=== block 1 ===
### config.mk
export PLATFORM = sky130hd
export DESIGN_NAME = product_accumulator
export DESIGN_NICKNAME = d
export VERILOG_FILES = /design/src/rtl/product_accumulator.sv
export SDC_FILE = /design/constraint.sdc
export NUM_CORES = 1
export LEC_CHECK = 0
export CORE_MARGIN = 3
export CORE_UTILIZATION = 40
export CTS_BUF_LIST = sky130_fd_sc_hd__clkbuf_8
export CTS_CLUSTER_DIAMETER = 200
export DETAILED_ROUTE_END_ITERATION = 8
export HOLD_SLACK_MARGIN = 0.08
export PLACE_DENSITY = 0.67
export SLEW_MARGIN = 20
export SYNTH_ARGS = -nofsm -noshare
export SYNTH_HDL_FRONTEND = slang
export SYNTH_SLANG_ARGS = --single-unit
### constraint.sdc
create_clock -name clk -period 5.6 [get_ports clk]
set_input_delay 1.12 -clock clk [delete_from_list [all_inputs] [get_ports clk]]
set_output_delay 1.12 -clock clk [all_outputs]
set_load 0.05 [all_outputs]
### src/rtl/product_accumulator.sv
// Product accumulator: sums a batch of 8-bit multiplier products into an
// ACC_W-bit accumulator, then streams the sum out LSB byte first.
//
// Ports:
//   clk, rst           clock; asynchronous active-high reset
//   start, len         batch request (sampled only in IDLE)
//   prod_valid, prod   product input stream
//   prod_ready         asserted while accumulating
//   res_valid, res_ready, res_byte, res_last   result byte stream
//   busy               high while accumulating or emitting
//   ovf                sticky carry-out of the accumulator for the batch
module product_accumulator #(
    parameter int ACC_W = 16,
    parameter int CNT_W = 4
) (
    input  logic             clk,
    input  logic             rst,
    input  logic             start,
    input  logic [CNT_W-1:0] len,
    input  logic             prod_valid,
    input  logic [7:0]       prod,
    output logic             prod_ready,
    output logic             res_valid,
    input  logic             res_ready,
    output logic [7:0]       res_byte,
    output logic             res_last,
    output logic             busy,
    output logic             ovf
);

    localparam int NB = ACC_W / 8;
    localparam int BW = (NB > 1) ? $clog2(NB) : 1;

    typedef enum logic [1:0] {
        IDLE  = 2'd0,
        ACCUM = 2'd1,
        OUT   = 2'd2
    } state_t;

    state_t           state;
    logic [ACC_W-1:0] acc;
    logic [CNT_W-1:0] remaining;
    logic [BW-1:0]    byte_idx;

    logic [ACC_W:0]   sum;
    logic [ACC_W-1:0] acc_sh;
    logic             last_byte;

    // One extra bit captures the carry that feeds the sticky flag.
    assign sum       = {1'b0, acc} + (ACC_W+1)'(prod);
    // Shift-based byte select keeps the index in range for every ACC_W.
    assign acc_sh    = acc >> {byte_idx, 3'b000};
    assign last_byte = (byte_idx == BW'(NB - 1));

    always_ff @(posedge clk or posedge rst) begin
        if (rst) begin
            state     <= IDLE;
            acc       <= '0;
            remaining <= '0;
            byte_idx  <= '0;
            ovf       <= 1'b0;
        end else begin
            unique case (state)
                IDLE: begin
                    if (start) begin
                        acc       <= '0;
                        ovf       <= 1'b0;
                        byte_idx  <= '0;
                        remaining <= len;
                        state     <= (len != '0) ? ACCUM : OUT;
                    end
                end
                ACCUM: begin
                    if (prod_valid) begin
                        acc       <= sum[ACC_W-1:0];
                        remaining <= remaining - 1'b1;
                        if (sum[ACC_W]) begin
                            ovf <= 1'b1;
                        end
                        if (remaining == CNT_W'(1)) begin
                            state <= OUT;
                        end
                    end
                end
                OUT: begin
                    if (res_ready) begin
                        if (last_byte) begin
                            state <= IDLE;
                        end else begin
                            byte_idx <= byte_idx + 1'b1;
                        end
                    end
                end
                default: state <= IDLE;
            endcase
        end
    end

    // Handshake outputs decode directly from the state register.
    assign prod_ready = (state == ACCUM);
    assign res_valid  = (state == OUT);
    assign busy       = (state != IDLE);
    assign res_last   = (state == OUT) && last_byte;
    assign res_byte   = (state == OUT) ? acc_sh[7:0] : 8'h00;

endmodule

==> results.yml <==
# physical design summary
outcome:
  status: "complete, no violations"
logic_synthesis:
  ys_sh_aoi: 0.2042
  flop_cell: "dfrtp_1"
  ys_sh_mux: 0.05440
  synthSimpleGateAreaFrac: 0.2183
  area_leaders: "dfrtp_1 36%, ha_1 7.5%, o21ai_0 5.4%"
  ys_sh_xor: 0.03651
final_layout:
  area.share.sequential: 0.2923
  fin_cells: 270
  layout_top_cells: "29 x clkdlybuf4s50_1, 24 x dfrtp_1, 20 x nand2_1, 18 x o21ai_0, 17 x nor2_1"
  comb_area_frac: 0.4903
power:
  p_clk_mw: 0.121
final_timing:
  post-route-period-util: 0.5948
placed_design:
  place_inst: 266
  dp_hpwl_microns: 2959
critical_path:
  path_buffers: 2
  crit_path_start: "state[0]"
  r2r-end: "acc[11]"
floorplan:
  die_area_sq_um: 5011
  rows: 22
  die_x_microns: 70.79
cts:
  cts_buffers: 3
hold_path:
  hold_depth: 2
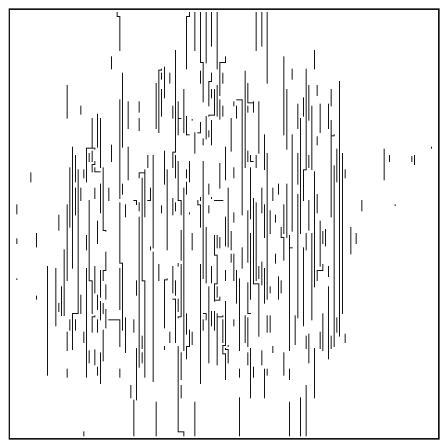
Figure 1: block 1, M2 wires.
The layer carries 1810 microns of wire. The longest straight run is 42.2 microns. 201 nets have wire on it. The layer holds 46% of the routed length.
Routed WL: 3968 microns
total number of vias: 1470
met2 usage: 0.2400

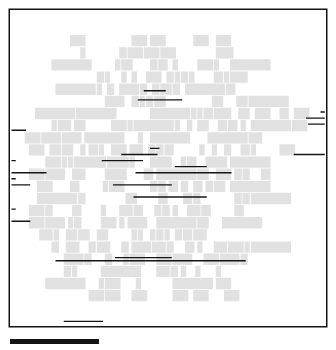
Figure 2: block 1, the metal 3 layer.
The bar under the picture is 20 microns long.
The wires run mostly horizontal. The layer carries 188 microns of wire. The longest straight run is 42.3 microns. 21 nets have wire on it. The layer holds 4.8% of the routed length.
M3 GR Usage: 0.02699


=== block 2 ===
Figure 3. M1 wires (block 2).
Supply wires on this layer in grey.
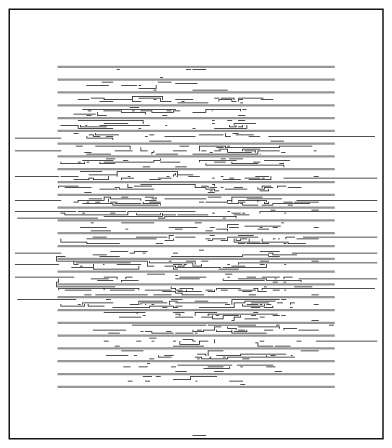
Figure 4. M2 wires (block 2).
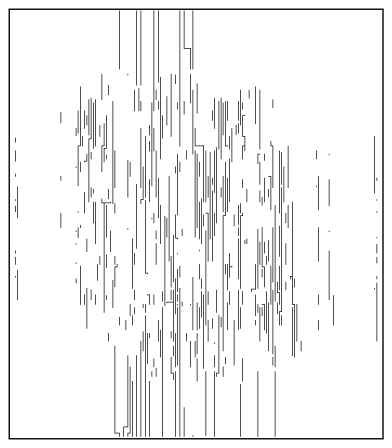
Figure 5. The metal 3 layer (block 2).
The bar under the picture is 20 microns long.
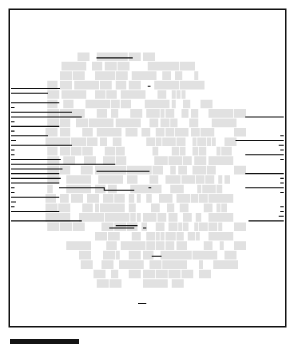
===== src/rtl/ctrl_decode_stage_if.sv =====
// ----------------------------------------------------------------------------
// ctrl_decode_stage_if
// Bundles the fetch-side handshake and the ID/EX control register outputs of
// the main-decode stage.
//   if_valid / if_instr / id_ready : fetch -> decode handshake
//   ex_flush                       : EX-stage kill of the instruction entering EX
//   ex_*                           : registered control bundle presented to EX
//   ex_md_done                     : final cycle of a MUL/DIV occupancy
// modport master : fetch/EX side (drives if_* and ex_flush)
// modport slave  : the decode stage itself
// ----------------------------------------------------------------------------
interface ctrl_decode_stage_if;
    logic        if_valid;
    logic [31:0] if_instr;
    logic        id_ready;
    logic        ex_flush;

    logic        ex_valid;
    logic        ex_alusrc;
    logic        ex_memtoreg;
    logic        ex_regtomem;
    logic        ex_regwrite;
    logic        ex_memread;
    logic        ex_memwrite;
    logic        ex_mem;
    logic        ex_branch;
    logic        ex_jal;
    logic        ex_jalr;
    logic        ex_opi;
    logic        ex_auipc;
    logic        ex_lui;
    logic        ex_muldiv;
    logic        ex_illegal;
    logic [1:0]  ex_aluop;
    logic [4:0]  ex_rd;
    logic [4:0]  ex_rs1;
    logic [4:0]  ex_rs2;
    logic        ex_md_done;

    modport master (
        output if_valid, if_instr, ex_flush,
        input  id_ready, ex_valid, ex_alusrc, ex_memtoreg, ex_regtomem, ex_regwrite,
               ex_memread, ex_memwrite, ex_mem, ex_branch, ex_jal, ex_jalr, ex_opi,
               ex_auipc, ex_lui, ex_muldiv, ex_illegal, ex_aluop, ex_rd, ex_rs1,
               ex_rs2, ex_md_done
    );

    modport slave (
        input  if_valid, if_instr, ex_flush,
        output id_ready, ex_valid, ex_alusrc, ex_memtoreg, ex_regtomem, ex_regwrite,
               ex_memread, ex_memwrite, ex_mem, ex_branch, ex_jal, ex_jalr, ex_opi,
               ex_auipc, ex_lui, ex_muldiv, ex_illegal, ex_aluop, ex_rd, ex_rs1,
               ex_rs2, ex_md_done
    );
endinterface


===== src/rtl/ctrl_decode_stage.sv =====
// ----------------------------------------------------------------------------
// ctrl_decode_stage
// Registered RV32I/M main-decode stage. Decodes the fetched instruction into
// the ID/EX control register, inserts a bubble on load-use hazards, kills the
// instruction entering EX on ex_flush, holds EX for MUL/DIV occupancy and
// flags illegal opcodes.
// Ports:
//   clk   : clock, rising edge
//   reset : synchronous, active-high
//   bus   : ctrl_decode_stage_if.slave (fetch handshake, flush, ex_* bundle)
// Parameters:
//   ENABLE_M      : 1 decodes funct7=0000001 on OP as MUL/DIV, 0 flags it illegal
//   MULDIV_LAT    : cycles a MUL/DIV occupies EX (2..16)
//   LOADUSE_STALL : 1 enables the load-use bubble
// ----------------------------------------------------------------------------
module ctrl_decode_stage #(
    parameter bit ENABLE_M      = 1'b1,
    parameter int MULDIV_LAT    = 4,
    parameter bit LOADUSE_STALL = 1'b1
) (
    input  logic                clk,
    input  logic                reset,
    ctrl_decode_stage_if.slave  bus
);

    if (MULDIV_LAT < 2) begin : g_bad_lat
        $error("ctrl_decode_stage: MULDIV_LAT must be at least 2");
    end

    // Guarded so an illegal MULDIV_LAT still elaborates far enough to report.
    localparam int CNT_W = (MULDIV_LAT > 2) ? $clog2(MULDIV_LAT) : 1;

    localparam logic [6:0] OPC_LW    = 7'b0000011;
    localparam logic [6:0] OPC_SW    = 7'b0100011;
    localparam logic [6:0] OPC_BR    = 7'b1100011;
    localparam logic [6:0] OPC_OP    = 7'b0110011;
    localparam logic [6:0] OPC_OPI   = 7'b0010011;
    localparam logic [6:0] OPC_JAL   = 7'b1101111;
    localparam logic [6:0] OPC_JALR  = 7'b1100111;
    localparam logic [6:0] OPC_AUIPC = 7'b0010111;
    localparam logic [6:0] OPC_LUI   = 7'b0110111;

    typedef enum logic {ST_RUN, ST_MD_BUSY} state_t;

    typedef struct packed {
        logic       valid;
        logic       alusrc;
        logic       memtoreg;
        logic       regtomem;
        logic       regwrite;
        logic       memread;
        logic       memwrite;
        logic       mem;
        logic       branch;
        logic       jal;
        logic       jalr;
        logic       opi;
        logic       auipc;
        logic       lui;
        logic       muldiv;
        logic       illegal;
        logic [1:0] aluop;
        logic [4:0] rd;
        logic [4:0] rs1;
        logic [4:0] rs2;
    } ex_ctrl_t;

    state_t           state_q, state_d;
    logic [CNT_W-1:0] md_cnt_q, md_cnt_d;
    ex_ctrl_t         ex_q, ex_d;
    logic             md_done_q, md_done_d;

    ex_ctrl_t dec;
    logic     use_rs1;
    logic     use_rs2;
    logic     hazard;

    // Instruction decode.
    // NOTE: every always_comb output gets a default first so no path leaves
    // it unassigned; a missing default infers a latch.
    always_comb begin
        dec     = '0;
        use_rs1 = 1'b0;
        use_rs2 = 1'b0;
        dec.valid = 1'b1;
        dec.rd    = bus.if_instr[11:7];
        dec.rs1   = bus.if_instr[19:15];
        dec.rs2   = bus.if_instr[24:20];
        case (bus.if_instr[6:0])
            OPC_LW: begin
                dec.alusrc   = 1'b1;
                dec.memtoreg = 1'b1;
                dec.memread  = 1'b1;
                dec.mem      = 1'b1;
                dec.regwrite = 1'b1;
                use_rs1      = 1'b1;
            end
            OPC_SW: begin
                dec.alusrc   = 1'b1;
                dec.regtomem = 1'b1;
                dec.memwrite = 1'b1;
                dec.mem      = 1'b1;
                use_rs1      = 1'b1;
                use_rs2      = 1'b1;
            end
            OPC_BR: begin
                dec.branch   = 1'b1;
                dec.aluop    = 2'b01;
                use_rs1      = 1'b1;
                use_rs2      = 1'b1;
            end
            OPC_OP: begin
                use_rs1 = 1'b1;
                use_rs2 = 1'b1;
                // M-extension encoding without M support is an illegal instruction.
                if (bus.if_instr[31:25] == 7'b0000001 && !ENABLE_M) begin
                    dec.illegal = 1'b1;
                end else begin
                    dec.regwrite = 1'b1;
                    dec.aluop    = 2'b10;
                    dec.muldiv   = (bus.if_instr[31:25] == 7'b0000001);
                end
            end
            OPC_OPI: begin
                dec.alusrc   = 1'b1;
                dec.regwrite = 1'b1;
                dec.opi      = 1'b1;
                use_rs1      = 1'b1;
            end
            OPC_JAL: begin
                dec.jal      = 1'b1;
                dec.regwrite = 1'b1;
            end
            OPC_JALR: begin
                dec.jalr     = 1'b1;
                dec.regwrite = 1'b1;
                use_rs1      = 1'b1;
            end
            OPC_AUIPC: begin
                dec.auipc    = 1'b1;
                dec.regwrite = 1'b1;
            end
            OPC_LUI: begin
                dec.lui      = 1'b1;
                dec.regwrite = 1'b1;
            end
            default: dec.illegal = 1'b1;
        endcase
    end

    // A load in EX whose destination is read by the incoming instruction.
    // x0 is never a real dependency.
    assign hazard = LOADUSE_STALL && ex_q.valid && ex_q.memread && (ex_q.rd != 5'd0) &&
                    bus.if_valid &&
                    ((use_rs1 && (dec.rs1 == ex_q.rd)) || (use_rs2 && (dec.rs2 == ex_q.rd)));

    assign bus.id_ready = !reset && (state_q == ST_RUN) && !hazard && !bus.ex_flush;

    // EX-register next state, highest priority first: flush, MUL/DIV hold,
    // hazard bubble, accept, idle bubble.
    always_comb begin
        state_d   = state_q;
        md_cnt_d  = md_cnt_q;
        ex_d      = ex_q;
        md_done_d = 1'b0;
        if (bus.ex_flush) begin
            ex_d     = '0;
            state_d  = ST_RUN;
            md_cnt_d = '0;
        end else if (state_q == ST_MD_BUSY) begin
            // md_cnt counts the hold cycles left before the done cycle.
            if (md_cnt_q == '0) begin
                md_done_d = 1'b1;
                state_d   = ST_RUN;
            end else begin
                md_cnt_d = md_cnt_q - 1'b1;
            end
        end else if (hazard) begin
            ex_d = '0;
        end else if (bus.if_valid) begin
            ex_d = dec;
            if (dec.muldiv) begin
                state_d  = ST_MD_BUSY;
                md_cnt_d = CNT_W'(MULDIV_LAT - 2);
            end
        end else begin
            ex_d = '0;
        end
    end

    // NOTE: sequential state uses non-blocking assignments so every register
    // samples pre-edge values regardless of process ordering.
    always_ff @(posedge clk) begin
        if (reset) begin
            state_q   <= ST_RUN;
            md_cnt_q  <= '0;
            ex_q      <= '0;
            md_done_q <= 1'b0;
        end else begin
            state_q   <= state_d;
            md_cnt_q  <= md_cnt_d;
            ex_q      <= ex_d;
            md_done_q <= md_done_d;
        end
    end

    assign bus.ex_valid    = ex_q.valid;
    assign bus.ex_alusrc   = ex_q.alusrc;
    assign bus.ex_memtoreg = ex_q.memtoreg;
    assign bus.ex_regtomem = ex_q.regtomem;
    assign bus.ex_regwrite = ex_q.regwrite;
    assign bus.ex_memread  = ex_q.memread;
    assign bus.ex_memwrite = ex_q.memwrite;
    assign bus.ex_mem      = ex_q.mem;
    assign bus.ex_branch   = ex_q.branch;
    assign bus.ex_jal      = ex_q.jal;
    assign bus.ex_jalr     = ex_q.jalr;
    assign bus.ex_opi      = ex_q.opi;
    assign bus.ex_auipc    = ex_q.auipc;
    assign bus.ex_lui      = ex_q.lui;
    assign bus.ex_muldiv   = ex_q.muldiv;
    assign bus.ex_illegal  = ex_q.illegal;
    assign bus.ex_aluop    = ex_q.aluop;
    assign bus.ex_rd       = ex_q.rd;
    assign bus.ex_rs1      = ex_q.rs1;
    assign bus.ex_rs2      = ex_q.rs2;
    assign bus.ex_md_done  = md_done_q;

endmodule


===== src/flat_wrapper.sv =====
// flat-port wrapper written by rule: the top's interface ports become plain ports
module ctrl_decode_stage_flat 
#(
    parameter bit ENABLE_M      = 1'b1,
    parameter int MULDIV_LAT    = 4,
    parameter bit LOADUSE_STALL = 1'b1
)
  (clk, reset, bus_if_valid, bus_if_instr, bus_ex_flush, bus_id_ready, bus_ex_valid, bus_ex_alusrc, bus_ex_memtoreg, bus_ex_regtomem, bus_ex_regwrite, bus_ex_memread, bus_ex_memwrite, bus_ex_mem, bus_ex_branch, bus_ex_jal, bus_ex_jalr, bus_ex_opi, bus_ex_auipc, bus_ex_lui, bus_ex_muldiv, bus_ex_illegal, bus_ex_aluop, bus_ex_rd, bus_ex_rs1, bus_ex_rs2, bus_ex_md_done);
  ctrl_decode_stage_if bus_i ();
  input  logic clk;
  input  logic reset;
  input wire logic [$bits(bus_i.if_valid)-1:0] bus_if_valid;
  input wire logic [$bits(bus_i.if_instr)-1:0] bus_if_instr;
  input wire logic [$bits(bus_i.ex_flush)-1:0] bus_ex_flush;
  output wire logic [$bits(bus_i.id_ready)-1:0] bus_id_ready;
  output wire logic [$bits(bus_i.ex_valid)-1:0] bus_ex_valid;
  output wire logic [$bits(bus_i.ex_alusrc)-1:0] bus_ex_alusrc;
  output wire logic [$bits(bus_i.ex_memtoreg)-1:0] bus_ex_memtoreg;
  output wire logic [$bits(bus_i.ex_regtomem)-1:0] bus_ex_regtomem;
  output wire logic [$bits(bus_i.ex_regwrite)-1:0] bus_ex_regwrite;
  output wire logic [$bits(bus_i.ex_memread)-1:0] bus_ex_memread;
  output wire logic [$bits(bus_i.ex_memwrite)-1:0] bus_ex_memwrite;
  output wire logic [$bits(bus_i.ex_mem)-1:0] bus_ex_mem;
  output wire logic [$bits(bus_i.ex_branch)-1:0] bus_ex_branch;
  output wire logic [$bits(bus_i.ex_jal)-1:0] bus_ex_jal;
  output wire logic [$bits(bus_i.ex_jalr)-1:0] bus_ex_jalr;
  output wire logic [$bits(bus_i.ex_opi)-1:0] bus_ex_opi;
  output wire logic [$bits(bus_i.ex_auipc)-1:0] bus_ex_auipc;
  output wire logic [$bits(bus_i.ex_lui)-1:0] bus_ex_lui;
  output wire logic [$bits(bus_i.ex_muldiv)-1:0] bus_ex_muldiv;
  output wire logic [$bits(bus_i.ex_illegal)-1:0] bus_ex_illegal;
  output wire logic [$bits(bus_i.ex_aluop)-1:0] bus_ex_aluop;
  output wire logic [$bits(bus_i.ex_rd)-1:0] bus_ex_rd;
  output wire logic [$bits(bus_i.ex_rs1)-1:0] bus_ex_rs1;
  output wire logic [$bits(bus_i.ex_rs2)-1:0] bus_ex_rs2;
  output wire logic [$bits(bus_i.ex_md_done)-1:0] bus_ex_md_done;
  assign bus_i.if_valid = bus_if_valid;
  assign bus_i.if_instr = bus_if_instr;
  assign bus_i.ex_flush = bus_ex_flush;
  assign bus_id_ready = bus_i.id_ready;
  assign bus_ex_valid = bus_i.ex_valid;
  assign bus_ex_alusrc = bus_i.ex_alusrc;
  assign bus_ex_memtoreg = bus_i.ex_memtoreg;
  assign bus_ex_regtomem = bus_i.ex_regtomem;
  assign bus_ex_regwrite = bus_i.ex_regwrite;
  assign bus_ex_memread = bus_i.ex_memread;
  assign bus_ex_memwrite = bus_i.ex_memwrite;
  assign bus_ex_mem = bus_i.ex_mem;
  assign bus_ex_branch = bus_i.ex_branch;
  assign bus_ex_jal = bus_i.ex_jal;
  assign bus_ex_jalr = bus_i.ex_jalr;
  assign bus_ex_opi = bus_i.ex_opi;
  assign bus_ex_auipc = bus_i.ex_auipc;
  assign bus_ex_lui = bus_i.ex_lui;
  assign bus_ex_muldiv = bus_i.ex_muldiv;
  assign bus_ex_illegal = bus_i.ex_illegal;
  assign bus_ex_aluop = bus_i.ex_aluop;
  assign bus_ex_rd = bus_i.ex_rd;
  assign bus_ex_rs1 = bus_i.ex_rs1;
  assign bus_ex_rs2 = bus_i.ex_rs2;
  assign bus_ex_md_done = bus_i.ex_md_done;
  ctrl_decode_stage #(.ENABLE_M(ENABLE_M), .MULDIV_LAT(MULDIV_LAT), .LOADUSE_STALL(LOADUSE_STALL)) u_core (.clk(clk), .reset(reset), .bus(bus_i));
endmodule

===== config.mk =====
export PLATFORM = sky130hd
export DESIGN_NAME = ctrl_decode_stage_flat
export DESIGN_NICKNAME = d
export VERILOG_FILES = /design/src/rtl/ctrl_decode_stage_if.sv /design/src/rtl/ctrl_decode_stage.sv /design/src/flat_wrapper.sv
export SDC_FILE = /design/constraint.sdc
export NUM_CORES = 1
export LEC_CHECK = 0
export CAP_MARGIN = 20
export CORE_ASPECT_RATIO = 1.2
export CORE_MARGIN = 10
export CORE_UTILIZATION = 37
export CTS_BUF_LIST = sky130_fd_sc_hd__clkbuf_16
export DETAILED_ROUTE_END_ITERATION = 8
export PLACE_DENSITY = 0.74
export SYNTH_ARGS = -nofsm -noshare
export SYNTH_HDL_FRONTEND = slang
export SYNTH_SLANG_ARGS = --single-unit

===== constraint.sdc =====
create_clock -name clk -period 3.1 [get_ports clk]
set_clock_uncertainty 0.1 [all_clocks]
set_input_delay 0.93 -clock clk [delete_from_list [all_inputs] [get_ports clk]]
set_output_delay 0.93 -clock clk [all_outputs]
set_load 0.005 [all_outputs]

==> results.yml <==
# physical design summary
critical_path:
  cp_num_cells: 6
  cp.arrival_ns: 2.30
  crit_type: "input pin to primary output"
  cp_slowest_stage_delay_ns: 0.39
  slowest_stage: "a2111o_1"
  crit_fanout: 2
final_layout:
  flops: 35
  nMultiInputCombCells: 108
  fillers: 365
  comb_area_frac: 0.3128
  finalNetCount: 283
  largest_class: "buffers"
logic_synthesis:
  async_flop_share: 0
  synth_top_area_share: 0.4512
  ys_sh_mux: 0
  synth_area_sq_um: 1553
  ys_sh_aoi: 0.2280
power:
  internal-power_mw: 0.8218
  seq_cell_power_mw: 0.461
placed_design:
  place_inst: 289
  preCtsSetupSlack_ns: -0.9377
  placed_cell_area_sq_um: 2404
final_timing:
  layout_setup_ws_ns: -0.2343
  setup_violations: 1
  hold_ws_ns: 0.3509
  slew_viol_final: 0
  tns_ns: -0.2343
  max_slew_margin: 0.6928
  max_freq_ghz: 0.2999
route:
  met3_length_microns: 410
  drc_errors: 0
  wl_per_cell_microns: 15.58
  ant_nets: 0
cts:
  clock_path_buffers: 2
  post_cts_buffers: 4
hold_path:
  min-delay-path-class: "flop to flop"
outcome:
  failed_checks: "setup timing"
  status: "complete, but fails checks"
grt:
  busiest_layer: "met2"
  antenna_found_initial: 0
  grtUsageTotal: 0.1363
  grt_pass1_vias: 1598
floorplan:
  die_x_microns: 79.14
## Picture notes: Figure 3
The layer holds 44% of the routed length. The wires run mostly horizontal. The layer carries 2060 microns of wire.
total number of vias: 1527
GR met1 Demand/Resource: 0.1584
Routed WL: 4690 microns

## Picture notes: Figure 4
The wires run mostly vertical. 247 nets have wire on it. The layer carries 2120 microns of wire. The layer holds 45% of the routed length.
met2 usage: 0.2037

## Picture notes: Figure 5
The layer carries 411 microns of wire. The longest straight run is 29.7 microns. The wires run mostly horizontal. 47 nets have wire on it.
M3 GR Usage: 0.06706


=== block 3 ===
Figure 6. The metal 3 layer (block 3).
The bar under the picture is 50 microns long.
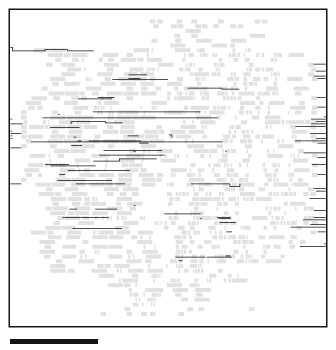
Figure 7. M2 wires (block 3).
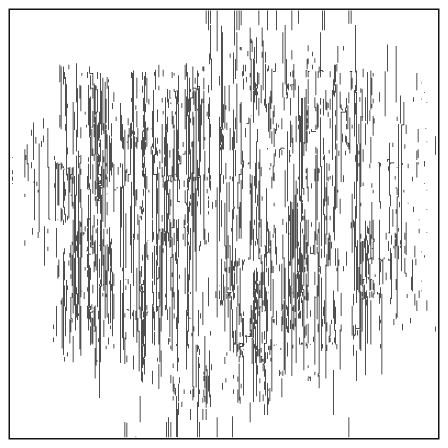
File: config.mk
export PLATFORM = sky130hd
export DESIGN_NAME = multicycle_cpu
export DESIGN_NICKNAME = d
export VERILOG_FILES = /design/src/rtl/multicycle_cpu.sv
export SDC_FILE = /design/constraint.sdc
export NUM_CORES = 1
export LEC_CHECK = 0
export CELL_PAD_IN_SITES_DETAIL_PLACEMENT = 0
export CELL_PAD_IN_SITES_GLOBAL_PLACEMENT = 1
export CORE_MARGIN = 4
export CORE_UTILIZATION = 30
export DETAILED_ROUTE_END_ITERATION = 16
export PLACE_DENSITY = 0.55
export SKIP_CTS_REPAIR_TIMING = 1
export SLEW_MARGIN = 15
export SYNTH_ARGS = -nofsm -noshare
export SYNTH_HDL_FRONTEND = slang
export SYNTH_SLANG_ARGS = --single-unit
File: constraint.sdc
create_clock -name clk -period 6 [get_ports clk]
set_input_delay 0.6 -clock clk [delete_from_list [all_inputs] [get_ports clk]]
set_output_delay 0.6 -clock clk [all_outputs]
set_load 0.03 [all_outputs]
File: src/rtl/multicycle_cpu.sv
// multicycle_cpu: 16-bit ISA multi-cycle core with req/ready memory ports.
// One instruction at a time through FETCH/DECODE/EXEC/MEM/WB; r0 is general.
module multicycle_cpu #(
    parameter int DATA_W   = 8,
    parameter int PC_W     = 8,
    parameter int DADDR_W  = 6,
    parameter int RESET_PC = 0
) (
    input  logic               clk,
    input  logic               reset_CPU,
    output logic               imem_req,
    output logic [PC_W-1:0]    imem_addr,
    input  logic [15:0]        imem_rdata,
    input  logic               imem_ready,
    output logic               dmem_req,
    output logic               dmem_we,
    output logic [DADDR_W-1:0] dmem_addr,
    output logic [DATA_W-1:0]  dmem_wdata,
    input  logic [DATA_W-1:0]  dmem_rdata,
    input  logic               dmem_ready,
    output logic               zero_flag,
    output logic               carrier_flag,
    output logic               negative_flag,
    output logic               halted,
    output logic [PC_W-1:0]    dbg_pc,
    output logic [2:0]         dbg_state
);

    typedef enum logic [2:0] {
        S_FETCH  = 3'd0,
        S_DECODE = 3'd1,
        S_EXEC   = 3'd2,
        S_MEM    = 3'd3,
        S_WB     = 3'd4,
        S_HALT   = 3'd5
    } state_t;

    localparam logic [3:0] OP_NOP  = 4'd0;
    localparam logic [3:0] OP_ADD  = 4'd1;
    localparam logic [3:0] OP_SUB  = 4'd2;
    localparam logic [3:0] OP_AND  = 4'd3;
    localparam logic [3:0] OP_OR   = 4'd4;
    localparam logic [3:0] OP_XOR  = 4'd5;
    localparam logic [3:0] OP_ADDI = 4'd6;
    localparam logic [3:0] OP_LDI  = 4'd7;
    localparam logic [3:0] OP_LD   = 4'd8;
    localparam logic [3:0] OP_ST   = 4'd9;
    localparam logic [3:0] OP_BEQZ = 4'd10;
    localparam logic [3:0] OP_JMP  = 4'd11;
    localparam logic [3:0] OP_HALT = 4'd15;

    localparam logic [PC_W-1:0] PC_RST = PC_W'(RESET_PC);

    state_t              state;
    logic [PC_W-1:0]     pc;
    logic [15:0]         ir;
    logic [DATA_W-1:0]   rf [8];
    logic [DATA_W-1:0]   a_q, b_q, d_q, res_q;
    logic [DADDR_W-1:0]  addr_q;
    logic                zf, cf, nf;

    logic [3:0]          op;
    logic [2:0]          rd, ra, rb;
    logic signed [5:0]   imm6;
    logic [7:0]          imm8;
    logic [DATA_W:0]     alu;
    logic [PC_W-1:0]     pc_inc, br_tgt;
    logic                upd_flags;

    assign op   = ir[15:12];
    assign rd   = ir[11:9];
    assign ra   = ir[8:6];
    assign rb   = ir[5:3];
    assign imm6 = ir[5:0];
    assign imm8 = ir[7:0];

    assign pc_inc    = pc + PC_W'(1);
    assign br_tgt    = pc_inc + PC_W'(imm6);
    assign upd_flags = (op >= OP_ADD) && (op <= OP_ADDI);

    // Bit DATA_W carries the carry-out, or the borrow for SUB.
    always_comb begin
        alu = '0;
        unique case (op)
            OP_ADD:  alu = {1'b0, a_q} + {1'b0, b_q};
            OP_SUB:  alu = {1'b0, a_q} - {1'b0, b_q};
            OP_AND:  alu = {1'b0, a_q & b_q};
            OP_OR:   alu = {1'b0, a_q | b_q};
            OP_XOR:  alu = {1'b0, a_q ^ b_q};
            OP_ADDI: alu = {1'b0, a_q} + {1'b0, DATA_W'(imm6)};
            OP_LDI:  alu = {1'b0, DATA_W'(imm8)};
            default: alu = '0;
        endcase
    end

    always_ff @(posedge clk or posedge reset_CPU) begin
        if (reset_CPU) begin
            state  <= S_FETCH;
            pc     <= PC_RST;
            ir     <= '0;
            a_q    <= '0;
            b_q    <= '0;
            d_q    <= '0;
            res_q  <= '0;
            addr_q <= '0;
            zf     <= 1'b0;
            cf     <= 1'b0;
            nf     <= 1'b0;
            for (int i = 0; i < 8; i++) rf[i] <= '0;
        end else begin
            unique case (state)
                S_FETCH: begin
                    if (imem_ready) begin
                        ir    <= imem_rdata;
                        state <= S_DECODE;
                    end
                end
                S_DECODE: begin
                    a_q <= rf[ra];
                    b_q <= rf[rb];
                    d_q <= rf[rd];
                    if (op == OP_HALT) begin
                        state <= S_HALT;
                    end else if (op == OP_NOP || op > OP_JMP) begin
                        pc    <= pc_inc;
                        state <= S_FETCH;
                    end else begin
                        state <= S_EXEC;
                    end
                end
                S_EXEC: begin
                    if (op == OP_LD || op == OP_ST) begin
                        addr_q <= DADDR_W'(a_q + DATA_W'(imm6));
                        state  <= S_MEM;
                    end else if (op == OP_BEQZ) begin
                        pc    <= (d_q == '0) ? br_tgt : pc_inc;
                        state <= S_FETCH;
                    end else if (op == OP_JMP) begin
                        pc    <= PC_W'(imm8);
                        state <= S_FETCH;
                    end else begin
                        res_q <= alu[DATA_W-1:0];
                        if (upd_flags) begin
                            zf <= (alu[DATA_W-1:0] == '0);
                            cf <= alu[DATA_W];
                            nf <= alu[DATA_W-1];
                        end
                        state <= S_WB;
                    end
                end
                S_MEM: begin
                    if (dmem_ready) begin
                        if (op == OP_ST) begin
                            pc    <= pc_inc;
                            state <= S_FETCH;
                        end else begin
                            res_q <= dmem_rdata;
                            state <= S_WB;
                        end
                    end
                end
                S_WB: begin
                    rf[rd] <= res_q;
                    pc     <= pc_inc;
                    state  <= S_FETCH;
                end
                S_HALT:  state <= S_HALT;
                default: state <= S_FETCH;
            endcase
        end
    end

    assign imem_req      = (state == S_FETCH) && !reset_CPU;
    assign imem_addr     = pc;
    assign dmem_req      = (state == S_MEM);
    assign dmem_we       = (state == S_MEM) && (op == OP_ST);
    assign dmem_addr     = addr_q;
    assign dmem_wdata    = d_q;
    assign zero_flag     = zf;
    assign carrier_flag  = cf;
    assign negative_flag = nf;
    assign halted        = (state == S_HALT);
    assign dbg_pc        = pc;
    assign dbg_state     = state;

endmodule
==> results.yml <==
# physical design summary
final_timing:
  setup_violations: 0
  period_needed_ns: 3.685
  layout_setup_ws_ns: 2.315
  tns_ns: 0
  slew_viol_final: 0
  hold_ws_ns: 0.4740
final_layout:
  lay_top_count: "dfrtp_1"
  clk_share: 0.05761
  n_all_inverters: 32
  fin_cells: 1262
  largest_class: "logic gates"
grt:
  met1_usage: 0.2362
power:
  ir_drop_mv: 0.2902
  swShare: 0.4528
  power.group.top: "combinational logic"
route:
  drtIter0Drc: 348
  dr_wl_met2_microns: 12990
critical_path:
  path_buffers: 2
  crit_type: "flop to flop"
  worstPathRequired_ns: 6.31
  r2r_slack_ns: 2.32
placed_design:
  preCtsSetupSlack_ns: 2.352
  placed_cell_area_sq_um: 9797
floorplan:
  ios: 68
  die_x_microns: 179.2
  core_area_sq_um: 28780
logic_synthesis:
  most_common_cell: "dfrtp_1"
  avgSynthCellArea_sq_um: 10.69
  ys_seq_share: 0.3755
  ys_chip_area_sq_um: 8796
cts:
  h-tree-depth: 4
  cts_buffers: 17
outcome:
  status: "complete, no violations"
Notes on Figure 6 above:
The wires run mostly horizontal. The longest straight run is 108 microns. 69 nets have wire on it. The layer carries 1210 microns of wire. The layer holds 4.5% of the routed length.

Notes on Figure 7 above:
The wires run mostly vertical. The longest straight run is 89.2 microns. 756 nets have wire on it.
Routed WL: 26910 microns
total number of vias: 6552
met2 usage: 0.2842


=== block 4 ===
Figure 8. M1 wires (block 4).
Supply wires on this layer in grey.
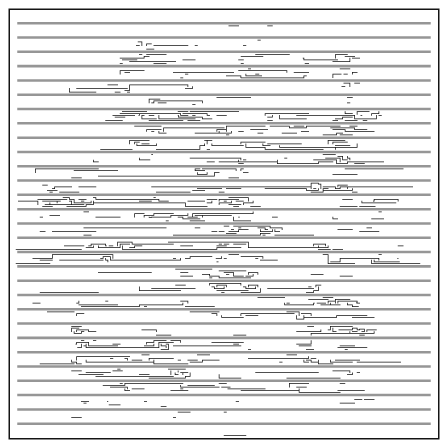
Figure 9. M2 wires (block 4).
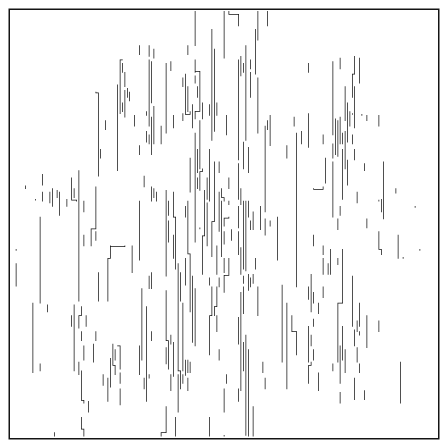
[src/rtl/cdc_pulse_arb_pkg.sv]
// Shared types and the round-robin selection helper for the cdc_pulse_arb arbiter.
// Optional feature macro used by the top: CDC_PULSE_ARB_WDOG_EN.
package cdc_pulse_arb_pkg;

    localparam int MAX_REQ = 16;
    localparam int IDX_W   = 4;

    typedef enum logic [1:0] {
        IDLE    = 2'd0,
        WAIT_HI = 2'd1,
        WAIT_LO = 2'd2
    } arb_state_e;

    typedef struct packed {
        logic             valid;
        logic [IDX_W-1:0] idx;
    } rr_pick_t;

    // First set bit of req_vec searching upward from ptr+1, wrapping at n_req.
    function automatic rr_pick_t rr_pick(input logic [MAX_REQ-1:0] req_vec,
                                         input logic [IDX_W-1:0]   ptr,
                                         input int                 n_req);
        rr_pick_t res;
        int       j;
        res = '0;
        for (int k = 1; k <= MAX_REQ; k++) begin
            if (k <= n_req && !res.valid) begin
                j = (int'(ptr) + k) % n_req;
                if (req_vec[j]) begin
                    res.valid = 1'b1;
                    res.idx   = IDX_W'(j);
                end
            end
        end
        return res;
    endfunction

endpackage

[src/rtl/cdc_pulse_arb_cnt.sv]
// Saturating pending-event counter for one requester, with a sticky overflow flag.
module cdc_pulse_arb_cnt #(
    parameter int CNT_W = 4
) (
    input  logic s_clk,
    input  logic s_arst_n,
    input  logic inc,
    input  logic dec,
    input  logic ovf_clr,
    output logic nz,
    output logic ovf
);

    logic [CNT_W-1:0] cnt_q;
    logic             ovf_q;
    logic             at_max;

    assign at_max = &cnt_q;

    // Simultaneous inc and dec cancel; an event at max with no grant is dropped.
    always_ff @(posedge s_clk or negedge s_arst_n) begin
        if (!s_arst_n) begin
            cnt_q <= '0;
            ovf_q <= 1'b0;
        end else begin
            if (inc && !dec && !at_max)
                cnt_q <= cnt_q + 1'b1;
            else if (dec && !inc)
                cnt_q <= cnt_q - 1'b1;

            if (inc && !dec && at_max)
                ovf_q <= 1'b1;
            else if (ovf_clr)
                ovf_q <= 1'b0;
        end
    end

    assign nz  = |cnt_q;
    assign ovf = ovf_q;

endmodule

[src/rtl/cdc_pulse_arb.sv]
// Round-robin arbiter sharing one cdc_pulse_sync channel among N_REQ event sources.
// Optional watchdog on the busy handshake: define CDC_PULSE_ARB_WDOG_EN.
module cdc_pulse_arb
    import cdc_pulse_arb_pkg::*;
#(
    parameter  int N_REQ    = 4,
    parameter  int CNT_W    = 4,
    parameter  int WDOG_CYC = 64,
    localparam int TAG_W    = $clog2(N_REQ)
) (
    input  logic             s_clk,
    input  logic             s_arst_n,
    input  logic [N_REQ-1:0] s_req,
    input  logic             s_busy,
    output logic             s_pulse_out,
    output logic [TAG_W-1:0] s_tag_out,
    output logic [N_REQ-1:0] s_pend,
    output logic [N_REQ-1:0] s_ovf,
    input  logic [N_REQ-1:0] s_ovf_clr,
    output logic             s_idle
`ifdef CDC_PULSE_ARB_WDOG_EN
    ,
    output logic             s_wdog_err
`endif
);

    arb_state_e         state_q, state_d;
    logic [IDX_W-1:0]   ptr_q;
    logic [TAG_W-1:0]   tag_q;
    logic               pulse_q;
    logic               grant;
    logic [MAX_REQ-1:0] pend_ext;
    logic [N_REQ-1:0]   dec;
    rr_pick_t           pick;

    for (genvar i = 0; i < N_REQ; i++) begin : g_cnt
        assign dec[i] = grant && (pick.idx == IDX_W'(i));

        cdc_pulse_arb_cnt #(.CNT_W(CNT_W)) u_cnt (
            .s_clk    (s_clk),
            .s_arst_n (s_arst_n),
            .inc      (s_req[i]),
            .dec      (dec[i]),
            .ovf_clr  (s_ovf_clr[i]),
            .nz       (s_pend[i]),
            .ovf      (s_ovf[i])
        );
    end

    always_comb begin
        pend_ext              = '0;
        pend_ext[N_REQ-1:0]   = s_pend;
    end

    assign pick = rr_pick(pend_ext, ptr_q, N_REQ);

`ifdef CDC_PULSE_ARB_WDOG_EN
    localparam int WD_W = $clog2(WDOG_CYC + 1);
    logic [WD_W-1:0] wdog_q;
    logic            wdog_fire;
    logic            wdog_err_q;

    // wdog_q counts cycles already spent waiting; firing on the WDOG_CYC-th one.
    assign wdog_fire = (state_q != IDLE) && (wdog_q == WD_W'(WDOG_CYC - 1));

    always_ff @(posedge s_clk or negedge s_arst_n) begin
        if (!s_arst_n) begin
            wdog_q     <= '0;
            wdog_err_q <= 1'b0;
        end else begin
            if (state_d == IDLE || wdog_fire)
                wdog_q <= '0;
            else if (state_q != IDLE)
                wdog_q <= wdog_q + 1'b1;
            if (wdog_fire)
                wdog_err_q <= 1'b1;
        end
    end

    assign s_wdog_err = wdog_err_q;
`endif

    always_comb begin
        state_d = state_q;
        grant   = 1'b0;
        case (state_q)
            IDLE: begin
                if (pick.valid && !s_busy) begin
                    grant   = 1'b1;
                    state_d = WAIT_HI;
                end
            end
            WAIT_HI: if (s_busy)  state_d = WAIT_LO;
            WAIT_LO: if (!s_busy) state_d = IDLE;
            default: state_d = IDLE;
        endcase
`ifdef CDC_PULSE_ARB_WDOG_EN
        // A stuck handshake abandons the granted event rather than re-queueing it.
        if (wdog_fire)
            state_d = IDLE;
`endif
    end

    always_ff @(posedge s_clk or negedge s_arst_n) begin
        if (!s_arst_n) begin
            state_q <= IDLE;
            ptr_q   <= IDX_W'(N_REQ - 1);
            tag_q   <= '0;
            pulse_q <= 1'b0;
        end else begin
            state_q <= state_d;
            pulse_q <= grant;
            if (grant) begin
                tag_q <= pick.idx[TAG_W-1:0];
                ptr_q <= pick.idx;
            end
        end
    end

    assign s_pulse_out = pulse_q;
    assign s_tag_out   = tag_q;
    assign s_idle      = (state_q == IDLE) && !(|s_pend) && !s_busy;

endmodule

[config.mk]
export PLATFORM = sky130hd
export DESIGN_NAME = cdc_pulse_arb
export DESIGN_NICKNAME = d
export VERILOG_FILES = /design/src/rtl/cdc_pulse_arb_pkg.sv /design/src/rtl/cdc_pulse_arb_cnt.sv /design/src/rtl/cdc_pulse_arb.sv
export SDC_FILE = /design/constraint.sdc
export NUM_CORES = 1
export LEC_CHECK = 0
export ABC_AREA = 1
export CAP_MARGIN = 20
export CORE_UTILIZATION = 29
export CTS_CLUSTER_DIAMETER = 100
export CTS_CLUSTER_SIZE = 28
export DETAILED_ROUTE_END_ITERATION = 6
export HOLD_SLACK_MARGIN = 0.15
export PLACE_DENSITY = 0.44
export SLEW_MARGIN = 40
export SYNTH_ARGS = -nofsm -noshare
export SYNTH_HDL_FRONTEND = slang
export SYNTH_SLANG_ARGS = --single-unit
[constraint.sdc]
create_clock -name s_clk -period 6.6 [get_ports s_clk]
set_input_delay 1.32 -clock s_clk [delete_from_list [all_inputs] [get_ports s_clk]]
set_output_delay 1.32 -clock s_clk [all_outputs]
set_load 0.02 [all_outputs]
==> results.yml <==
# physical design summary
logic_synthesis:
  yosys_warnings: 0
  ys_cells: 232
  flop_cell: "dfrtp_1"
  synth-adder-area-share: 0.09856
final_layout:
  clk_share: 0.02121
  largest_register_ffs: 16
  drive_gt1_frac: 0.08000
  fin_cells: 325
  fillers: 637
  buf_share: 0.1072
  largest_class: "logic gates"
  flops: 27
critical_path:
  r2r_start: "ptr_q[0]"
  cp.arrival_ns: 2.66
  end_kind: "primary output"
  slowest_stage: "clkdlybuf4s50_1"
  crit_type: "input pin to primary output"
  crit_path_start: "s_busy"
  cp-start-kind: "input pin"
placed_design:
  dp_hpwl_microns: 2803
  place_inst: 321
  gp_congestion: 0.7962
  placed_cell_area_sq_um: 2078
cts:
  clock_tree.root_cell: "clkbuf_8"
  cts_tree: "done"
  cts_sinks: 27
  path_clk_slew_ns: 0.09
floorplan:
  dieHeight_microns: 81.40
  ios: 23
outcome:
  status: "complete, no violations"
final_timing:
  slew_viol_final: 0
  tightest_slew_ns: 0.3678
  layout_setup_ws_ns: 2.618
  hold_ws_ns: 0.4889
  tns_ns: 0
grt:
  grt_pass1_wl_microns: 6417
  gr-usage-met3: 0.01798
  grtUsageTotal: 0.1254
power:
  pwr-share-seq: 0.307
  powerComb_mw: 0.666
  p_leak_nw: 1.030
route:
  drtIter0Drc: 53
  met3_length_microns: 89
hold_path:
  min-delay-start: "s_tag_out[1]"
  hold_depth: 2
Notes on Figure 8 above:
251 nets have wire on it. The wires run mostly horizontal. The layer carries 1900 microns of wire. The layer holds 53% of the routed length.
Routed WL: 3588 microns
GR met1 Demand/Resource: 0.1890
total number of vias: 1462

Notes on Figure 9 above:
202 nets have wire on it. The layer carries 1560 microns of wire.
met2 usage: 0.1792


=== block 5 ===
===== src/rtl/adc_cic_decim.sv =====
// adc_cic_decim: third-order CIC decimator, ADC capture to output path.
// Optional CIC_OFFSET_BINARY_EN: accept offset-binary ADC codes.
module adc_cic_decim #(
  parameter int DATA_W = 10,
  parameter int R      = 16,
  parameter int OUT_W  = 16
) (
  input  logic             mclk,
  input  logic             ext_rst,
  input  logic [15:0]      adc,
  input  logic             adc_valid,
  output logic [OUT_W-1:0] dec_out,
  output logic             out_valid,
  input  logic             out_ready,
  output logic             ovf
);

  localparam int CNT_W = $clog2(R);
  localparam int ACC_W = DATA_W + 3 * CNT_W;
  localparam int EXT_W = ACC_W - DATA_W;

  // Raw sample extraction from the left-justified bus
  logic [DATA_W-1:0] adc_x;

`ifdef CIC_OFFSET_BINARY_EN
  assign adc_x = {~adc[15], adc[14 -: DATA_W-1]};
`else
  assign adc_x = adc[15 -: DATA_W];
`endif

  // Input stage
  logic [DATA_W-1:0] x_q, x_d;
  logic              xv_q, xv_d;

  // Integrators and decimation counter
  logic [ACC_W-1:0] i1_q, i1_d;
  logic [ACC_W-1:0] i2_q, i2_d;
  logic [ACC_W-1:0] i3_q, i3_d;
  logic [CNT_W-1:0] cnt_q, cnt_d;
  logic             dv_q, dv_d;

  // Comb stages
  logic [ACC_W-1:0] c1_q, c1_d;
  logic [ACC_W-1:0] d1_q, d1_d;
  logic             c1v_q, c1v_d;
  logic [ACC_W-1:0] c2_q, c2_d;
  logic [ACC_W-1:0] d2_q, d2_d;
  logic             c2v_q, c2v_d;
  logic [ACC_W-1:0] d3_q, d3_d;
  logic [ACC_W-1:0] c3;

  // Output holding register
  logic [OUT_W-1:0] out_q, out_d;
  logic             ov_q, ov_d;
  logic             ovf_q, ovf_d;

  logic [ACC_W-1:0]       x_ext;
  logic [ACC_W+OUT_W-1:0] c3_wide;
  logic [OUT_W-1:0]       c3_t;
  logic                   unused_bits;

  assign x_ext = {{EXT_W{x_q[DATA_W-1]}}, x_q};

  // Zero-padding on the right keeps the top-OUT_W slice legal
  // even when the accumulator is narrower than the output.
  assign c3      = c2_q - d3_q;
  assign c3_wide = {c3, {OUT_W{1'b0}}};
  assign c3_t    = c3_wide[ACC_W+OUT_W-1 -: OUT_W];

  assign unused_bits = ^{adc[15-DATA_W:0], c3_wide[ACC_W-1:0]};

  // Input register next state: capture only qualified samples
  always_comb begin
    x_d  = x_q;
    xv_d = adc_valid;
    if (adc_valid) begin
      x_d = adc_x;
    end
  end

  // Input register state
  always_ff @(posedge mclk or posedge ext_rst) begin
    if (ext_rst) begin
      x_q  <= '0;
      xv_q <= 1'b0;
    end else begin
      x_q  <= x_d;
      xv_q <= xv_d;
    end
  end

  // Integrator cascade next state; wraps modulo 2^ACC_W
  always_comb begin
    i1_d  = i1_q;
    i2_d  = i2_q;
    i3_d  = i3_q;
    cnt_d = cnt_q;
    dv_d  = 1'b0;
    if (xv_q) begin
      i1_d  = i1_q + x_ext;
      i2_d  = i2_q + i1_q;
      i3_d  = i3_q + i2_q;
      cnt_d = cnt_q + CNT_W'(1);
      dv_d  = (cnt_q == CNT_W'(R - 1));
    end
  end

  // Integrator and counter state
  always_ff @(posedge mclk or posedge ext_rst) begin
    if (ext_rst) begin
      i1_q  <= '0;
      i2_q  <= '0;
      i3_q  <= '0;
      cnt_q <= '0;
      dv_q  <= 1'b0;
    end else begin
      i1_q  <= i1_d;
      i2_q  <= i2_d;
      i3_q  <= i3_d;
      cnt_q <= cnt_d;
      dv_q  <= dv_d;
    end
  end

  // First and second comb next state; delays move only on decimated samples
  always_comb begin
    c1_d  = c1_q;
    d1_d  = d1_q;
    c1v_d = dv_q;
    c2_d  = c2_q;
    d2_d  = d2_q;
    c2v_d = c1v_q;
    if (dv_q) begin
      c1_d = i3_q - d1_q;
      d1_d = i3_q;
    end
    if (c1v_q) begin
      c2_d = c1_q - d2_q;
      d2_d = c1_q;
    end
  end

  // First and second comb state
  always_ff @(posedge mclk or posedge ext_rst) begin
    if (ext_rst) begin
      c1_q  <= '0;
      d1_q  <= '0;
      c1v_q <= 1'b0;
      c2_q  <= '0;
      d2_q  <= '0;
      c2v_q <= 1'b0;
    end else begin
      c1_q  <= c1_d;
      d1_q  <= d1_d;
      c1v_q <= c1v_d;
      c2_q  <= c2_d;
      d2_q  <= d2_d;
      c2v_q <= c2v_d;
    end
  end

  // Third comb feeds the holding register; a result that finds the
  // register full and unaccepted is dropped and flagged.
  always_comb begin
    d3_d  = d3_q;
    out_d = out_q;
    ov_d  = ov_q;
    ovf_d = ovf_q;
    if (c2v_q) begin
      d3_d = c2_q;
      if (!ov_q || out_ready) begin
        out_d = c3_t;
        ov_d  = 1'b1;
      end else begin
        ovf_d = 1'b1;
      end
    end else if (ov_q && out_ready) begin
      ov_d = 1'b0;
    end
  end

  // Third comb delay and output state
  always_ff @(posedge mclk or posedge ext_rst) begin
    if (ext_rst) begin
      d3_q  <= '0;
      out_q <= '0;
      ov_q  <= 1'b0;
      ovf_q <= 1'b0;
    end else begin
      d3_q  <= d3_d;
      out_q <= out_d;
      ov_q  <= ov_d;
      ovf_q <= ovf_d;
    end
  end

  assign dec_out   = out_q;
  assign out_valid = ov_q;
  assign ovf       = ovf_q;

endmodule


===== config.mk =====
export PLATFORM = sky130hd
export DESIGN_NAME = adc_cic_decim
export DESIGN_NICKNAME = d
export VERILOG_FILES = /design/src/rtl/adc_cic_decim.sv
export SDC_FILE = /design/constraint.sdc
export NUM_CORES = 1
export LEC_CHECK = 0
export CORE_MARGIN = 3
export CORE_UTILIZATION = 65
export DETAILED_ROUTE_END_ITERATION = 8
export MAX_ROUTING_LAYER = met4
export PLACE_DENSITY = 0.83
export SLEW_MARGIN = 20
export SYNTH_ARGS = -nofsm -noshare
export SYNTH_HDL_FRONTEND = slang
export SYNTH_SLANG_ARGS = --single-unit

===== constraint.sdc =====
create_clock -name mclk -period 12.99 [get_ports mclk]
set_input_delay 3.897 -clock mclk [delete_from_list [all_inputs] [get_ports mclk]]
set_output_delay 3.897 -clock mclk [all_outputs]
set_load 0.01 [all_outputs]

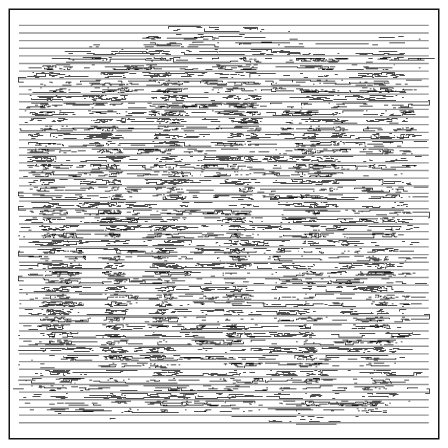
Figure 10: block 5, M1 wires.
Supply wires on this layer in grey.
1524 nets have wire on it. The layer carries 11200 microns of wire. The wires run mostly horizontal.

==> results.yml <==
# physical design summary
outcome:
  status: "complete, no violations"
logic_synthesis:
  netlist_instances: 1470
  synth-adder-area-share: 0.1205
hold_path:
  hold_depth: 2
grt:
  gr-usage-met3: 0.02812
  met1_usage: 0.2790
  grt_pass1_wl_microns: 46840
final_layout:
  seq_area_sq_um: 5309
  layout_top_cells: "209 x dfrtp_1, 155 x nand2_1, 142 x o21ai_0, 126 x ha_1, 97 x inv_1"
route:
  met1_length_microns: 11220
  ant_nets: 0
final_timing:
  max_slew_margin: 0.3308
  layout_setup_ws_ns: 7.426
  period_needed_ns: 5.564
  tns_ns: 0
floorplan:
  rows: 52
  nWellTaps: 270
critical_path:
  crit_fanout: 150
  r2r-end: "c2_q[18]"
placed_design:
  preCtsSetupSlack_ns: 6.858
run:
  maxCapViolCount: 0

=== block 6 ===
Figure 11. M1 wires (block 6).
Supply wires on this layer in grey.
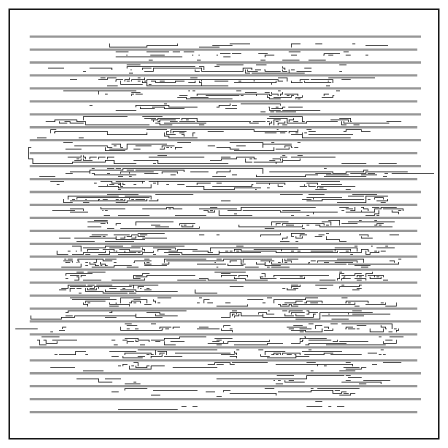
File: config.mk
export PLATFORM = sky130hd
export DESIGN_NAME = uart_rx_frame_check
export DESIGN_NICKNAME = d
export VERILOG_FILES = /design/src/rtl/uart_rx_frame_check.sv
export SDC_FILE = /design/constraint.sdc
export NUM_CORES = 1
export LEC_CHECK = 0
export ABC_AREA = 1
export ABC_CLOCK_PERIOD_IN_PS = 2090
export CAP_MARGIN = 20
export CORE_MARGIN = 4
export CORE_UTILIZATION = 45
export CTS_BUF_LIST = sky130_fd_sc_hd__clkbuf_8
export DETAILED_ROUTE_END_ITERATION = 10
export PLACE_DENSITY = 0.62
export SYNTH_ARGS = -nofsm -noshare
export SYNTH_HDL_FRONTEND = slang
export SYNTH_SLANG_ARGS = --single-unit
File: constraint.sdc
create_clock -name CLK -period 2.09 [get_ports CLK]
set_input_delay 0.5225 -clock CLK [delete_from_list [all_inputs] [get_ports CLK]]
set_output_delay 0.5225 -clock CLK [all_outputs]
set_load 0.05 [all_outputs]
File: src/rtl/uart_rx_frame_check.sv
// Oversampling UART receive frame engine: majority-voted start qualification,
// LSB-first deserialisation, optional parity and one/two stop bit checking.
module uart_rx_frame_check #(
    parameter int DATA_WIDTH     = 8,
    parameter int PRESCALE_WIDTH = 6
) (
    input  logic                      CLK,
    input  logic                      RST,
    input  logic                      rx_in,
    input  logic [PRESCALE_WIDTH-1:0] prescale,
    input  logic                      par_en,
    input  logic                      par_typ,
    input  logic                      stop_two,
    output logic [DATA_WIDTH-1:0]     p_data,
    output logic                      data_valid,
    output logic                      strt_glitch,
    output logic                      par_err,
    output logic                      stp_err,
    output logic                      busy
);

    typedef enum logic [2:0] {IDLE, START, DATA, PARITY, STOP} state_t;

    state_t                    state;
    logic [PRESCALE_WIDTH-1:0] edge_cnt;
    logic [PRESCALE_WIDTH-1:0] prescale_q;
    logic                      par_en_q;
    logic                      par_typ_q;
    logic                      stop_two_q;
    logic [3:0]                bit_cnt;
    logic [2:0]                samples;
    logic [DATA_WIDTH-1:0]     shift_reg;
    logic                      par_bad;
    logic                      stop_bad;

    logic [PRESCALE_WIDTH-1:0] half;
    logic                      end_of_bit;
    logic                      sample_hit;
    logic                      majority;
    logic                      stop_fault;

    always_comb begin
        half       = prescale_q >> 1;
        end_of_bit = (edge_cnt == prescale_q - PRESCALE_WIDTH'(1));
        sample_hit = (edge_cnt == half - PRESCALE_WIDTH'(1)) ||
                     (edge_cnt == half) ||
                     (edge_cnt == half + PRESCALE_WIDTH'(1));
        majority   = (samples[0] & samples[1]) | (samples[0] & samples[2]) |
                     (samples[1] & samples[2]);
        stop_fault = stop_bad | ~majority;
    end

    // Bit decisions are taken at end-of-bit, by which point all three mid-bit samples are in.
    always_ff @(posedge CLK or posedge RST) begin
        if (RST) begin
            state       <= IDLE;
            edge_cnt    <= '0;
            prescale_q  <= '0;
            par_en_q    <= 1'b0;
            par_typ_q   <= 1'b0;
            stop_two_q  <= 1'b0;
            bit_cnt     <= '0;
            samples     <= '0;
            shift_reg   <= '0;
            par_bad     <= 1'b0;
            stop_bad    <= 1'b0;
            p_data      <= '0;
            data_valid  <= 1'b0;
            strt_glitch <= 1'b0;
            par_err     <= 1'b0;
            stp_err     <= 1'b0;
            busy        <= 1'b0;
        end else begin
            data_valid  <= 1'b0;
            strt_glitch <= 1'b0;
            par_err     <= 1'b0;
            stp_err     <= 1'b0;

            if (state == IDLE) begin
                edge_cnt <= '0;
                if (!rx_in) begin
                    state      <= START;
                    edge_cnt   <= PRESCALE_WIDTH'(1);
                    prescale_q <= prescale;
                    par_en_q   <= par_en;
                    par_typ_q  <= par_typ;
                    stop_two_q <= stop_two;
                    bit_cnt    <= '0;
                    par_bad    <= 1'b0;
                    stop_bad   <= 1'b0;
                    busy       <= 1'b1;
                end
            end else begin
                edge_cnt <= end_of_bit ? '0 : edge_cnt + PRESCALE_WIDTH'(1);
                if (sample_hit)
                    samples <= {samples[1:0], rx_in};

                if (end_of_bit) begin
                    case (state)
                        START: begin
                            if (majority) begin
                                strt_glitch <= 1'b1;
                                state       <= IDLE;
                                busy        <= 1'b0;
                            end else begin
                                state   <= DATA;
                                bit_cnt <= '0;
                            end
                        end
                        DATA: begin
                            shift_reg <= {majority, shift_reg[DATA_WIDTH-1:1]};
                            if (bit_cnt == 4'(DATA_WIDTH - 1)) begin
                                bit_cnt <= '0;
                                state   <= par_en_q ? PARITY : STOP;
                            end else begin
                                bit_cnt <= bit_cnt + 4'd1;
                            end
                        end
                        PARITY: begin
                            par_bad <= (majority != ((^shift_reg) ^ par_typ_q));
                            state   <= STOP;
                        end
                        STOP: begin
                            if (bit_cnt == {3'b000, stop_two_q}) begin
                                state <= IDLE;
                                busy  <= 1'b0;
                                if (!par_bad && !stop_fault) begin
                                    p_data     <= shift_reg;
                                    data_valid <= 1'b1;
                                end else begin
                                    par_err <= par_bad;
                                    stp_err <= stop_fault;
                                end
                            end else begin
                                stop_bad <= stop_fault;
                                bit_cnt  <= bit_cnt + 4'd1;
                            end
                        end
                        default: state <= IDLE;
                    endcase
                end
            end
        end
    end

endmodule

==> results.yml <==
# physical design summary
grt:
  grt_use_met2: 0.2732
  grt_pass1_vias: 2479
final_layout:
  antenna_cells: 0
  n_clock_buffer: 5
  drive_gt1_frac: 0.1048
  clk_share: 0.02286
  seq_area_sq_um: 1201
  largest_class: "logic gates"
  comb_area_frac: 0.4351
  final_area_sq_um: 3557
placed_design:
  preCtsSetupSlack_ns: 0.04599
outcome:
  status: "complete, no violations"
route:
  drtIter0Drc: 125
logic_synthesis:
  synth_top_area_share: 0.3978
  area_leaders: "dfrtp_1 40%, nand2_1 19%, inv_1 7.7%"
  ys_cells: 436
critical_path:
  cp_slowest_stage_delay_ns: 0.81
  slowest_stage: "clkdlybuf4s50_1"
  crit_fanout: 2
  r2r_cells: 14
  cp_num_cells: 1
floorplan:
  fp-utilization: 0.4701
power:
  clkPwrFrac: 0.132
  power.group.top: "combinational logic"
  power_mw: 4.094
final_timing:
  post-route-period-util: 0.9523
  finalClockSkew_ns: 0.01035
cts:
  clk_latency_ns: 0.30
## Picture notes: Figure 11
The longest straight run is 40.0 microns. The layer holds 49% of the routed length.
total number of vias: 2711
Routed WL: 6608 microns


=== block 7 ===
Figure 12. M1 wires (block 7).
Supply wires on this layer in grey.
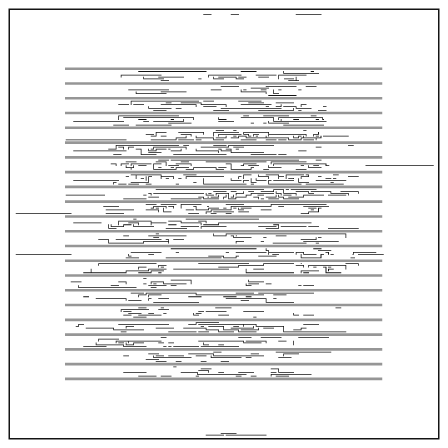
Figure 13. Selected gate families (block 7).
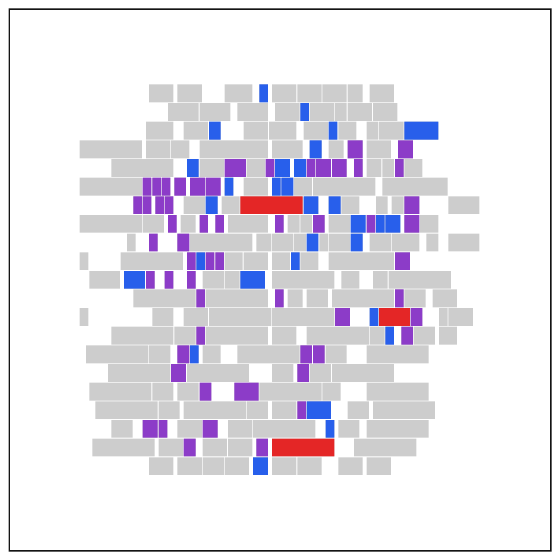
File: src/rtl/multicycle_ctrl.sv
// multicycle_ctrl: multicycle MIPS-subset control FSM with memory-wait timeout and retire counter.
module multicycle_ctrl #(
  parameter int MAX_WAIT = 15
) (
  input  logic        clk,
  input  logic        reset,
  input  logic [5:0]  opcode,
  input  logic        mem_ready,
  output logic        mem_req,
  output logic        MemRead,
  output logic        MemWrite,
  output logic        IorD,
  output logic        IRWrite,
  output logic        PCWrite,
  output logic        PCWriteCond,
  output logic        BranchNE,
  output logic        RegWrite,
  output logic        RegDst,
  output logic        MemtoReg,
  output logic        ALUSrcA,
  output logic [1:0]  ALUSrcB,
  output logic [1:0]  PCSource,
  output logic [2:0]  ALUop,
  output logic        err,
  output logic [15:0] retired
);
  localparam int WW = ($clog2(MAX_WAIT + 1) > 4) ? $clog2(MAX_WAIT + 1) : 4;
  typedef enum logic [3:0] {
    INIT, FETCH, DECODE, MEMADR, MEMRD, MEMWB, MEMWR,
    RTEXE, RTWB, ADDIEXE, ADDIWB, BRANCH, ERROR
  } state_t;
  state_t        state_q, state_d;
  logic [5:0]    op_q, op_d;
  logic [WW-1:0] wait_cnt_q, wait_cnt_d;
  logic [15:0]   retired_q, retired_d;
  logic          mem_st, timeout;
  assign mem_st  = state_q inside {FETCH, MEMRD, MEMWR};
  assign timeout = mem_st && !mem_ready && (wait_cnt_q == WW'(MAX_WAIT));
  always_comb begin
    state_d = state_q;
    op_d    = op_q;
    case (state_q)
      INIT:    state_d = FETCH;
      FETCH:   state_d = mem_ready ? DECODE : timeout ? ERROR : FETCH;
      DECODE: begin
        op_d    = opcode;
        state_d = (opcode == 6'b100011 || opcode == 6'b101011) ? MEMADR :
                  (opcode == 6'b000000) ? RTEXE :
                  (opcode == 6'b001000) ? ADDIEXE :
                  (opcode == 6'b000100 || opcode == 6'b000101) ? BRANCH : ERROR;
      end
      MEMADR:  state_d = (op_q == 6'b100011) ? MEMRD : MEMWR;
      MEMRD:   state_d = mem_ready ? MEMWB : timeout ? ERROR : MEMRD;
      MEMWR:   state_d = mem_ready ? FETCH : timeout ? ERROR : MEMWR;
      MEMWB, RTWB, ADDIWB, BRANCH: state_d = FETCH;
      RTEXE:   state_d = RTWB;
      ADDIEXE: state_d = ADDIWB;
      default: state_d = ERROR;
    endcase
  end
  // wait_cnt only survives while a memory state is held waiting; any exit or entry clears it
  assign wait_cnt_d = (mem_st && !mem_ready && !timeout) ? wait_cnt_q + WW'(1) : '0;
  assign retired_d  = retired_q + 16'(state_d == FETCH &&
                      state_q inside {MEMWB, MEMWR, RTWB, ADDIWB, BRANCH});
  always_ff @(posedge clk or posedge reset) begin
    if (reset) begin
      state_q    <= INIT;
      op_q       <= '0;
      wait_cnt_q <= '0;
      retired_q  <= '0;
    end else begin
      state_q    <= state_d;
      op_q       <= op_d;
      wait_cnt_q <= wait_cnt_d;
      retired_q  <= retired_d;
    end
  end
  assign retired = retired_q;
  always_comb begin
    {mem_req, MemRead, MemWrite, IorD, IRWrite, PCWrite, PCWriteCond, BranchNE,
     RegWrite, RegDst, MemtoReg, ALUSrcA, err} = '0;
    ALUSrcB  = 2'b00;
    PCSource = 2'b00;
    ALUop    = 3'b000;
    case (state_q)
      FETCH: begin
        {mem_req, MemRead} = 2'b11;
        ALUSrcB = 2'b01;
        IRWrite = mem_ready;
        PCWrite = mem_ready;
      end
      DECODE:          ALUSrcB = 2'b11;
      MEMADR, ADDIEXE: begin
        ALUSrcA = 1'b1;
        ALUSrcB = 2'b10;
      end
      MEMRD:  {mem_req, MemRead, IorD} = 3'b111;
      MEMWB:  {RegWrite, MemtoReg} = 2'b11;
      MEMWR:  {mem_req, MemWrite, IorD} = 3'b111;
      RTEXE: begin
        ALUSrcA = 1'b1;
        ALUop   = 3'b010;
      end
      RTWB:   {RegWrite, RegDst} = 2'b11;
      ADDIWB: RegWrite = 1'b1;
      BRANCH: begin
        ALUSrcA     = 1'b1;
        ALUop       = 3'b001;
        PCWriteCond = 1'b1;
        PCSource    = 2'b01;
        BranchNE    = (op_q == 6'b000101);
      end
      ERROR:  err = 1'b1;
      default: ;
    endcase
  end
endmodule
File: config.mk
export PLATFORM = sky130hd
export DESIGN_NAME = multicycle_ctrl
export DESIGN_NICKNAME = d
export VERILOG_FILES = /design/src/rtl/multicycle_ctrl.sv
export SDC_FILE = /design/constraint.sdc
export NUM_CORES = 1
export LEC_CHECK = 0
export CORE_MARGIN = 10
export CORE_UTILIZATION = 48
export CTS_BUF_LIST = sky130_fd_sc_hd__clkbuf_16
export DETAILED_ROUTE_END_ITERATION = 16
export PLACE_DENSITY = 0.9
export SETUP_SLACK_MARGIN = 0.3
export SKIP_CTS_REPAIR_TIMING = 1
export SYNTH_ARGS = -nofsm -noshare
export SYNTH_HDL_FRONTEND = slang
export SYNTH_SLANG_ARGS = --single-unit
File: constraint.sdc
create_clock -name clk -period 2.7 [get_ports clk]
set_input_delay 0.405 -clock clk [delete_from_list [all_inputs] [get_ports clk]]
set_output_delay 0.405 -clock clk [all_outputs]
set_load 0.02 [all_outputs]
==> results.yml <==
# physical design summary
route:
  ant_nets: 0
  vias_per_cell: 5.448
  drtIter0Drc: 187
  met3_length_microns: 235
critical_path:
  cp.arrival_ns: 1.94
  r2r_start: "state_q[2]"
  r2r-end: "retired[12]"
  r2r_cells: 10
logic_synthesis:
  yosys_warnings: 0
  ys_chip_area_sq_um: 1660
  ys_seq_elements: 30
  edf_count: 0
  synthDistinctLibCells: 40
  ys_sh_xor: 0.08440
  area_leaders: "dfrtp_1 45%, nand2_1 6.6%, xnor2_1 4.7%"
  top_logic_kind: "simple AND/OR/NAND/NOR gates"
  top_area_cell: "dfrtp_1"
  synth_top_area_share: 0.4521
  synth_area_sq_um: 1660
final_layout:
  n_all_inverters: 1
  clk_share: 0.05501
  largest_register_ffs: 16
  logic_area_sq_um: 932.1
  lay_top_count: "clkdlybuf4s50_1"
grt:
  antenna_found_initial: 0
hold_path:
  hold_depth: 1
  min-delay-path-class: "flop to flop"
final_timing:
  finalClockSkew_ns: 0.002799
  finalHoldViolCount: 0
power:
  power_density_nw_per_um2: 414.8
  internal-power_mw: 0.7981
  power.group.top: "the clock network"
  clkPwrFrac: 0.504
cts:
  clock_tree.root_cell: "clkbuf_16"
placed_design:
  gp_congestion: 0.8566
outcome:
  status: "complete, no violations"
Notes on Figure 12 above:
231 nets have wire on it. The layer carries 1860 microns of wire. The wires run mostly horizontal.
total number of vias: 1531
GR met1 Demand/Resource: 0.1599
Routed WL: 4585 microns

Notes on Figure 13 above:
Purple is nand cells, cells 56. Red is fa/ha/maj cells, cells 3. Blue is nor cells, cells 30.


=== block 8 ===
--- config.mk ---
export PLATFORM = sky130hd
export DESIGN_NAME = fish_sprite_renderer_flat
export DESIGN_NICKNAME = d
export VERILOG_FILES = /design/src/rtl/fish_sprite_renderer_pkg.sv /design/src/rtl/fish_sprite_renderer_if.sv /design/src/rtl/fish_sprite_renderer_pos_shadow.sv /design/src/rtl/fish_sprite_renderer.sv /design/src/flat_wrapper.sv
export SDC_FILE = /design/constraint.sdc
export NUM_CORES = 1
export LEC_CHECK = 0
export CORE_MARGIN = 3
export CORE_UTILIZATION = 47
export CTS_BUF_LIST = sky130_fd_sc_hd__clkbuf_16
export DETAILED_ROUTE_END_ITERATION = 8
export PLACE_DENSITY_LB_ADDON = 0.05
export REMOVE_ABC_BUFFERS = 1
export SYNTH_ARGS = -nofsm -noshare
export SYNTH_HDL_FRONTEND = slang
export SYNTH_SLANG_ARGS = --single-unit
--- constraint.sdc ---
create_clock -name clk -period 4.4 [get_ports clk]
set_clock_uncertainty 0.05 [all_clocks]
set_input_delay 0.66 -clock clk [delete_from_list [all_inputs] [get_ports clk]]
set_output_delay 0.66 -clock clk [all_outputs]
set_load 0.005 [all_outputs]
--- src/rtl/fish_sprite_renderer_pkg.sv ---
// Shared constants and types for the sprite renderers (fish, hook, boat).
// Sprite ROM geometry here must match every sprite ROM in the build.
package fish_pkg;

    localparam int SCREEN_W = 640;
    localparam int SCREEN_H = 480;
    localparam int COORD_W  = 10;
    localparam int COLOR_W  = 12;

    localparam logic [COLOR_W-1:0] KEY_WHITE = 12'hFFF;

    localparam int SPR_W_DEF = 32;
    localparam int SPR_H_DEF = 16;
    localparam int SPR_ROW_W = 4;
    localparam int SPR_COL_W = 5;

    typedef enum logic {
        UPD_CLEAN   = 1'b0,
        UPD_PENDING = 1'b1
    } upd_state_t;

    typedef struct packed {
        logic [COORD_W-1:0] x;
        logic [COORD_W-1:0] y;
        logic               flip;
        logic               show;
    } spr_pos_t;

endpackage

--- src/rtl/fish_sprite_renderer_if.sv ---
// Bundle of update, pixel, ROM and output signals for fish_sprite_renderer.
// slave = renderer side, master = driver / ROM side.
interface fish_sprite_renderer_if
    import fish_pkg::*;
();

    logic                 frame_tick;
    logic                 upd_valid;
    logic [COORD_W-1:0]   upd_x;
    logic [COORD_W-1:0]   upd_y;
    logic                 upd_flip;
    logic                 upd_show;
    logic [COORD_W-1:0]   pix_x;
    logic [COORD_W-1:0]   pix_y;
    logic                 pix_valid;
    logic [SPR_ROW_W-1:0] rom_row;
    logic [SPR_COL_W-1:0] rom_col;
    logic [COLOR_W-1:0]   rom_data;
    logic                 out_valid;
    logic                 out_hit;
    logic [COLOR_W-1:0]   out_color;

    modport slave (
        input  frame_tick, upd_valid, upd_x, upd_y, upd_flip, upd_show,
        input  pix_x, pix_y, pix_valid, rom_data,
        output rom_row, rom_col, out_valid, out_hit, out_color
    );

    modport master (
        output frame_tick, upd_valid, upd_x, upd_y, upd_flip, upd_show,
        output pix_x, pix_y, pix_valid, rom_data,
        input  rom_row, rom_col, out_valid, out_hit, out_color
    );

endinterface

--- src/rtl/fish_sprite_renderer_pos_shadow.sv ---
// Shadow/active sprite position registers with CLEAN/PENDING update FSM.
// Active position only changes on frame_tick so a sprite never tears.
module sprite_pos_shadow
    import fish_pkg::*;
(
    input  logic     clk,
    input  logic     reset_n,
    input  logic     i_frame_tick,
    input  logic     i_upd_valid,
    input  spr_pos_t i_upd,
    output spr_pos_t o_act
);

    upd_state_t r_state;
    upd_state_t w_next;
    spr_pos_t   r_shadow;
    spr_pos_t   r_act;
    logic       w_ld_shadow;
    logic       w_ld_act_upd;
    logic       w_ld_act_shd;

    always_ff @(posedge clk or negedge reset_n) begin
        if (!reset_n) begin
            r_state <= UPD_CLEAN;
        end else begin
            r_state <= w_next;
        end
    end

    always_comb begin
        w_next = r_state;
        if (i_upd_valid && i_frame_tick) begin
            w_next = UPD_CLEAN;
        end else if (i_upd_valid) begin
            w_next = UPD_PENDING;
        end else if (i_frame_tick) begin
            w_next = UPD_CLEAN;
        end
    end

    // A coincident update bypasses the shadow straight into active.
    always_comb begin
        w_ld_shadow  = i_upd_valid;
        w_ld_act_upd = i_upd_valid & i_frame_tick;
        w_ld_act_shd = ~i_upd_valid & i_frame_tick &
                       (r_state == UPD_PENDING);
    end

    always_ff @(posedge clk or negedge reset_n) begin
        if (!reset_n) begin
            r_shadow <= '0;
            r_act    <= '0;
        end else begin
            if (w_ld_shadow) begin
                r_shadow <= i_upd;
            end
            if (w_ld_act_upd) begin
                r_act <= i_upd;
            end else if (w_ld_act_shd) begin
                r_act <= r_shadow;
            end
        end
    end

    assign o_act = r_act;

endmodule

--- src/rtl/fish_sprite_renderer.sv ---
// Fish sprite pixel reader: hit test, ROM addressing, colour key, 2-clock pipe.
// Optional FISH_BOB_EN: sprite bobs down 1 line every 16 frames.
module fish_sprite_renderer
    import fish_pkg::*;
#(
    parameter int                 SPR_W     = SPR_W_DEF,
    parameter int                 SPR_H     = SPR_H_DEF,
    parameter logic [COLOR_W-1:0] KEY_COLOR = KEY_WHITE
)(
    input  logic                  clk,
    input  logic                  reset_n,
    fish_sprite_renderer_if.slave bus
);

    localparam logic [COORD_W:0]    W11     = (COORD_W+1)'(SPR_W);
    localparam logic [COORD_W:0]    H11     = (COORD_W+1)'(SPR_H);
    localparam logic [SPR_COL_W-1:0] COL_MAX = SPR_COL_W'(SPR_W - 1);

    spr_pos_t w_upd;
    spr_pos_t w_act;

    assign w_upd = '{
        x:    bus.upd_x,
        y:    bus.upd_y,
        flip: bus.upd_flip,
        show: bus.upd_show
    };

    sprite_pos_shadow u_pos (
        .clk          (clk),
        .reset_n      (reset_n),
        .i_frame_tick (bus.frame_tick),
        .i_upd_valid  (bus.upd_valid),
        .i_upd        (w_upd),
        .o_act        (w_act)
    );

    logic w_bob;

`ifdef FISH_BOB_EN
    logic [3:0] r_frame_cnt;
    logic       r_bob;

    always_ff @(posedge clk or negedge reset_n) begin
        if (!reset_n) begin
            r_frame_cnt <= 4'd0;
            r_bob       <= 1'b0;
        end else if (bus.frame_tick) begin
            r_frame_cnt <= r_frame_cnt + 4'd1;
            if (r_frame_cnt == 4'hF) begin
                r_bob <= ~r_bob;
            end
        end
    end

    assign w_bob = r_bob;
`else
    assign w_bob = 1'b0;
`endif

    logic [COORD_W:0]     w_eff_y;
    logic [COORD_W:0]     w_px;
    logic [COORD_W:0]     w_py;
    logic [COORD_W:0]     w_ax;
    logic                 w_in_spr;
    logic [SPR_COL_W-1:0] w_dx;
    logic [SPR_ROW_W-1:0] w_dy;
    logic [SPR_COL_W-1:0] w_col;

    assign w_eff_y = {1'b0, w_act.y} + {{COORD_W{1'b0}}, w_bob};
    assign w_px    = {1'b0, bus.pix_x};
    assign w_py    = {1'b0, bus.pix_y};
    assign w_ax    = {1'b0, w_act.x};

    // 11-bit bounds: sprites past the right/bottom edge clip, never wrap.
    assign w_in_spr = w_act.show & bus.pix_valid &
                      (w_px >= w_ax) & (w_px < w_ax + W11) &
                      (w_py >= w_eff_y) & (w_py < w_eff_y + H11);

    assign w_dx  = bus.pix_x[SPR_COL_W-1:0] - w_act.x[SPR_COL_W-1:0];
    assign w_dy  = bus.pix_y[SPR_ROW_W-1:0] - w_eff_y[SPR_ROW_W-1:0];
    assign w_col = w_act.flip ? (COL_MAX - w_dx) : w_dx;

    assign bus.rom_row = w_in_spr ? w_dy  : '0;
    assign bus.rom_col = w_in_spr ? w_col : '0;

    logic               r_s1_in;
    logic               r_s1_valid;
    logic               r_out_valid;
    logic               r_out_hit;
    logic [COLOR_W-1:0] r_out_color;
    logic               w_opaque;

    assign w_opaque = r_s1_in & (bus.rom_data != KEY_COLOR);

    always_ff @(posedge clk or negedge reset_n) begin
        if (!reset_n) begin
            r_s1_in     <= 1'b0;
            r_s1_valid  <= 1'b0;
            r_out_valid <= 1'b0;
            r_out_hit   <= 1'b0;
            r_out_color <= '0;
        end else begin
            r_s1_in     <= w_in_spr;
            r_s1_valid  <= bus.pix_valid;
            r_out_valid <= r_s1_valid;
            r_out_hit   <= w_opaque;
            r_out_color <= w_opaque ? bus.rom_data : '0;
        end
    end

    assign bus.out_valid = r_out_valid;
    assign bus.out_hit   = r_out_hit;
    assign bus.out_color = r_out_color;

endmodule

--- src/flat_wrapper.sv ---
// flat-port wrapper written by rule: the top's interface ports become plain ports
module fish_sprite_renderer_flat import fish_pkg::*;
#(
    parameter int                 SPR_W     = SPR_W_DEF,
    parameter int                 SPR_H     = SPR_H_DEF,
    parameter logic [COLOR_W-1:0] KEY_COLOR = KEY_WHITE
)
  (clk, reset_n, bus_frame_tick, bus_upd_valid, bus_upd_x, bus_upd_y, bus_upd_flip, bus_upd_show, bus_pix_x, bus_pix_y, bus_pix_valid, bus_rom_data, bus_rom_row, bus_rom_col, bus_out_valid, bus_out_hit, bus_out_color);
  fish_sprite_renderer_if bus_i ();
  input  logic clk;
  input  logic reset_n;
  input wire logic [$bits(bus_i.frame_tick)-1:0] bus_frame_tick;
  input wire logic [$bits(bus_i.upd_valid)-1:0] bus_upd_valid;
  input wire logic [$bits(bus_i.upd_x)-1:0] bus_upd_x;
  input wire logic [$bits(bus_i.upd_y)-1:0] bus_upd_y;
  input wire logic [$bits(bus_i.upd_flip)-1:0] bus_upd_flip;
  input wire logic [$bits(bus_i.upd_show)-1:0] bus_upd_show;
  input wire logic [$bits(bus_i.pix_x)-1:0] bus_pix_x;
  input wire logic [$bits(bus_i.pix_y)-1:0] bus_pix_y;
  input wire logic [$bits(bus_i.pix_valid)-1:0] bus_pix_valid;
  input wire logic [$bits(bus_i.rom_data)-1:0] bus_rom_data;
  output wire logic [$bits(bus_i.rom_row)-1:0] bus_rom_row;
  output wire logic [$bits(bus_i.rom_col)-1:0] bus_rom_col;
  output wire logic [$bits(bus_i.out_valid)-1:0] bus_out_valid;
  output wire logic [$bits(bus_i.out_hit)-1:0] bus_out_hit;
  output wire logic [$bits(bus_i.out_color)-1:0] bus_out_color;
  assign bus_i.frame_tick = bus_frame_tick;
  assign bus_i.upd_valid = bus_upd_valid;
  assign bus_i.upd_x = bus_upd_x;
  assign bus_i.upd_y = bus_upd_y;
  assign bus_i.upd_flip = bus_upd_flip;
  assign bus_i.upd_show = bus_upd_show;
  assign bus_i.pix_x = bus_pix_x;
  assign bus_i.pix_y = bus_pix_y;
  assign bus_i.pix_valid = bus_pix_valid;
  assign bus_i.rom_data = bus_rom_data;
  assign bus_rom_row = bus_i.rom_row;
  assign bus_rom_col = bus_i.rom_col;
  assign bus_out_valid = bus_i.out_valid;
  assign bus_out_hit = bus_i.out_hit;
  assign bus_out_color = bus_i.out_color;
  fish_sprite_renderer #(.SPR_W(SPR_W), .SPR_H(SPR_H), .KEY_COLOR(KEY_COLOR)) u_core (.clk(clk), .reset_n(reset_n), .bus(bus_i));
endmodule
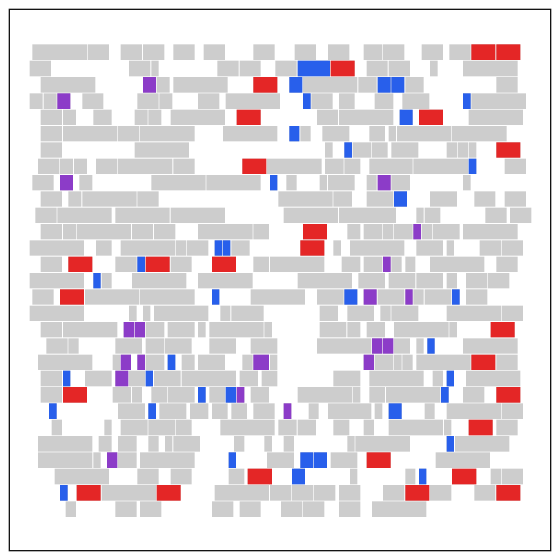
Figure 14: block 8, selected gate families.
Red is mux cells, cells 26, where all over the die. Purple is nand cells, cells 20. Blue is nor cells, cells 37, where all over the die.
final cell count without fillers: 486
logic share of the area: 0.3655
Commonest Layout Cell: clkdlybuf4s50_1

==> results.yml <==
# physical design summary
hold_path:
  min_to: "u_core.bus.out_valid"
critical_path:
  cp-start-kind: "input pin"
  r2r_start: "u_core.u_pos.o_act[6]"
  cp_slowest_stage_delay_ns: 0.49
  path_buffers: 4
placed_design:
  placed_cell_area_sq_um: 4225
cts:
  clock_tree.root_cell: "clkbuf_16"
  cts_hold_buf: 0
  cts_resized: 0
  h-tree-depth: 3
power:
  clkPwrFrac: 0.361
  ir_drop_mv: 0.2824
outcome:
  status: "complete, no violations"
grt:
  grt_pass1_vias: 2513
  grt_pass1_wl_microns: 12210
route:
  vias_per_cell: 5.181
  dr_wl_met2_microns: 3473
final_layout:
  layout_top_cells: "80 x clkdlybuf4s50_1, 61 x dfrtp_1, 33 x ha_1, 27 x inv_1"
  logic_area_sq_um: 1645
  synthToLayoutAreaGrowth_pct: 35.82
logic_synthesis:
  ys_chip_area_sq_um: 3314
  ys_cells: 301
  ys_sh_xor: 0.04492
  synthSimpleGateAreaFrac: 0.1174
  avgSynthCellArea_sq_um: 11.01
final_timing:
  period_needed_ns: 4.056
floorplan:
  fp-utilization: 0.5019
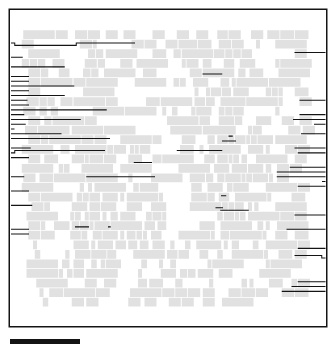
Figure 15: block 8, the metal 3 layer.
The bar under the picture is 20 microns long.
The layer holds 7.0% of the routed length. The layer carries 497 microns of wire.
Routed WL: 7151 microns
M3 GR Usage: 0.06344
total number of vias: 2518


=== block 9 ===
Figure 16. M1 wires (block 9).
Supply wires on this layer in grey.
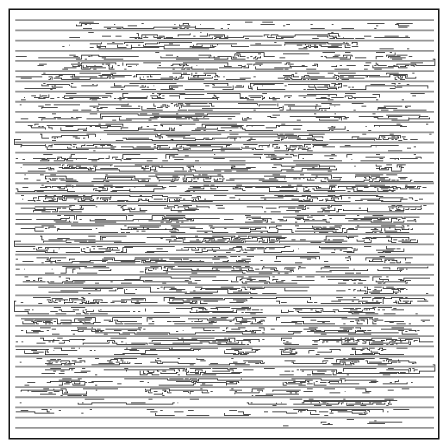
Figure 17. M2 wires (block 9).
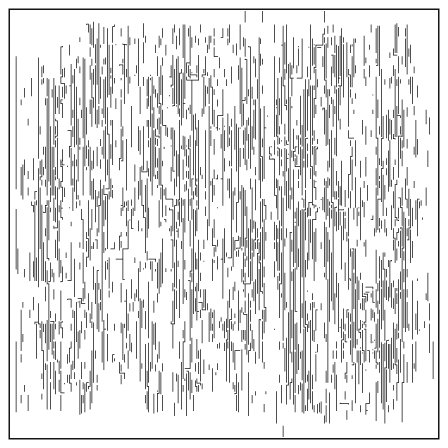
Figure 18. The metal 3 layer (block 9).
The bar under the picture is 20 microns long.
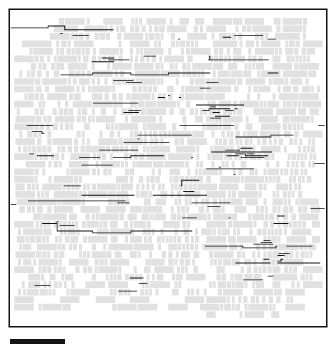
## src/rtl/jt201d_uart_spi_bridge.sv

```systemverilog
// UART ASCII command frames -> one 33-bit SPI transaction each; reads reply as hex over UART.
// Optional macro JT_WRITE_ACK_EN: writes are acknowledged with "K\n" on the UART.
module jt201d_uart_spi_bridge #(
    parameter int CLKS_PER_BIT = 573,
    parameter int SPI_DIV      = 4
) (
    input  logic i_clk_sys,
    input  logic i_rst_n,
    input  logic i_uart_rx,
    output logic o_uart_tx,
    output logic o_ld_parity,
    output logic o_SCLK,
    output logic o_MOSI,
    input  logic i_MISO,
    output logic o_SEN
);
    localparam int CW = $clog2(CLKS_PER_BIT + 1);
    localparam int DW = $clog2(SPI_DIV + 1);

    typedef enum logic [1:0] {RX_IDLE, RX_START, RX_DATA, RX_STOP} rx_state_e;
    typedef enum logic [2:0] {P_HUNT, P_CMD, P_COL1, P_ADDR, P_COL2, P_DATA, P_RUN} p_state_e;
    typedef enum logic [1:0] {R_LOW, R_HIGH, R_TAIL, R_TX} r_state_e;

    rx_state_e rx_state_q, rx_state_d;
    p_state_e  p_state_q, p_state_d;
    r_state_e  r_state_q, r_state_d;

    logic [2:0]    rx_sync_q, rx_sync_d;
    logic [CW-1:0] rx_cnt_q, rx_cnt_d, tx_cnt_q, tx_cnt_d;
    logic [2:0]    rx_bit_q, rx_bit_d, dig_q, dig_d, tx_idx_q, tx_idx_d, tx_last_q, tx_last_d;
    logic [7:0]    rx_shift_q, rx_shift_d, rx_byte_q, rx_byte_d;
    logic          rx_vld_q, rx_vld_d, rw_q, rw_d;
    logic [11:0]   addr_q, addr_d;
    logic [15:0]   data_q, data_d;
    logic [DW-1:0] spi_cnt_q, spi_cnt_d;
    logic [5:0]    bit_cnt_q, bit_cnt_d;
    logic [32:0]   shreg_q, shreg_d;
    logic [19:0]   rdata_q, rdata_d;
    logic          sclk_q, sclk_d, mosi_q, mosi_d, sen_q, sen_d, parity_q, parity_d, tx_q, tx_d;
    logic [3:0]    tx_bit_q, tx_bit_d, nib;
    logic [7:0]    tx_char;
    logic [9:0]    tx_frame;
    logic [4:0]    hx;
    logic          rx, rx_prev;

    // {valid, nibble}; letters map via low nibble + 9 for both cases
    function automatic logic [4:0] hex_dec(input logic [7:0] c);
        if (c >= 8'h30 && c <= 8'h39)                                  return {1'b1, c[3:0]};
        else if ((c >= 8'h41 && c <= 8'h46) || (c >= 8'h61 && c <= 8'h66)) return {1'b1, 4'(c[3:0] + 4'd9)};
        else                                                           return 5'd0;
    endfunction

    assign rx       = rx_sync_q[1];
    assign rx_prev  = rx_sync_q[2];
    assign hx       = hex_dec(rx_byte_q);
    assign tx_frame = {1'b1, tx_char, 1'b0};

    always_comb begin
        case (tx_idx_q)
            3'd0:    nib = rdata_q[19:16];
            3'd1:    nib = rdata_q[15:12];
            3'd2:    nib = rdata_q[11:8];
            3'd3:    nib = rdata_q[7:4];
            default: nib = rdata_q[3:0];
        endcase
        if (tx_idx_q == tx_last_q) tx_char = 8'h0A;
        else if (!rw_q)            tx_char = 8'h4B;
        else                       tx_char = (nib < 4'd10) ? {4'h3, nib} : (8'h37 + {4'h0, nib});
    end

    always_comb begin
        rx_sync_d  = {rx_sync_q[1:0], i_uart_rx};
        rx_state_d = rx_state_q;
        rx_cnt_d   = rx_cnt_q + 1'b1;
        rx_bit_d   = rx_bit_q;
        rx_shift_d = rx_shift_q;
        rx_vld_d   = 1'b0;
        rx_byte_d  = rx_byte_q;
        p_state_d  = p_state_q;
        rw_d       = rw_q;
        dig_d      = dig_q;
        addr_d     = addr_q;
        data_d     = data_q;
        r_state_d  = r_state_q;
        spi_cnt_d  = spi_cnt_q + 1'b1;
        bit_cnt_d  = bit_cnt_q;
        shreg_d    = shreg_q;
        rdata_d    = rdata_q;
        sclk_d     = sclk_q;
        mosi_d     = mosi_q;
        sen_d      = sen_q;
        parity_d   = parity_q;
        tx_d       = 1'b1;
        tx_cnt_d   = tx_cnt_q + 1'b1;
        tx_bit_d   = tx_bit_q;
        tx_idx_d   = tx_idx_q;
        tx_last_d  = tx_last_q;

        case (rx_state_q)
            RX_IDLE: begin
                rx_cnt_d = '0;
                if (!rx && rx_prev) rx_state_d = RX_START;
            end
            RX_START: if (rx_cnt_q == CW'(CLKS_PER_BIT / 2 - 1)) begin
                rx_cnt_d   = '0;
                rx_bit_d   = '0;
                rx_state_d = rx ? RX_IDLE : RX_DATA;
            end
            RX_DATA: if (rx_cnt_q == CW'(CLKS_PER_BIT - 1)) begin
                rx_cnt_d   = '0;
                rx_shift_d = {rx, rx_shift_q[7:1]};
                rx_bit_d   = rx_bit_q + 1'b1;
                if (rx_bit_q == 3'd7) rx_state_d = RX_STOP;
            end
            default: if (rx_cnt_q == CW'(CLKS_PER_BIT - 1)) begin
                rx_state_d = RX_IDLE;
                if (rx) begin
                    rx_vld_d  = 1'b1;
                    rx_byte_d = rx_shift_q;
                end
            end
        endcase

        if (rx_vld_q && p_state_q != P_RUN) begin
            if (rx_byte_q == 8'h7B) p_state_d = P_CMD;
            else case (p_state_q)
                P_CMD: begin
                    rw_d      = (rx_byte_q == 8'h41);
                    p_state_d = (rx_byte_q == 8'h41 || rx_byte_q == 8'h61) ? P_COL1 : P_HUNT;
                end
                P_COL1, P_COL2: begin
                    dig_d     = '0;
                    p_state_d = (rx_byte_q != 8'h3A) ? P_HUNT : (p_state_q == P_COL1) ? P_ADDR : P_DATA;
                end
                P_ADDR: begin
                    addr_d = {addr_q[7:0], hx[3:0]};
                    dig_d  = dig_q + 1'b1;
                    if (!hx[4])             p_state_d = P_HUNT;
                    else if (dig_q == 3'd2) p_state_d = P_COL2;
                end
                P_DATA: begin
                    data_d = {data_q[11:0], hx[3:0]};
                    dig_d  = dig_q + 1'b1;
                    if (!hx[4]) p_state_d = P_HUNT;
                    else if (dig_q == 3'd4) begin
                        p_state_d = P_RUN;
                        r_state_d = R_LOW;
                        spi_cnt_d = '0;
                        bit_cnt_d = '0;
                        shreg_d   = {rw_q, addr_q, rw_q ? 20'd0 : {data_q, hx[3:0]}};
                        sen_d     = 1'b0;
                        mosi_d    = rw_q;
                    end
                end
                default: ;
            endcase
        end

        // R_LOW doubles as the SEN-to-first-rise lead time
        if (p_state_q == P_RUN) begin
            case (r_state_q)
                R_LOW: if (spi_cnt_q == DW'(SPI_DIV - 1)) begin
                    spi_cnt_d = '0;
                    sclk_d    = 1'b1;
                    r_state_d = R_HIGH;
                    if (bit_cnt_q >= 6'd13) rdata_d = {rdata_q[18:0], i_MISO};
                end
                R_HIGH: if (spi_cnt_q == DW'(SPI_DIV - 1)) begin
                    spi_cnt_d = '0;
                    sclk_d    = 1'b0;
                    bit_cnt_d = bit_cnt_q + 1'b1;
                    if (bit_cnt_q == 6'd32) r_state_d = R_TAIL;
                    else begin
                        shreg_d   = {shreg_q[31:0], 1'b0};
                        mosi_d    = shreg_q[31];
                        r_state_d = R_LOW;
                    end
                end
                R_TAIL: if (spi_cnt_q == DW'(SPI_DIV - 1)) begin
                    sen_d    = 1'b1;
                    mosi_d   = 1'b0;
                    tx_idx_d = '0;
                    tx_bit_d = '0;
                    tx_cnt_d = '0;
                    if (rw_q) begin
                        parity_d  = ^rdata_q;
                        tx_last_d = 3'd5;
                        r_state_d = R_TX;
                    end else begin
`ifdef JT_WRITE_ACK_EN
                        tx_last_d = 3'd1;
                        r_state_d = R_TX;
`else
                        p_state_d = P_HUNT;
`endif
                    end
                end
                default: begin
                    tx_d = tx_frame[tx_bit_q];
                    if (tx_cnt_q == CW'(CLKS_PER_BIT - 1)) begin
                        tx_cnt_d = '0;
                        tx_bit_d = tx_bit_q + 1'b1;
                        if (tx_bit_q == 4'd9) begin
                            tx_bit_d = '0;
                            tx_idx_d = tx_idx_q + 1'b1;
                            if (tx_idx_q == tx_last_q) p_state_d = P_HUNT;
                        end
                    end
                end
            endcase
        end
    end

    always_ff @(posedge i_clk_sys) begin
        if (!i_rst_n) begin
            rx_sync_q  <= 3'b111;
            rx_state_q <= RX_IDLE;
            rx_cnt_q   <= '0;
            rx_bit_q   <= '0;
            rx_shift_q <= '0;
            rx_vld_q   <= 1'b0;
            rx_byte_q  <= '0;
            p_state_q  <= P_HUNT;
            rw_q       <= 1'b0;
            dig_q      <= '0;
            addr_q     <= '0;
            data_q     <= '0;
            r_state_q  <= R_LOW;
            spi_cnt_q  <= '0;
            bit_cnt_q  <= '0;
            shreg_q    <= '0;
            rdata_q    <= '0;
            sclk_q     <= 1'b0;
            mosi_q     <= 1'b0;
            sen_q      <= 1'b1;
            parity_q   <= 1'b0;
            tx_q       <= 1'b1;
            tx_cnt_q   <= '0;
            tx_bit_q   <= '0;
            tx_idx_q   <= '0;
            tx_last_q  <= '0;
        end else begin
            rx_sync_q  <= rx_sync_d;
            rx_state_q <= rx_state_d;
            rx_cnt_q   <= rx_cnt_d;
            rx_bit_q   <= rx_bit_d;
            rx_shift_q <= rx_shift_d;
            rx_vld_q   <= rx_vld_d;
            rx_byte_q  <= rx_byte_d;
            p_state_q  <= p_state_d;
            rw_q       <= rw_d;
            dig_q      <= dig_d;
            addr_q     <= addr_d;
            data_q     <= data_d;
            r_state_q  <= r_state_d;
            spi_cnt_q  <= spi_cnt_d;
            bit_cnt_q  <= bit_cnt_d;
            shreg_q    <= shreg_d;
            rdata_q    <= rdata_d;
            sclk_q     <= sclk_d;
            mosi_q     <= mosi_d;
            sen_q      <= sen_d;
            parity_q   <= parity_d;
            tx_q       <= tx_d;
            tx_cnt_q   <= tx_cnt_d;
            tx_bit_q   <= tx_bit_d;
            tx_idx_q   <= tx_idx_d;
            tx_last_q  <= tx_last_d;
        end
    end

    assign o_uart_tx   = tx_q;
    assign o_ld_parity = parity_q;
    assign o_SCLK      = sclk_q;
    assign o_MOSI      = mosi_q;
    assign o_SEN       = sen_q;
endmodule

```

## config.mk

```make
export PLATFORM = sky130hd
export DESIGN_NAME = jt201d_uart_spi_bridge
export DESIGN_NICKNAME = d
export VERILOG_FILES = /design/src/rtl/jt201d_uart_spi_bridge.sv
export SDC_FILE = /design/constraint.sdc
export NUM_CORES = 1
export LEC_CHECK = 0
export ABC_AREA = 1
export CAP_MARGIN = 20
export CORE_UTILIZATION = 63
export DETAILED_ROUTE_END_ITERATION = 8
export GPL_TIMING_DRIVEN = 0
export PLACE_DENSITY = 0.8
export SLEW_MARGIN = 0
export SYNTH_ARGS = -nofsm -noshare
export SYNTH_HDL_FRONTEND = slang
export SYNTH_SLANG_ARGS = --single-unit
```

## constraint.sdc

```tcl
create_clock -name i_clk_sys -period 2.9 [get_ports i_clk_sys]
set_input_delay 0.29 -clock i_clk_sys [delete_from_list [all_inputs] [get_ports i_clk_sys]]
set_output_delay 0.29 -clock i_clk_sys [all_outputs]
set_load 0.01 [all_outputs]
```

==> results.yml <==
# physical design summary
cts:
  cts_buffers: 17
  cts_tree: "done"
  clock_path_buffers: 2
  h-tree-depth: 4
  path_clk_slew_ns: 0.06
  post_cts_buffers: 0
final_layout:
  largest_register: "shreg_q"
  layout_top_cells: "203 x nand2_1, 156 x dfxtp_1, 141 x nor2_1, 129 x inv_1, 121 x nand3_1"
  nMultiInputCombCells: 780
  fin_cells: 1316
  drive_gt1_frac: 0.06620
  comb_area_frac: 0.4676
  top_regs: "shreg_q x32, rdata_q x20, data_q x16"
  buffers: 45
  antenna_cells: 0
  fillers: 1011
  n_all_inverters: 135
outcome:
  status: "complete, no violations"
placed_design:
  placed_cell_area_sq_um: 8218
  dp_hpwl_microns: 12400
  place_inst: 1284
floorplan:
  die_x_microns: 114.2
  dieHeight_microns: 114.2
power:
  power_mw: 4.474
  powerComb_mw: 0.112
  internal-power_mw: 3.402
final_timing:
  rsz0062_at_grt: "no"
route:
  wl_per_cell_microns: 13.34
  ant_nets: 0
  met3_length_microns: 799
  vias_per_cell: 5.413
critical_path:
  end_kind: "flop"
  path_cells: "inv_1, buf_2, ha_1, inv_1, nand3_1, nand4_1, nand2_1, ha_1, inv_1, a21oi_1, nand2_1, nand2_1, nand2_1, a21oi_1, nand2_1, nand2_1, nand2_1, nand2_1"
  crit_path_start: "tx_idx_q[2]"
  r2r_slack_ns: 0.48
grt:
  grt_overflow: 0
  grt_use_met2: 0.4840
logic_synthesis:
  ys_sh_mux: 0.001261
  ys_chip_area_sq_um: 7938
hold_path:
  min_to: "p_state_q[0]"
## Picture notes: Figure 16
The layer holds 46% of the routed length. 1098 nets have wire on it. The layer carries 8050 microns of wire.

## Picture notes: Figure 17
The layer carries 8440 microns of wire. The wires run mostly vertical. 915 nets have wire on it.

## Picture notes: Figure 18
The layer carries 799 microns of wire. 64 nets have wire on it. The longest straight run is 35.0 microns. The layer holds 4.6% of the routed length.


=== block 10 ===
===== config.mk =====
export PLATFORM = sky130hd
export DESIGN_NAME = glb_weight_sched
export DESIGN_NICKNAME = d
export VERILOG_FILES = /design/src/rtl/glb_pkg.sv /design/src/rtl/glb_rd_skid.sv /design/src/rtl/glb_weight_sched.sv
export SDC_FILE = /design/constraint.sdc
export NUM_CORES = 1
export LEC_CHECK = 0
export ABC_AREA = 1
export CORE_ASPECT_RATIO = 0.7
export CORE_MARGIN = 2
export CORE_UTILIZATION = 55
export CTS_BUF_LIST = sky130_fd_sc_hd__clkbuf_4 sky130_fd_sc_hd__clkbuf_8
export DETAILED_ROUTE_END_ITERATION = 6
export DONT_BUFFER_PORTS = 1
export HOLD_SLACK_MARGIN = 0.05
export PLACE_DENSITY = 0.7
export SYNTH_ARGS = -nofsm -noshare
export SYNTH_HDL_FRONTEND = slang
export SYNTH_SLANG_ARGS = --single-unit

===== constraint.sdc =====
create_clock -name clk -period 4.82 [get_ports clk]
set_input_delay 1.446 -clock clk [delete_from_list [all_inputs] [get_ports clk]]
set_output_delay 1.446 -clock clk [all_outputs]
set_load 0.005 [all_outputs]

===== src/rtl/glb_pkg.sv =====
// Shared widths and FSM encoding for the weight-GLB read scheduler.
package glb_pkg;

    localparam int DATA_W = 16;
    localparam int ADDR_W = 10;
    localparam int LEN_W  = 8;
    localparam int N_PE   = 3;

    typedef enum logic [1:0] {
        ST_IDLE,
        ST_ARB,
        ST_BURST,
        ST_DONE
    } state_e;

endpackage


===== src/rtl/glb_rd_skid.sv =====
// Two-entry FIFO that absorbs the one-cycle GLB read latency.
module glb_rd_skid #(
    parameter int DW = 16
) (
    input  logic          clk,
    input  logic          reset,
    input  logic          push,
    input  logic [DW-1:0] push_data,
    input  logic          pop,
    output logic [DW-1:0] head,
    output logic          valid,
    output logic [1:0]    occ
);

    logic [DW-1:0] mem_q [2];
    logic [DW-1:0] mem_d [2];
    logic          wp_q, wp_d;
    logic          rp_q, rp_d;
    logic [1:0]    cnt_q, cnt_d;

    always_comb begin
        mem_d = mem_q;
        wp_d  = wp_q;
        rp_d  = rp_q;
        cnt_d = cnt_q + {1'b0, push} - {1'b0, pop};
        if (push) begin
            mem_d[wp_q] = push_data;
            wp_d        = ~wp_q;
        end
        if (pop) begin
            rp_d = ~rp_q;
        end
    end

    always_ff @(posedge clk or negedge reset) begin
        if (!reset) begin
            mem_q[0] <= '0;
            mem_q[1] <= '0;
            wp_q     <= 1'b0;
            rp_q     <= 1'b0;
            cnt_q    <= 2'd0;
        end else begin
            mem_q <= mem_d;
            wp_q  <= wp_d;
            rp_q  <= rp_d;
            cnt_q <= cnt_d;
        end
    end

    assign head  = mem_q[rp_q];
    assign valid = (cnt_q != 2'd0);
    assign occ   = cnt_q;

endmodule


===== src/rtl/glb_weight_sched.sv =====
// Round-robin burst scheduler sharing the weight GLB read port among PE scratchpads.
module glb_weight_sched
    import glb_pkg::*;
#(
    parameter int DATA_BITWIDTH = DATA_W,
    parameter int ADDR_BITWIDTH = ADDR_W,
    parameter int NUM_PE        = N_PE,
    parameter int LEN_BITWIDTH  = LEN_W
) (
    input  logic                     clk,
    input  logic                     reset,
    input  logic                     start,
    input  logic [ADDR_BITWIDTH-1:0] cfg_base_addr,
    input  logic [LEN_BITWIDTH-1:0]  cfg_burst_len,
    input  logic [LEN_BITWIDTH-1:0]  cfg_num_bursts,
    output logic                     busy,
    output logic                     done,
    input  logic [NUM_PE-1:0]        pe_req,
    output logic [NUM_PE-1:0]        pe_grant,
    output logic                     glb_read_req,
    output logic [ADDR_BITWIDTH-1:0] glb_r_addr,
    input  logic [DATA_BITWIDTH-1:0] glb_r_data,
    output logic [DATA_BITWIDTH-1:0] out_data,
    output logic                     out_valid,
    input  logic                     out_ready,
    output logic                     out_last
);

    localparam int PW = (NUM_PE > 1) ? $clog2(NUM_PE) : 1;

    state_e                   state_q, state_d;
    logic [LEN_BITWIDTH-1:0]  len_q, len_d;
    logic [LEN_BITWIDTH-1:0]  nb_q, nb_d;
    logic [ADDR_BITWIDTH-1:0] ptr_q, ptr_d;
    logic [LEN_BITWIDTH-1:0]  rd_cnt_q, rd_cnt_d;
    logic [LEN_BITWIDTH-1:0]  acc_cnt_q, acc_cnt_d;
    logic [LEN_BITWIDTH-1:0]  burst_cnt_q, burst_cnt_d;
    logic [NUM_PE-1:0]        grant_q, grant_d;
    logic [PW-1:0]            prio_q, prio_d;
    logic                     rd_q, rd_d;

    logic                     pop;
    logic                     read_en;
    logic                     last_acc;
    logic [1:0]               occ;
    logic [2:0]               inflight;
    logic                     found;
    logic [PW-1:0]            win_idx;

    glb_rd_skid #(
        .DW(DATA_BITWIDTH)
    ) u_skid (
        .clk      (clk),
        .reset    (reset),
        .push     (rd_q),
        .push_data(glb_r_data),
        .pop      (pop),
        .head     (out_data),
        .valid    (out_valid),
        .occ      (occ)
    );

    // Requesters at or above the priority pointer win first, then wrap to the rest.
    always_comb begin
        found   = 1'b0;
        win_idx = '0;
        for (int i = 0; i < NUM_PE; i++) begin
            if (!found && pe_req[i] && (PW'(i) >= prio_q)) begin
                found   = 1'b1;
                win_idx = PW'(i);
            end
        end
        for (int i = 0; i < NUM_PE; i++) begin
            if (!found && pe_req[i]) begin
                found   = 1'b1;
                win_idx = PW'(i);
            end
        end
    end

    assign pop      = out_valid && out_ready;
    assign out_last = out_valid && (state_q == ST_BURST)
                      && (acc_cnt_q == len_q - LEN_BITWIDTH'(1));
    assign last_acc = pop && out_last;
    // Words buffered plus in flight, net of this cycle's pop, must leave room.
    assign inflight = {1'b0, occ} + {2'b0, rd_q} - {2'b0, pop};
    assign read_en  = (state_q == ST_BURST) && (rd_cnt_q < len_q)
                      && (inflight < 3'd2);

    always_comb begin
        state_d     = state_q;
        len_d       = len_q;
        nb_d        = nb_q;
        ptr_d       = ptr_q;
        rd_cnt_d    = rd_cnt_q;
        acc_cnt_d   = acc_cnt_q;
        burst_cnt_d = burst_cnt_q;
        grant_d     = grant_q;
        prio_d      = prio_q;
        rd_d        = read_en;
        unique case (state_q)
            ST_IDLE: begin
                if (start) begin
                    len_d       = cfg_burst_len;
                    nb_d        = cfg_num_bursts;
                    ptr_d       = cfg_base_addr;
                    burst_cnt_d = '0;
                    if (cfg_burst_len == '0 || cfg_num_bursts == '0) begin
                        state_d = ST_DONE;
                    end else begin
                        state_d = ST_ARB;
                    end
                end
            end
            ST_ARB: begin
                if (found) begin
                    grant_d   = NUM_PE'(1) << win_idx;
                    prio_d    = (win_idx == PW'(NUM_PE - 1)) ? '0 : win_idx + PW'(1);
                    rd_cnt_d  = '0;
                    acc_cnt_d = '0;
                    state_d   = ST_BURST;
                end
            end
            ST_BURST: begin
                if (read_en) begin
                    ptr_d    = ptr_q + ADDR_BITWIDTH'(1);
                    rd_cnt_d = rd_cnt_q + LEN_BITWIDTH'(1);
                end
                if (pop) begin
                    acc_cnt_d = acc_cnt_q + LEN_BITWIDTH'(1);
                end
                if (last_acc) begin
                    grant_d     = '0;
                    burst_cnt_d = burst_cnt_q + LEN_BITWIDTH'(1);
                    if (burst_cnt_q + LEN_BITWIDTH'(1) == nb_q) begin
                        state_d = ST_DONE;
                    end else begin
                        state_d = ST_ARB;
                    end
                end
            end
            ST_DONE: begin
                state_d = ST_IDLE;
            end
            default: begin
                state_d = ST_IDLE;
            end
        endcase
    end

    always_ff @(posedge clk or negedge reset) begin
        if (!reset) begin
            state_q     <= ST_IDLE;
            len_q       <= '0;
            nb_q        <= '0;
            ptr_q       <= '0;
            rd_cnt_q    <= '0;
            acc_cnt_q   <= '0;
            burst_cnt_q <= '0;
            grant_q     <= '0;
            prio_q      <= '0;
            rd_q        <= 1'b0;
        end else begin
            state_q     <= state_d;
            len_q       <= len_d;
            nb_q        <= nb_d;
            ptr_q       <= ptr_d;
            rd_cnt_q    <= rd_cnt_d;
            acc_cnt_q   <= acc_cnt_d;
            burst_cnt_q <= burst_cnt_d;
            grant_q     <= grant_d;
            prio_q      <= prio_d;
            rd_q        <= rd_d;
        end
    end

    assign busy         = (state_q != ST_IDLE);
    assign done         = (state_q == ST_DONE);
    assign pe_grant     = grant_q;
    assign glb_read_req = read_en;
    assign glb_r_addr   = ptr_q;

endmodule


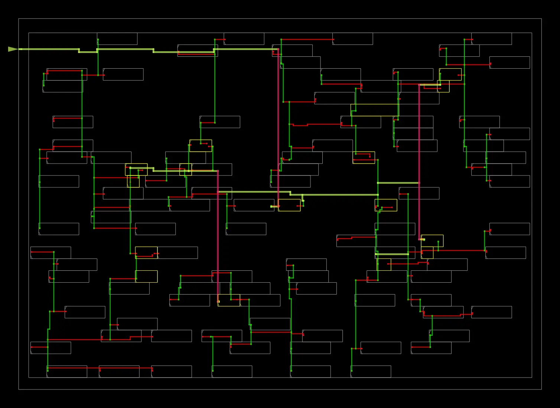
Figure 19: block 10, clock wiring as the flow saved it.
clock latency on the worst-skew pair: 0.36 ns
clkbuf count: 12
cts bufs inserted: 9

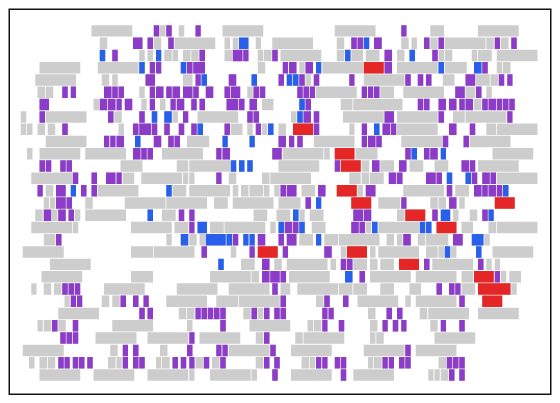
Figure 20: block 10, selected gate families.
Blue is nor cells, cells 57. Red is fa/ha/maj cells, cells 15. Purple is nand cells, cells 298, where all over the die.
logic share of the area: 0.4394
final cell count without fillers: 804

==> results.yml <==
# physical design summary
outcome:
  status: "complete, no violations"
critical_path:
  r2r_slack_ns: 2.13
  cp_slowest_stage_delay_ns: 0.46
power:
  p_leak_nw: 2.842
  power_mw: 3.138
  powerComb_mw: 1.24
  p_clk_mw: 0.545
final_layout:
  final_area_sq_um: 5430
  buffers: 4
route:
  routed_wl_microns: 11210
  dr_wl_met2_microns: 5184
floorplan:
  rows: 29
  dieHeight_microns: 84.86
  core_area_sq_um: 9071
final_timing:
  post-route-period-util: 0.9233
  tightest_slew_ns: 0.9260
grt:
  grt_overflow: 0
logic_synthesis:
  synth_top_area_share: 0.4579
  top_area_cell: "dfrtp_1"
cts:
  path_clk_slew_ns: 0.09
  cts_tree: "done"

=== block 11 ===
Figure 21. M1 wires (block 11).
Supply wires on this layer in grey.
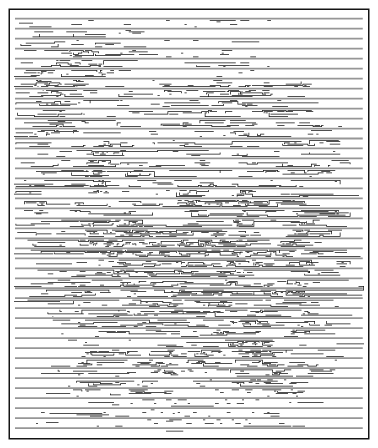
Figure 22. M2 wires (block 11).
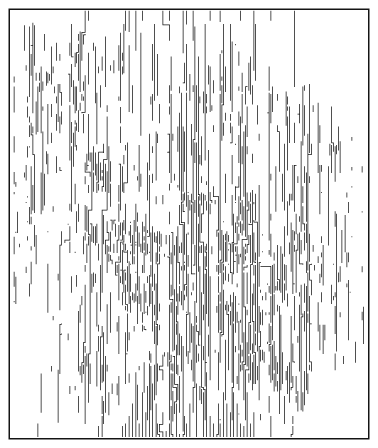
===== config.mk =====
export PLATFORM = sky130hd
export DESIGN_NAME = instr_encoder
export DESIGN_NICKNAME = d
export VERILOG_FILES = /design/src/rtl/rv_isa_pkg.sv /design/src/rtl/instr_fifo.sv /design/src/rtl/instr_encoder.sv
export SDC_FILE = /design/constraint.sdc
export NUM_CORES = 1
export LEC_CHECK = 0
export CAP_MARGIN = 20
export CORE_ASPECT_RATIO = 1.2
export CORE_UTILIZATION = 45
export DETAILED_ROUTE_END_ITERATION = 6
export HOLD_SLACK_MARGIN = 0.02
export PLACE_DENSITY = 0.73
export SLEW_MARGIN = 30
export SYNTH_ARGS = -nofsm -noshare
export SYNTH_HDL_FRONTEND = slang
export SYNTH_SLANG_ARGS = --single-unit

===== constraint.sdc =====
create_clock -name i_clk -period 4 [get_ports i_clk]
set_input_delay 0.8 -clock i_clk [delete_from_list [all_inputs] [get_ports i_clk]]
set_output_delay 0.8 -clock i_clk [all_outputs]
set_load 0.03 [all_outputs]

===== src/rtl/rv_isa_pkg.sv =====
// RV32I encoding constants shared by the control unit and the instruction encoder.
package rv_isa_pkg;

    // Major opcodes
    localparam logic [6:0] OpcR      = 7'b0110011;
    localparam logic [6:0] OpcIArith = 7'b0010011;
    localparam logic [6:0] OpcLoad   = 7'b0000011;
    localparam logic [6:0] OpcStore  = 7'b0100011;
    localparam logic [6:0] OpcBranch = 7'b1100011;
    localparam logic [6:0] OpcJal    = 7'b1101111;
    localparam logic [6:0] OpcJalr   = 7'b1100111;
    localparam logic [6:0] OpcLui    = 7'b0110111;
    localparam logic [6:0] OpcAuipc  = 7'b0010111;

    // Control-unit alu_op codes
    localparam logic [3:0] AluAdd  = 4'b0000;
    localparam logic [3:0] AluSub  = 4'b0001;
    localparam logic [3:0] AluSlt  = 4'b0010;
    localparam logic [3:0] AluSltu = 4'b0011;
    localparam logic [3:0] AluSll  = 4'b0100;
    localparam logic [3:0] AluXor  = 4'b0101;
    localparam logic [3:0] AluSrl  = 4'b0110;
    localparam logic [3:0] AluSra  = 4'b0111;
    localparam logic [3:0] AluOr   = 4'b1000;
    localparam logic [3:0] AluAnd  = 4'b1001;

    localparam logic [6:0] F7Alt = 7'b0100000;

    typedef enum logic [2:0] {
        ClsR      = 3'd0,
        ClsIArith = 3'd1,
        ClsLoad   = 3'd2,
        ClsStore  = 3'd3,
        ClsBranch = 3'd4,
        ClsJal    = 3'd5,
        ClsJalr   = 3'd6,
        ClsU      = 3'd7
    } req_class_e;

    typedef enum logic [1:0] {
        ErrFunct = 2'd0,
        ErrRange = 2'd1,
        ErrAlign = 2'd2
    } err_code_e;

    typedef struct packed {
        logic       ok;
        logic [2:0] f3;
        logic [6:0] f7;
    } alu_map_t;

    // Translate an alu_op into the R-type funct3/funct7 pair.
    function automatic alu_map_t alu_decode(logic [3:0] op);
        alu_map_t m;
        m = '{ok: 1'b1, f3: 3'b000, f7: 7'b0000000};
        case (op)
            AluAdd:  m.f3 = 3'b000;
            AluSub:  begin m.f3 = 3'b000; m.f7 = F7Alt; end
            AluSll:  m.f3 = 3'b001;
            AluSlt:  m.f3 = 3'b010;
            AluSltu: m.f3 = 3'b011;
            AluXor:  m.f3 = 3'b100;
            AluSrl:  m.f3 = 3'b101;
            AluSra:  begin m.f3 = 3'b101; m.f7 = F7Alt; end
            AluOr:   m.f3 = 3'b110;
            AluAnd:  m.f3 = 3'b111;
            default: m.ok = 1'b0;
        endcase
        return m;
    endfunction

endpackage


===== src/rtl/instr_fifo.sv =====
// Small circular FIFO holding encoded instruction words; head word is always presented.
module instr_fifo #(
    parameter int unsigned DEPTH = 2
) (
    input  logic        i_clk,
    input  logic        i_rst_n,
    input  logic        i_flush,
    input  logic        i_push,
    input  logic [31:0] i_data,
    input  logic        i_pop,
    output logic [31:0] o_data,
    output logic        o_valid,
    output logic        o_full
);

    localparam int unsigned PtrW = (DEPTH > 1) ? $clog2(DEPTH) : 1;

    logic [31:0]     r_mem [DEPTH];
    logic [PtrW-1:0] r_head;
    logic [PtrW-1:0] r_tail;
    logic [PtrW:0]   r_count;

    // Storage, pointers and occupancy; pointers wrap naturally since DEPTH is a power of 2.
    always_ff @(posedge i_clk or negedge i_rst_n) begin
        if (!i_rst_n) begin
            for (int unsigned i = 0; i < DEPTH; i++) begin
                r_mem[i] <= '0;
            end
            r_head  <= '0;
            r_tail  <= '0;
            r_count <= '0;
        end else if (i_flush) begin
            r_head  <= '0;
            r_tail  <= '0;
            r_count <= '0;
        end else begin
            if (i_push) begin
                r_mem[r_tail] <= i_data;
                r_tail        <= r_tail + 1'b1;
            end
            if (i_pop) begin
                r_head <= r_head + 1'b1;
            end
            case ({i_push, i_pop})
                2'b10:   r_count <= r_count + 1'b1;
                2'b01:   r_count <= r_count - 1'b1;
                default: r_count <= r_count;
            endcase
        end
    end

    assign o_data  = r_mem[r_head];
    assign o_valid = (r_count != '0);
    assign o_full  = (r_count == (PtrW+1)'(DEPTH));

endmodule


===== src/rtl/instr_encoder.sv =====
// Packs micro-op requests into RV32I words, rejects illegal ones, queues legal words.
module instr_encoder
    import rv_isa_pkg::*;
#(
    parameter int unsigned FIFO_DEPTH = 2,
    parameter bit          CHECK_IMM  = 1'b1
) (
    input  logic        i_clk,
    input  logic        i_rst_n,
    input  logic        i_flush,
    input  logic        i_req_valid,
    output logic        o_req_ready,
    input  logic [2:0]  i_req_class,
    input  logic [3:0]  i_req_alu_op,
    input  logic [2:0]  i_req_funct3,
    input  logic [4:0]  i_req_rd,
    input  logic [4:0]  i_req_rs1,
    input  logic [4:0]  i_req_rs2,
    input  logic [31:0] i_req_imm,
    output logic        o_out_valid,
    input  logic        i_out_ready,
    output logic [31:0] o_out_instr,
    output logic        o_err_illegal,
    output logic [1:0]  o_err_code,
    output logic [15:0] o_enc_count
);

    logic        w_full;
    logic        w_accept;
    logic        w_push;
    logic        w_pop;
    logic [31:0] w_word;
    logic        w_bad_fn;
    logic        w_bad_range;
    logic        w_bad_align;
    logic        w_illegal;
    err_code_e   w_code;
    alu_map_t    w_map;
    logic        w_shift;
    logic        w_fits12;
    logic        w_fits13;
    logic        w_fits21;

    logic        r_err_illegal;
    err_code_e   r_err_code;
    logic [15:0] r_enc_count;

    // Signed-range checks: every bit above the sign bit must match it.
    assign w_fits12 = (&i_req_imm[31:11]) | ~(|i_req_imm[31:11]);
    assign w_fits13 = (&i_req_imm[31:12]) | ~(|i_req_imm[31:12]);
    assign w_fits21 = (&i_req_imm[31:20]) | ~(|i_req_imm[31:20]);

    assign w_map   = alu_decode(i_req_alu_op);
    assign w_shift = (i_req_alu_op == AluSll) || (i_req_alu_op == AluSrl) ||
                     (i_req_alu_op == AluSra);

    // Combinational encode plus legality flags for the current request.
    always_comb begin
        w_word      = '0;
        w_bad_fn    = 1'b0;
        w_bad_range = 1'b0;
        w_bad_align = 1'b0;
        case (req_class_e'(i_req_class))
            ClsR: begin
                w_bad_fn = !w_map.ok;
                w_word   = {w_map.f7, i_req_rs2, i_req_rs1, w_map.f3, i_req_rd, OpcR};
            end
            ClsIArith: begin
                w_bad_fn = !w_map.ok || (i_req_alu_op == AluSub);
                if (w_shift) begin
                    w_bad_range = (i_req_imm[31:5] != '0);
                    w_word = {w_map.f7, i_req_imm[4:0], i_req_rs1, w_map.f3, i_req_rd,
                              OpcIArith};
                end else begin
                    w_bad_range = !w_fits12;
                    w_word = {i_req_imm[11:0], i_req_rs1, w_map.f3, i_req_rd, OpcIArith};
                end
            end
            ClsLoad: begin
                w_bad_fn    = (i_req_funct3 == 3'd3) || (i_req_funct3 == 3'd6) ||
                              (i_req_funct3 == 3'd7);
                w_bad_range = !w_fits12;
                w_word = {i_req_imm[11:0], i_req_rs1, i_req_funct3, i_req_rd, OpcLoad};
            end
            ClsStore: begin
                w_bad_fn    = (i_req_funct3 > 3'd2);
                w_bad_range = !w_fits12;
                w_word = {i_req_imm[11:5], i_req_rs2, i_req_rs1, i_req_funct3,
                          i_req_imm[4:0], OpcStore};
            end
            ClsBranch: begin
                w_bad_fn    = (i_req_funct3 == 3'd2) || (i_req_funct3 == 3'd3);
                w_bad_range = !w_fits13;
                w_bad_align = i_req_imm[0];
                w_word = {i_req_imm[12], i_req_imm[10:5], i_req_rs2, i_req_rs1, i_req_funct3,
                          i_req_imm[4:1], i_req_imm[11], OpcBranch};
            end
            ClsJal: begin
                w_bad_range = !w_fits21;
                w_bad_align = i_req_imm[0];
                w_word = {i_req_imm[20], i_req_imm[10:1], i_req_imm[11], i_req_imm[19:12],
                          i_req_rd, OpcJal};
            end
            ClsJalr: begin
                w_bad_range = !w_fits12;
                w_word = {i_req_imm[11:0], i_req_rs1, 3'b000, i_req_rd, OpcJalr};
            end
            ClsU: begin
                w_bad_align = (i_req_imm[11:0] != '0);
                w_word = {i_req_imm[31:12], i_req_rd, i_req_funct3[0] ? OpcAuipc : OpcLui};
            end
            default: ;
        endcase
        // Without immediate checking, out-of-range bits are simply dropped.
        if (!CHECK_IMM) begin
            w_bad_range = 1'b0;
            w_bad_align = 1'b0;
        end
    end

    // Error priority: bad field beats range beats alignment.
    always_comb begin
        w_code = ErrAlign;
        if (w_bad_fn) begin
            w_code = ErrFunct;
        end else if (w_bad_range) begin
            w_code = ErrRange;
        end
    end

    assign w_illegal   = w_bad_fn || w_bad_range || w_bad_align;
    assign o_req_ready = !w_full && !i_flush;
    assign w_accept    = i_req_valid && o_req_ready;
    assign w_push      = w_accept && !w_illegal;
    assign w_pop       = o_out_valid && i_out_ready;

    // Error pulse/code and the count of pushed words.
    always_ff @(posedge i_clk or negedge i_rst_n) begin
        if (!i_rst_n) begin
            r_err_illegal <= 1'b0;
            r_err_code    <= ErrFunct;
            r_enc_count   <= '0;
        end else begin
            r_err_illegal <= w_accept && w_illegal;
            if (w_accept && w_illegal) begin
                r_err_code <= w_code;
            end
            if (w_push) begin
                r_enc_count <= r_enc_count + 16'd1;
            end
        end
    end

    assign o_err_illegal = r_err_illegal;
    assign o_err_code    = r_err_code;
    assign o_enc_count   = r_enc_count;

    instr_fifo #(
        .DEPTH (FIFO_DEPTH)
    ) u_fifo (
        .i_clk   (i_clk),
        .i_rst_n (i_rst_n),
        .i_flush (i_flush),
        .i_push  (w_push),
        .i_data  (w_word),
        .i_pop   (w_pop),
        .o_data  (o_out_instr),
        .o_valid (o_out_valid),
        .o_full  (w_full)
    );

endmodule


==> results.yml <==
# physical design summary
outcome:
  status: "complete, no violations"
critical_path:
  cp_num_cells: 9
cts:
  cts_tree: "done"
  h-tree-depth: 3
  post_cts_buffers: 0
  clk_latency_ns: 0.34
route:
  ant_nets: 0
  drtIter0Drc: 240
  met3_length_microns: 623
logic_synthesis:
  ys_seq_elements: 85
  area_leaders: "dfrtp_1 43%, mux2_2 12%, mux2_4 8.8%"
  ys_seq_share: 0.4318
power:
  internal-power_mw: 1.993
final_layout:
  synthToLayoutAreaGrowth_pct: 32.16
  area.share.sequential: 0.3267
floorplan:
  nWellTaps: 129
grt:
  gr-usage-met3: 0.04369
final_timing:
  setup_violations: 0
hold_path:
  min-delay-path-class: "flop to flop"
## Picture notes: Figure 21
The layer holds 42% of the routed length. The layer carries 5320 microns of wire.
total number of vias: 3871
Routed WL: 12550 microns

## Picture notes: Figure 22
The layer holds 50% of the routed length. The layer carries 6250 microns of wire. The longest straight run is 47.9 microns.
met2 usage: 0.3879



==> layout pictures side by side <==
The metal 4 layer.
Supply wires on this layer in grey.
Plate I
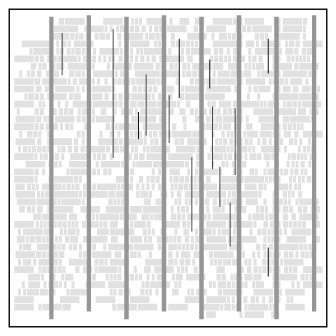
Plate II
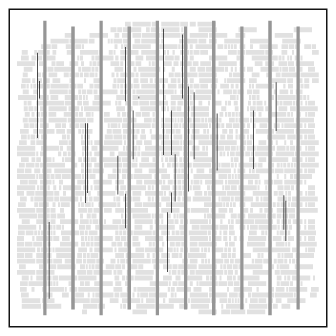
Plate III
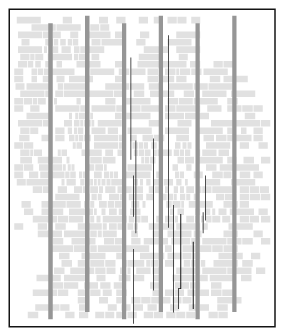
Plate III: block 11
Plate I: block 9
Plate II: block 5


## Gallery

M2 wires.
shot_01.png
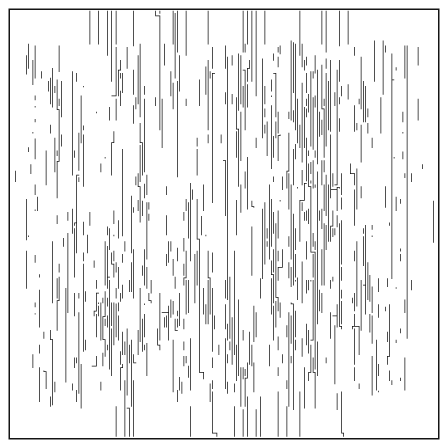
shot_02.png
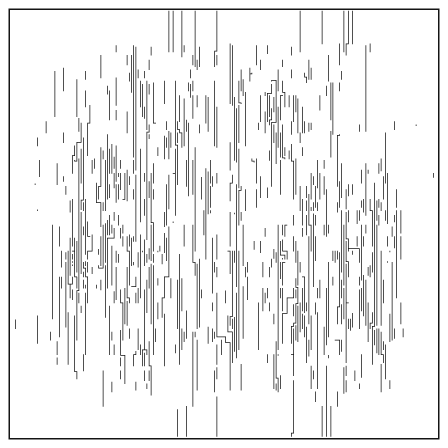
shot_03.png
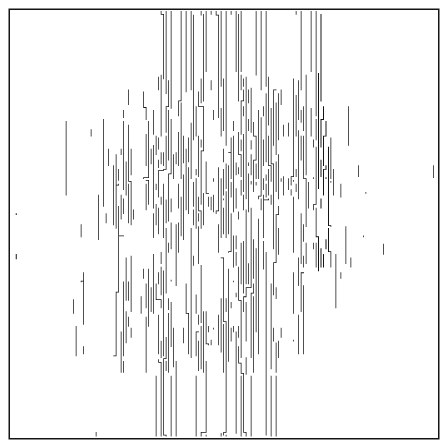
shot_04.png
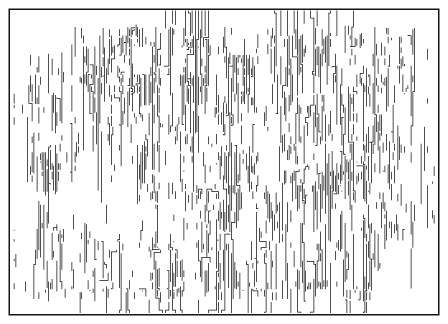
shot_05.png
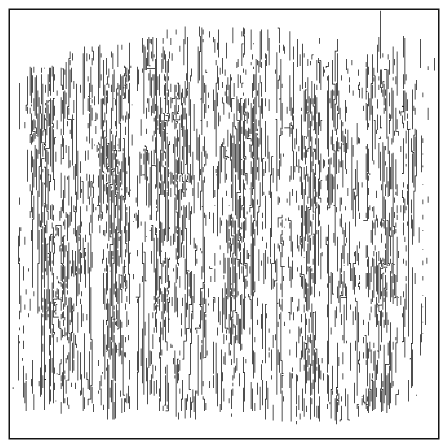
shot_02.png comes from block 6.
shot_05.png comes from block 5.
shot_03.png comes from block 7.
shot_04.png comes from block 10.
shot_01.png comes from block 8.

Power figures rest on the tool's default switching activity, not on a simulated workload.
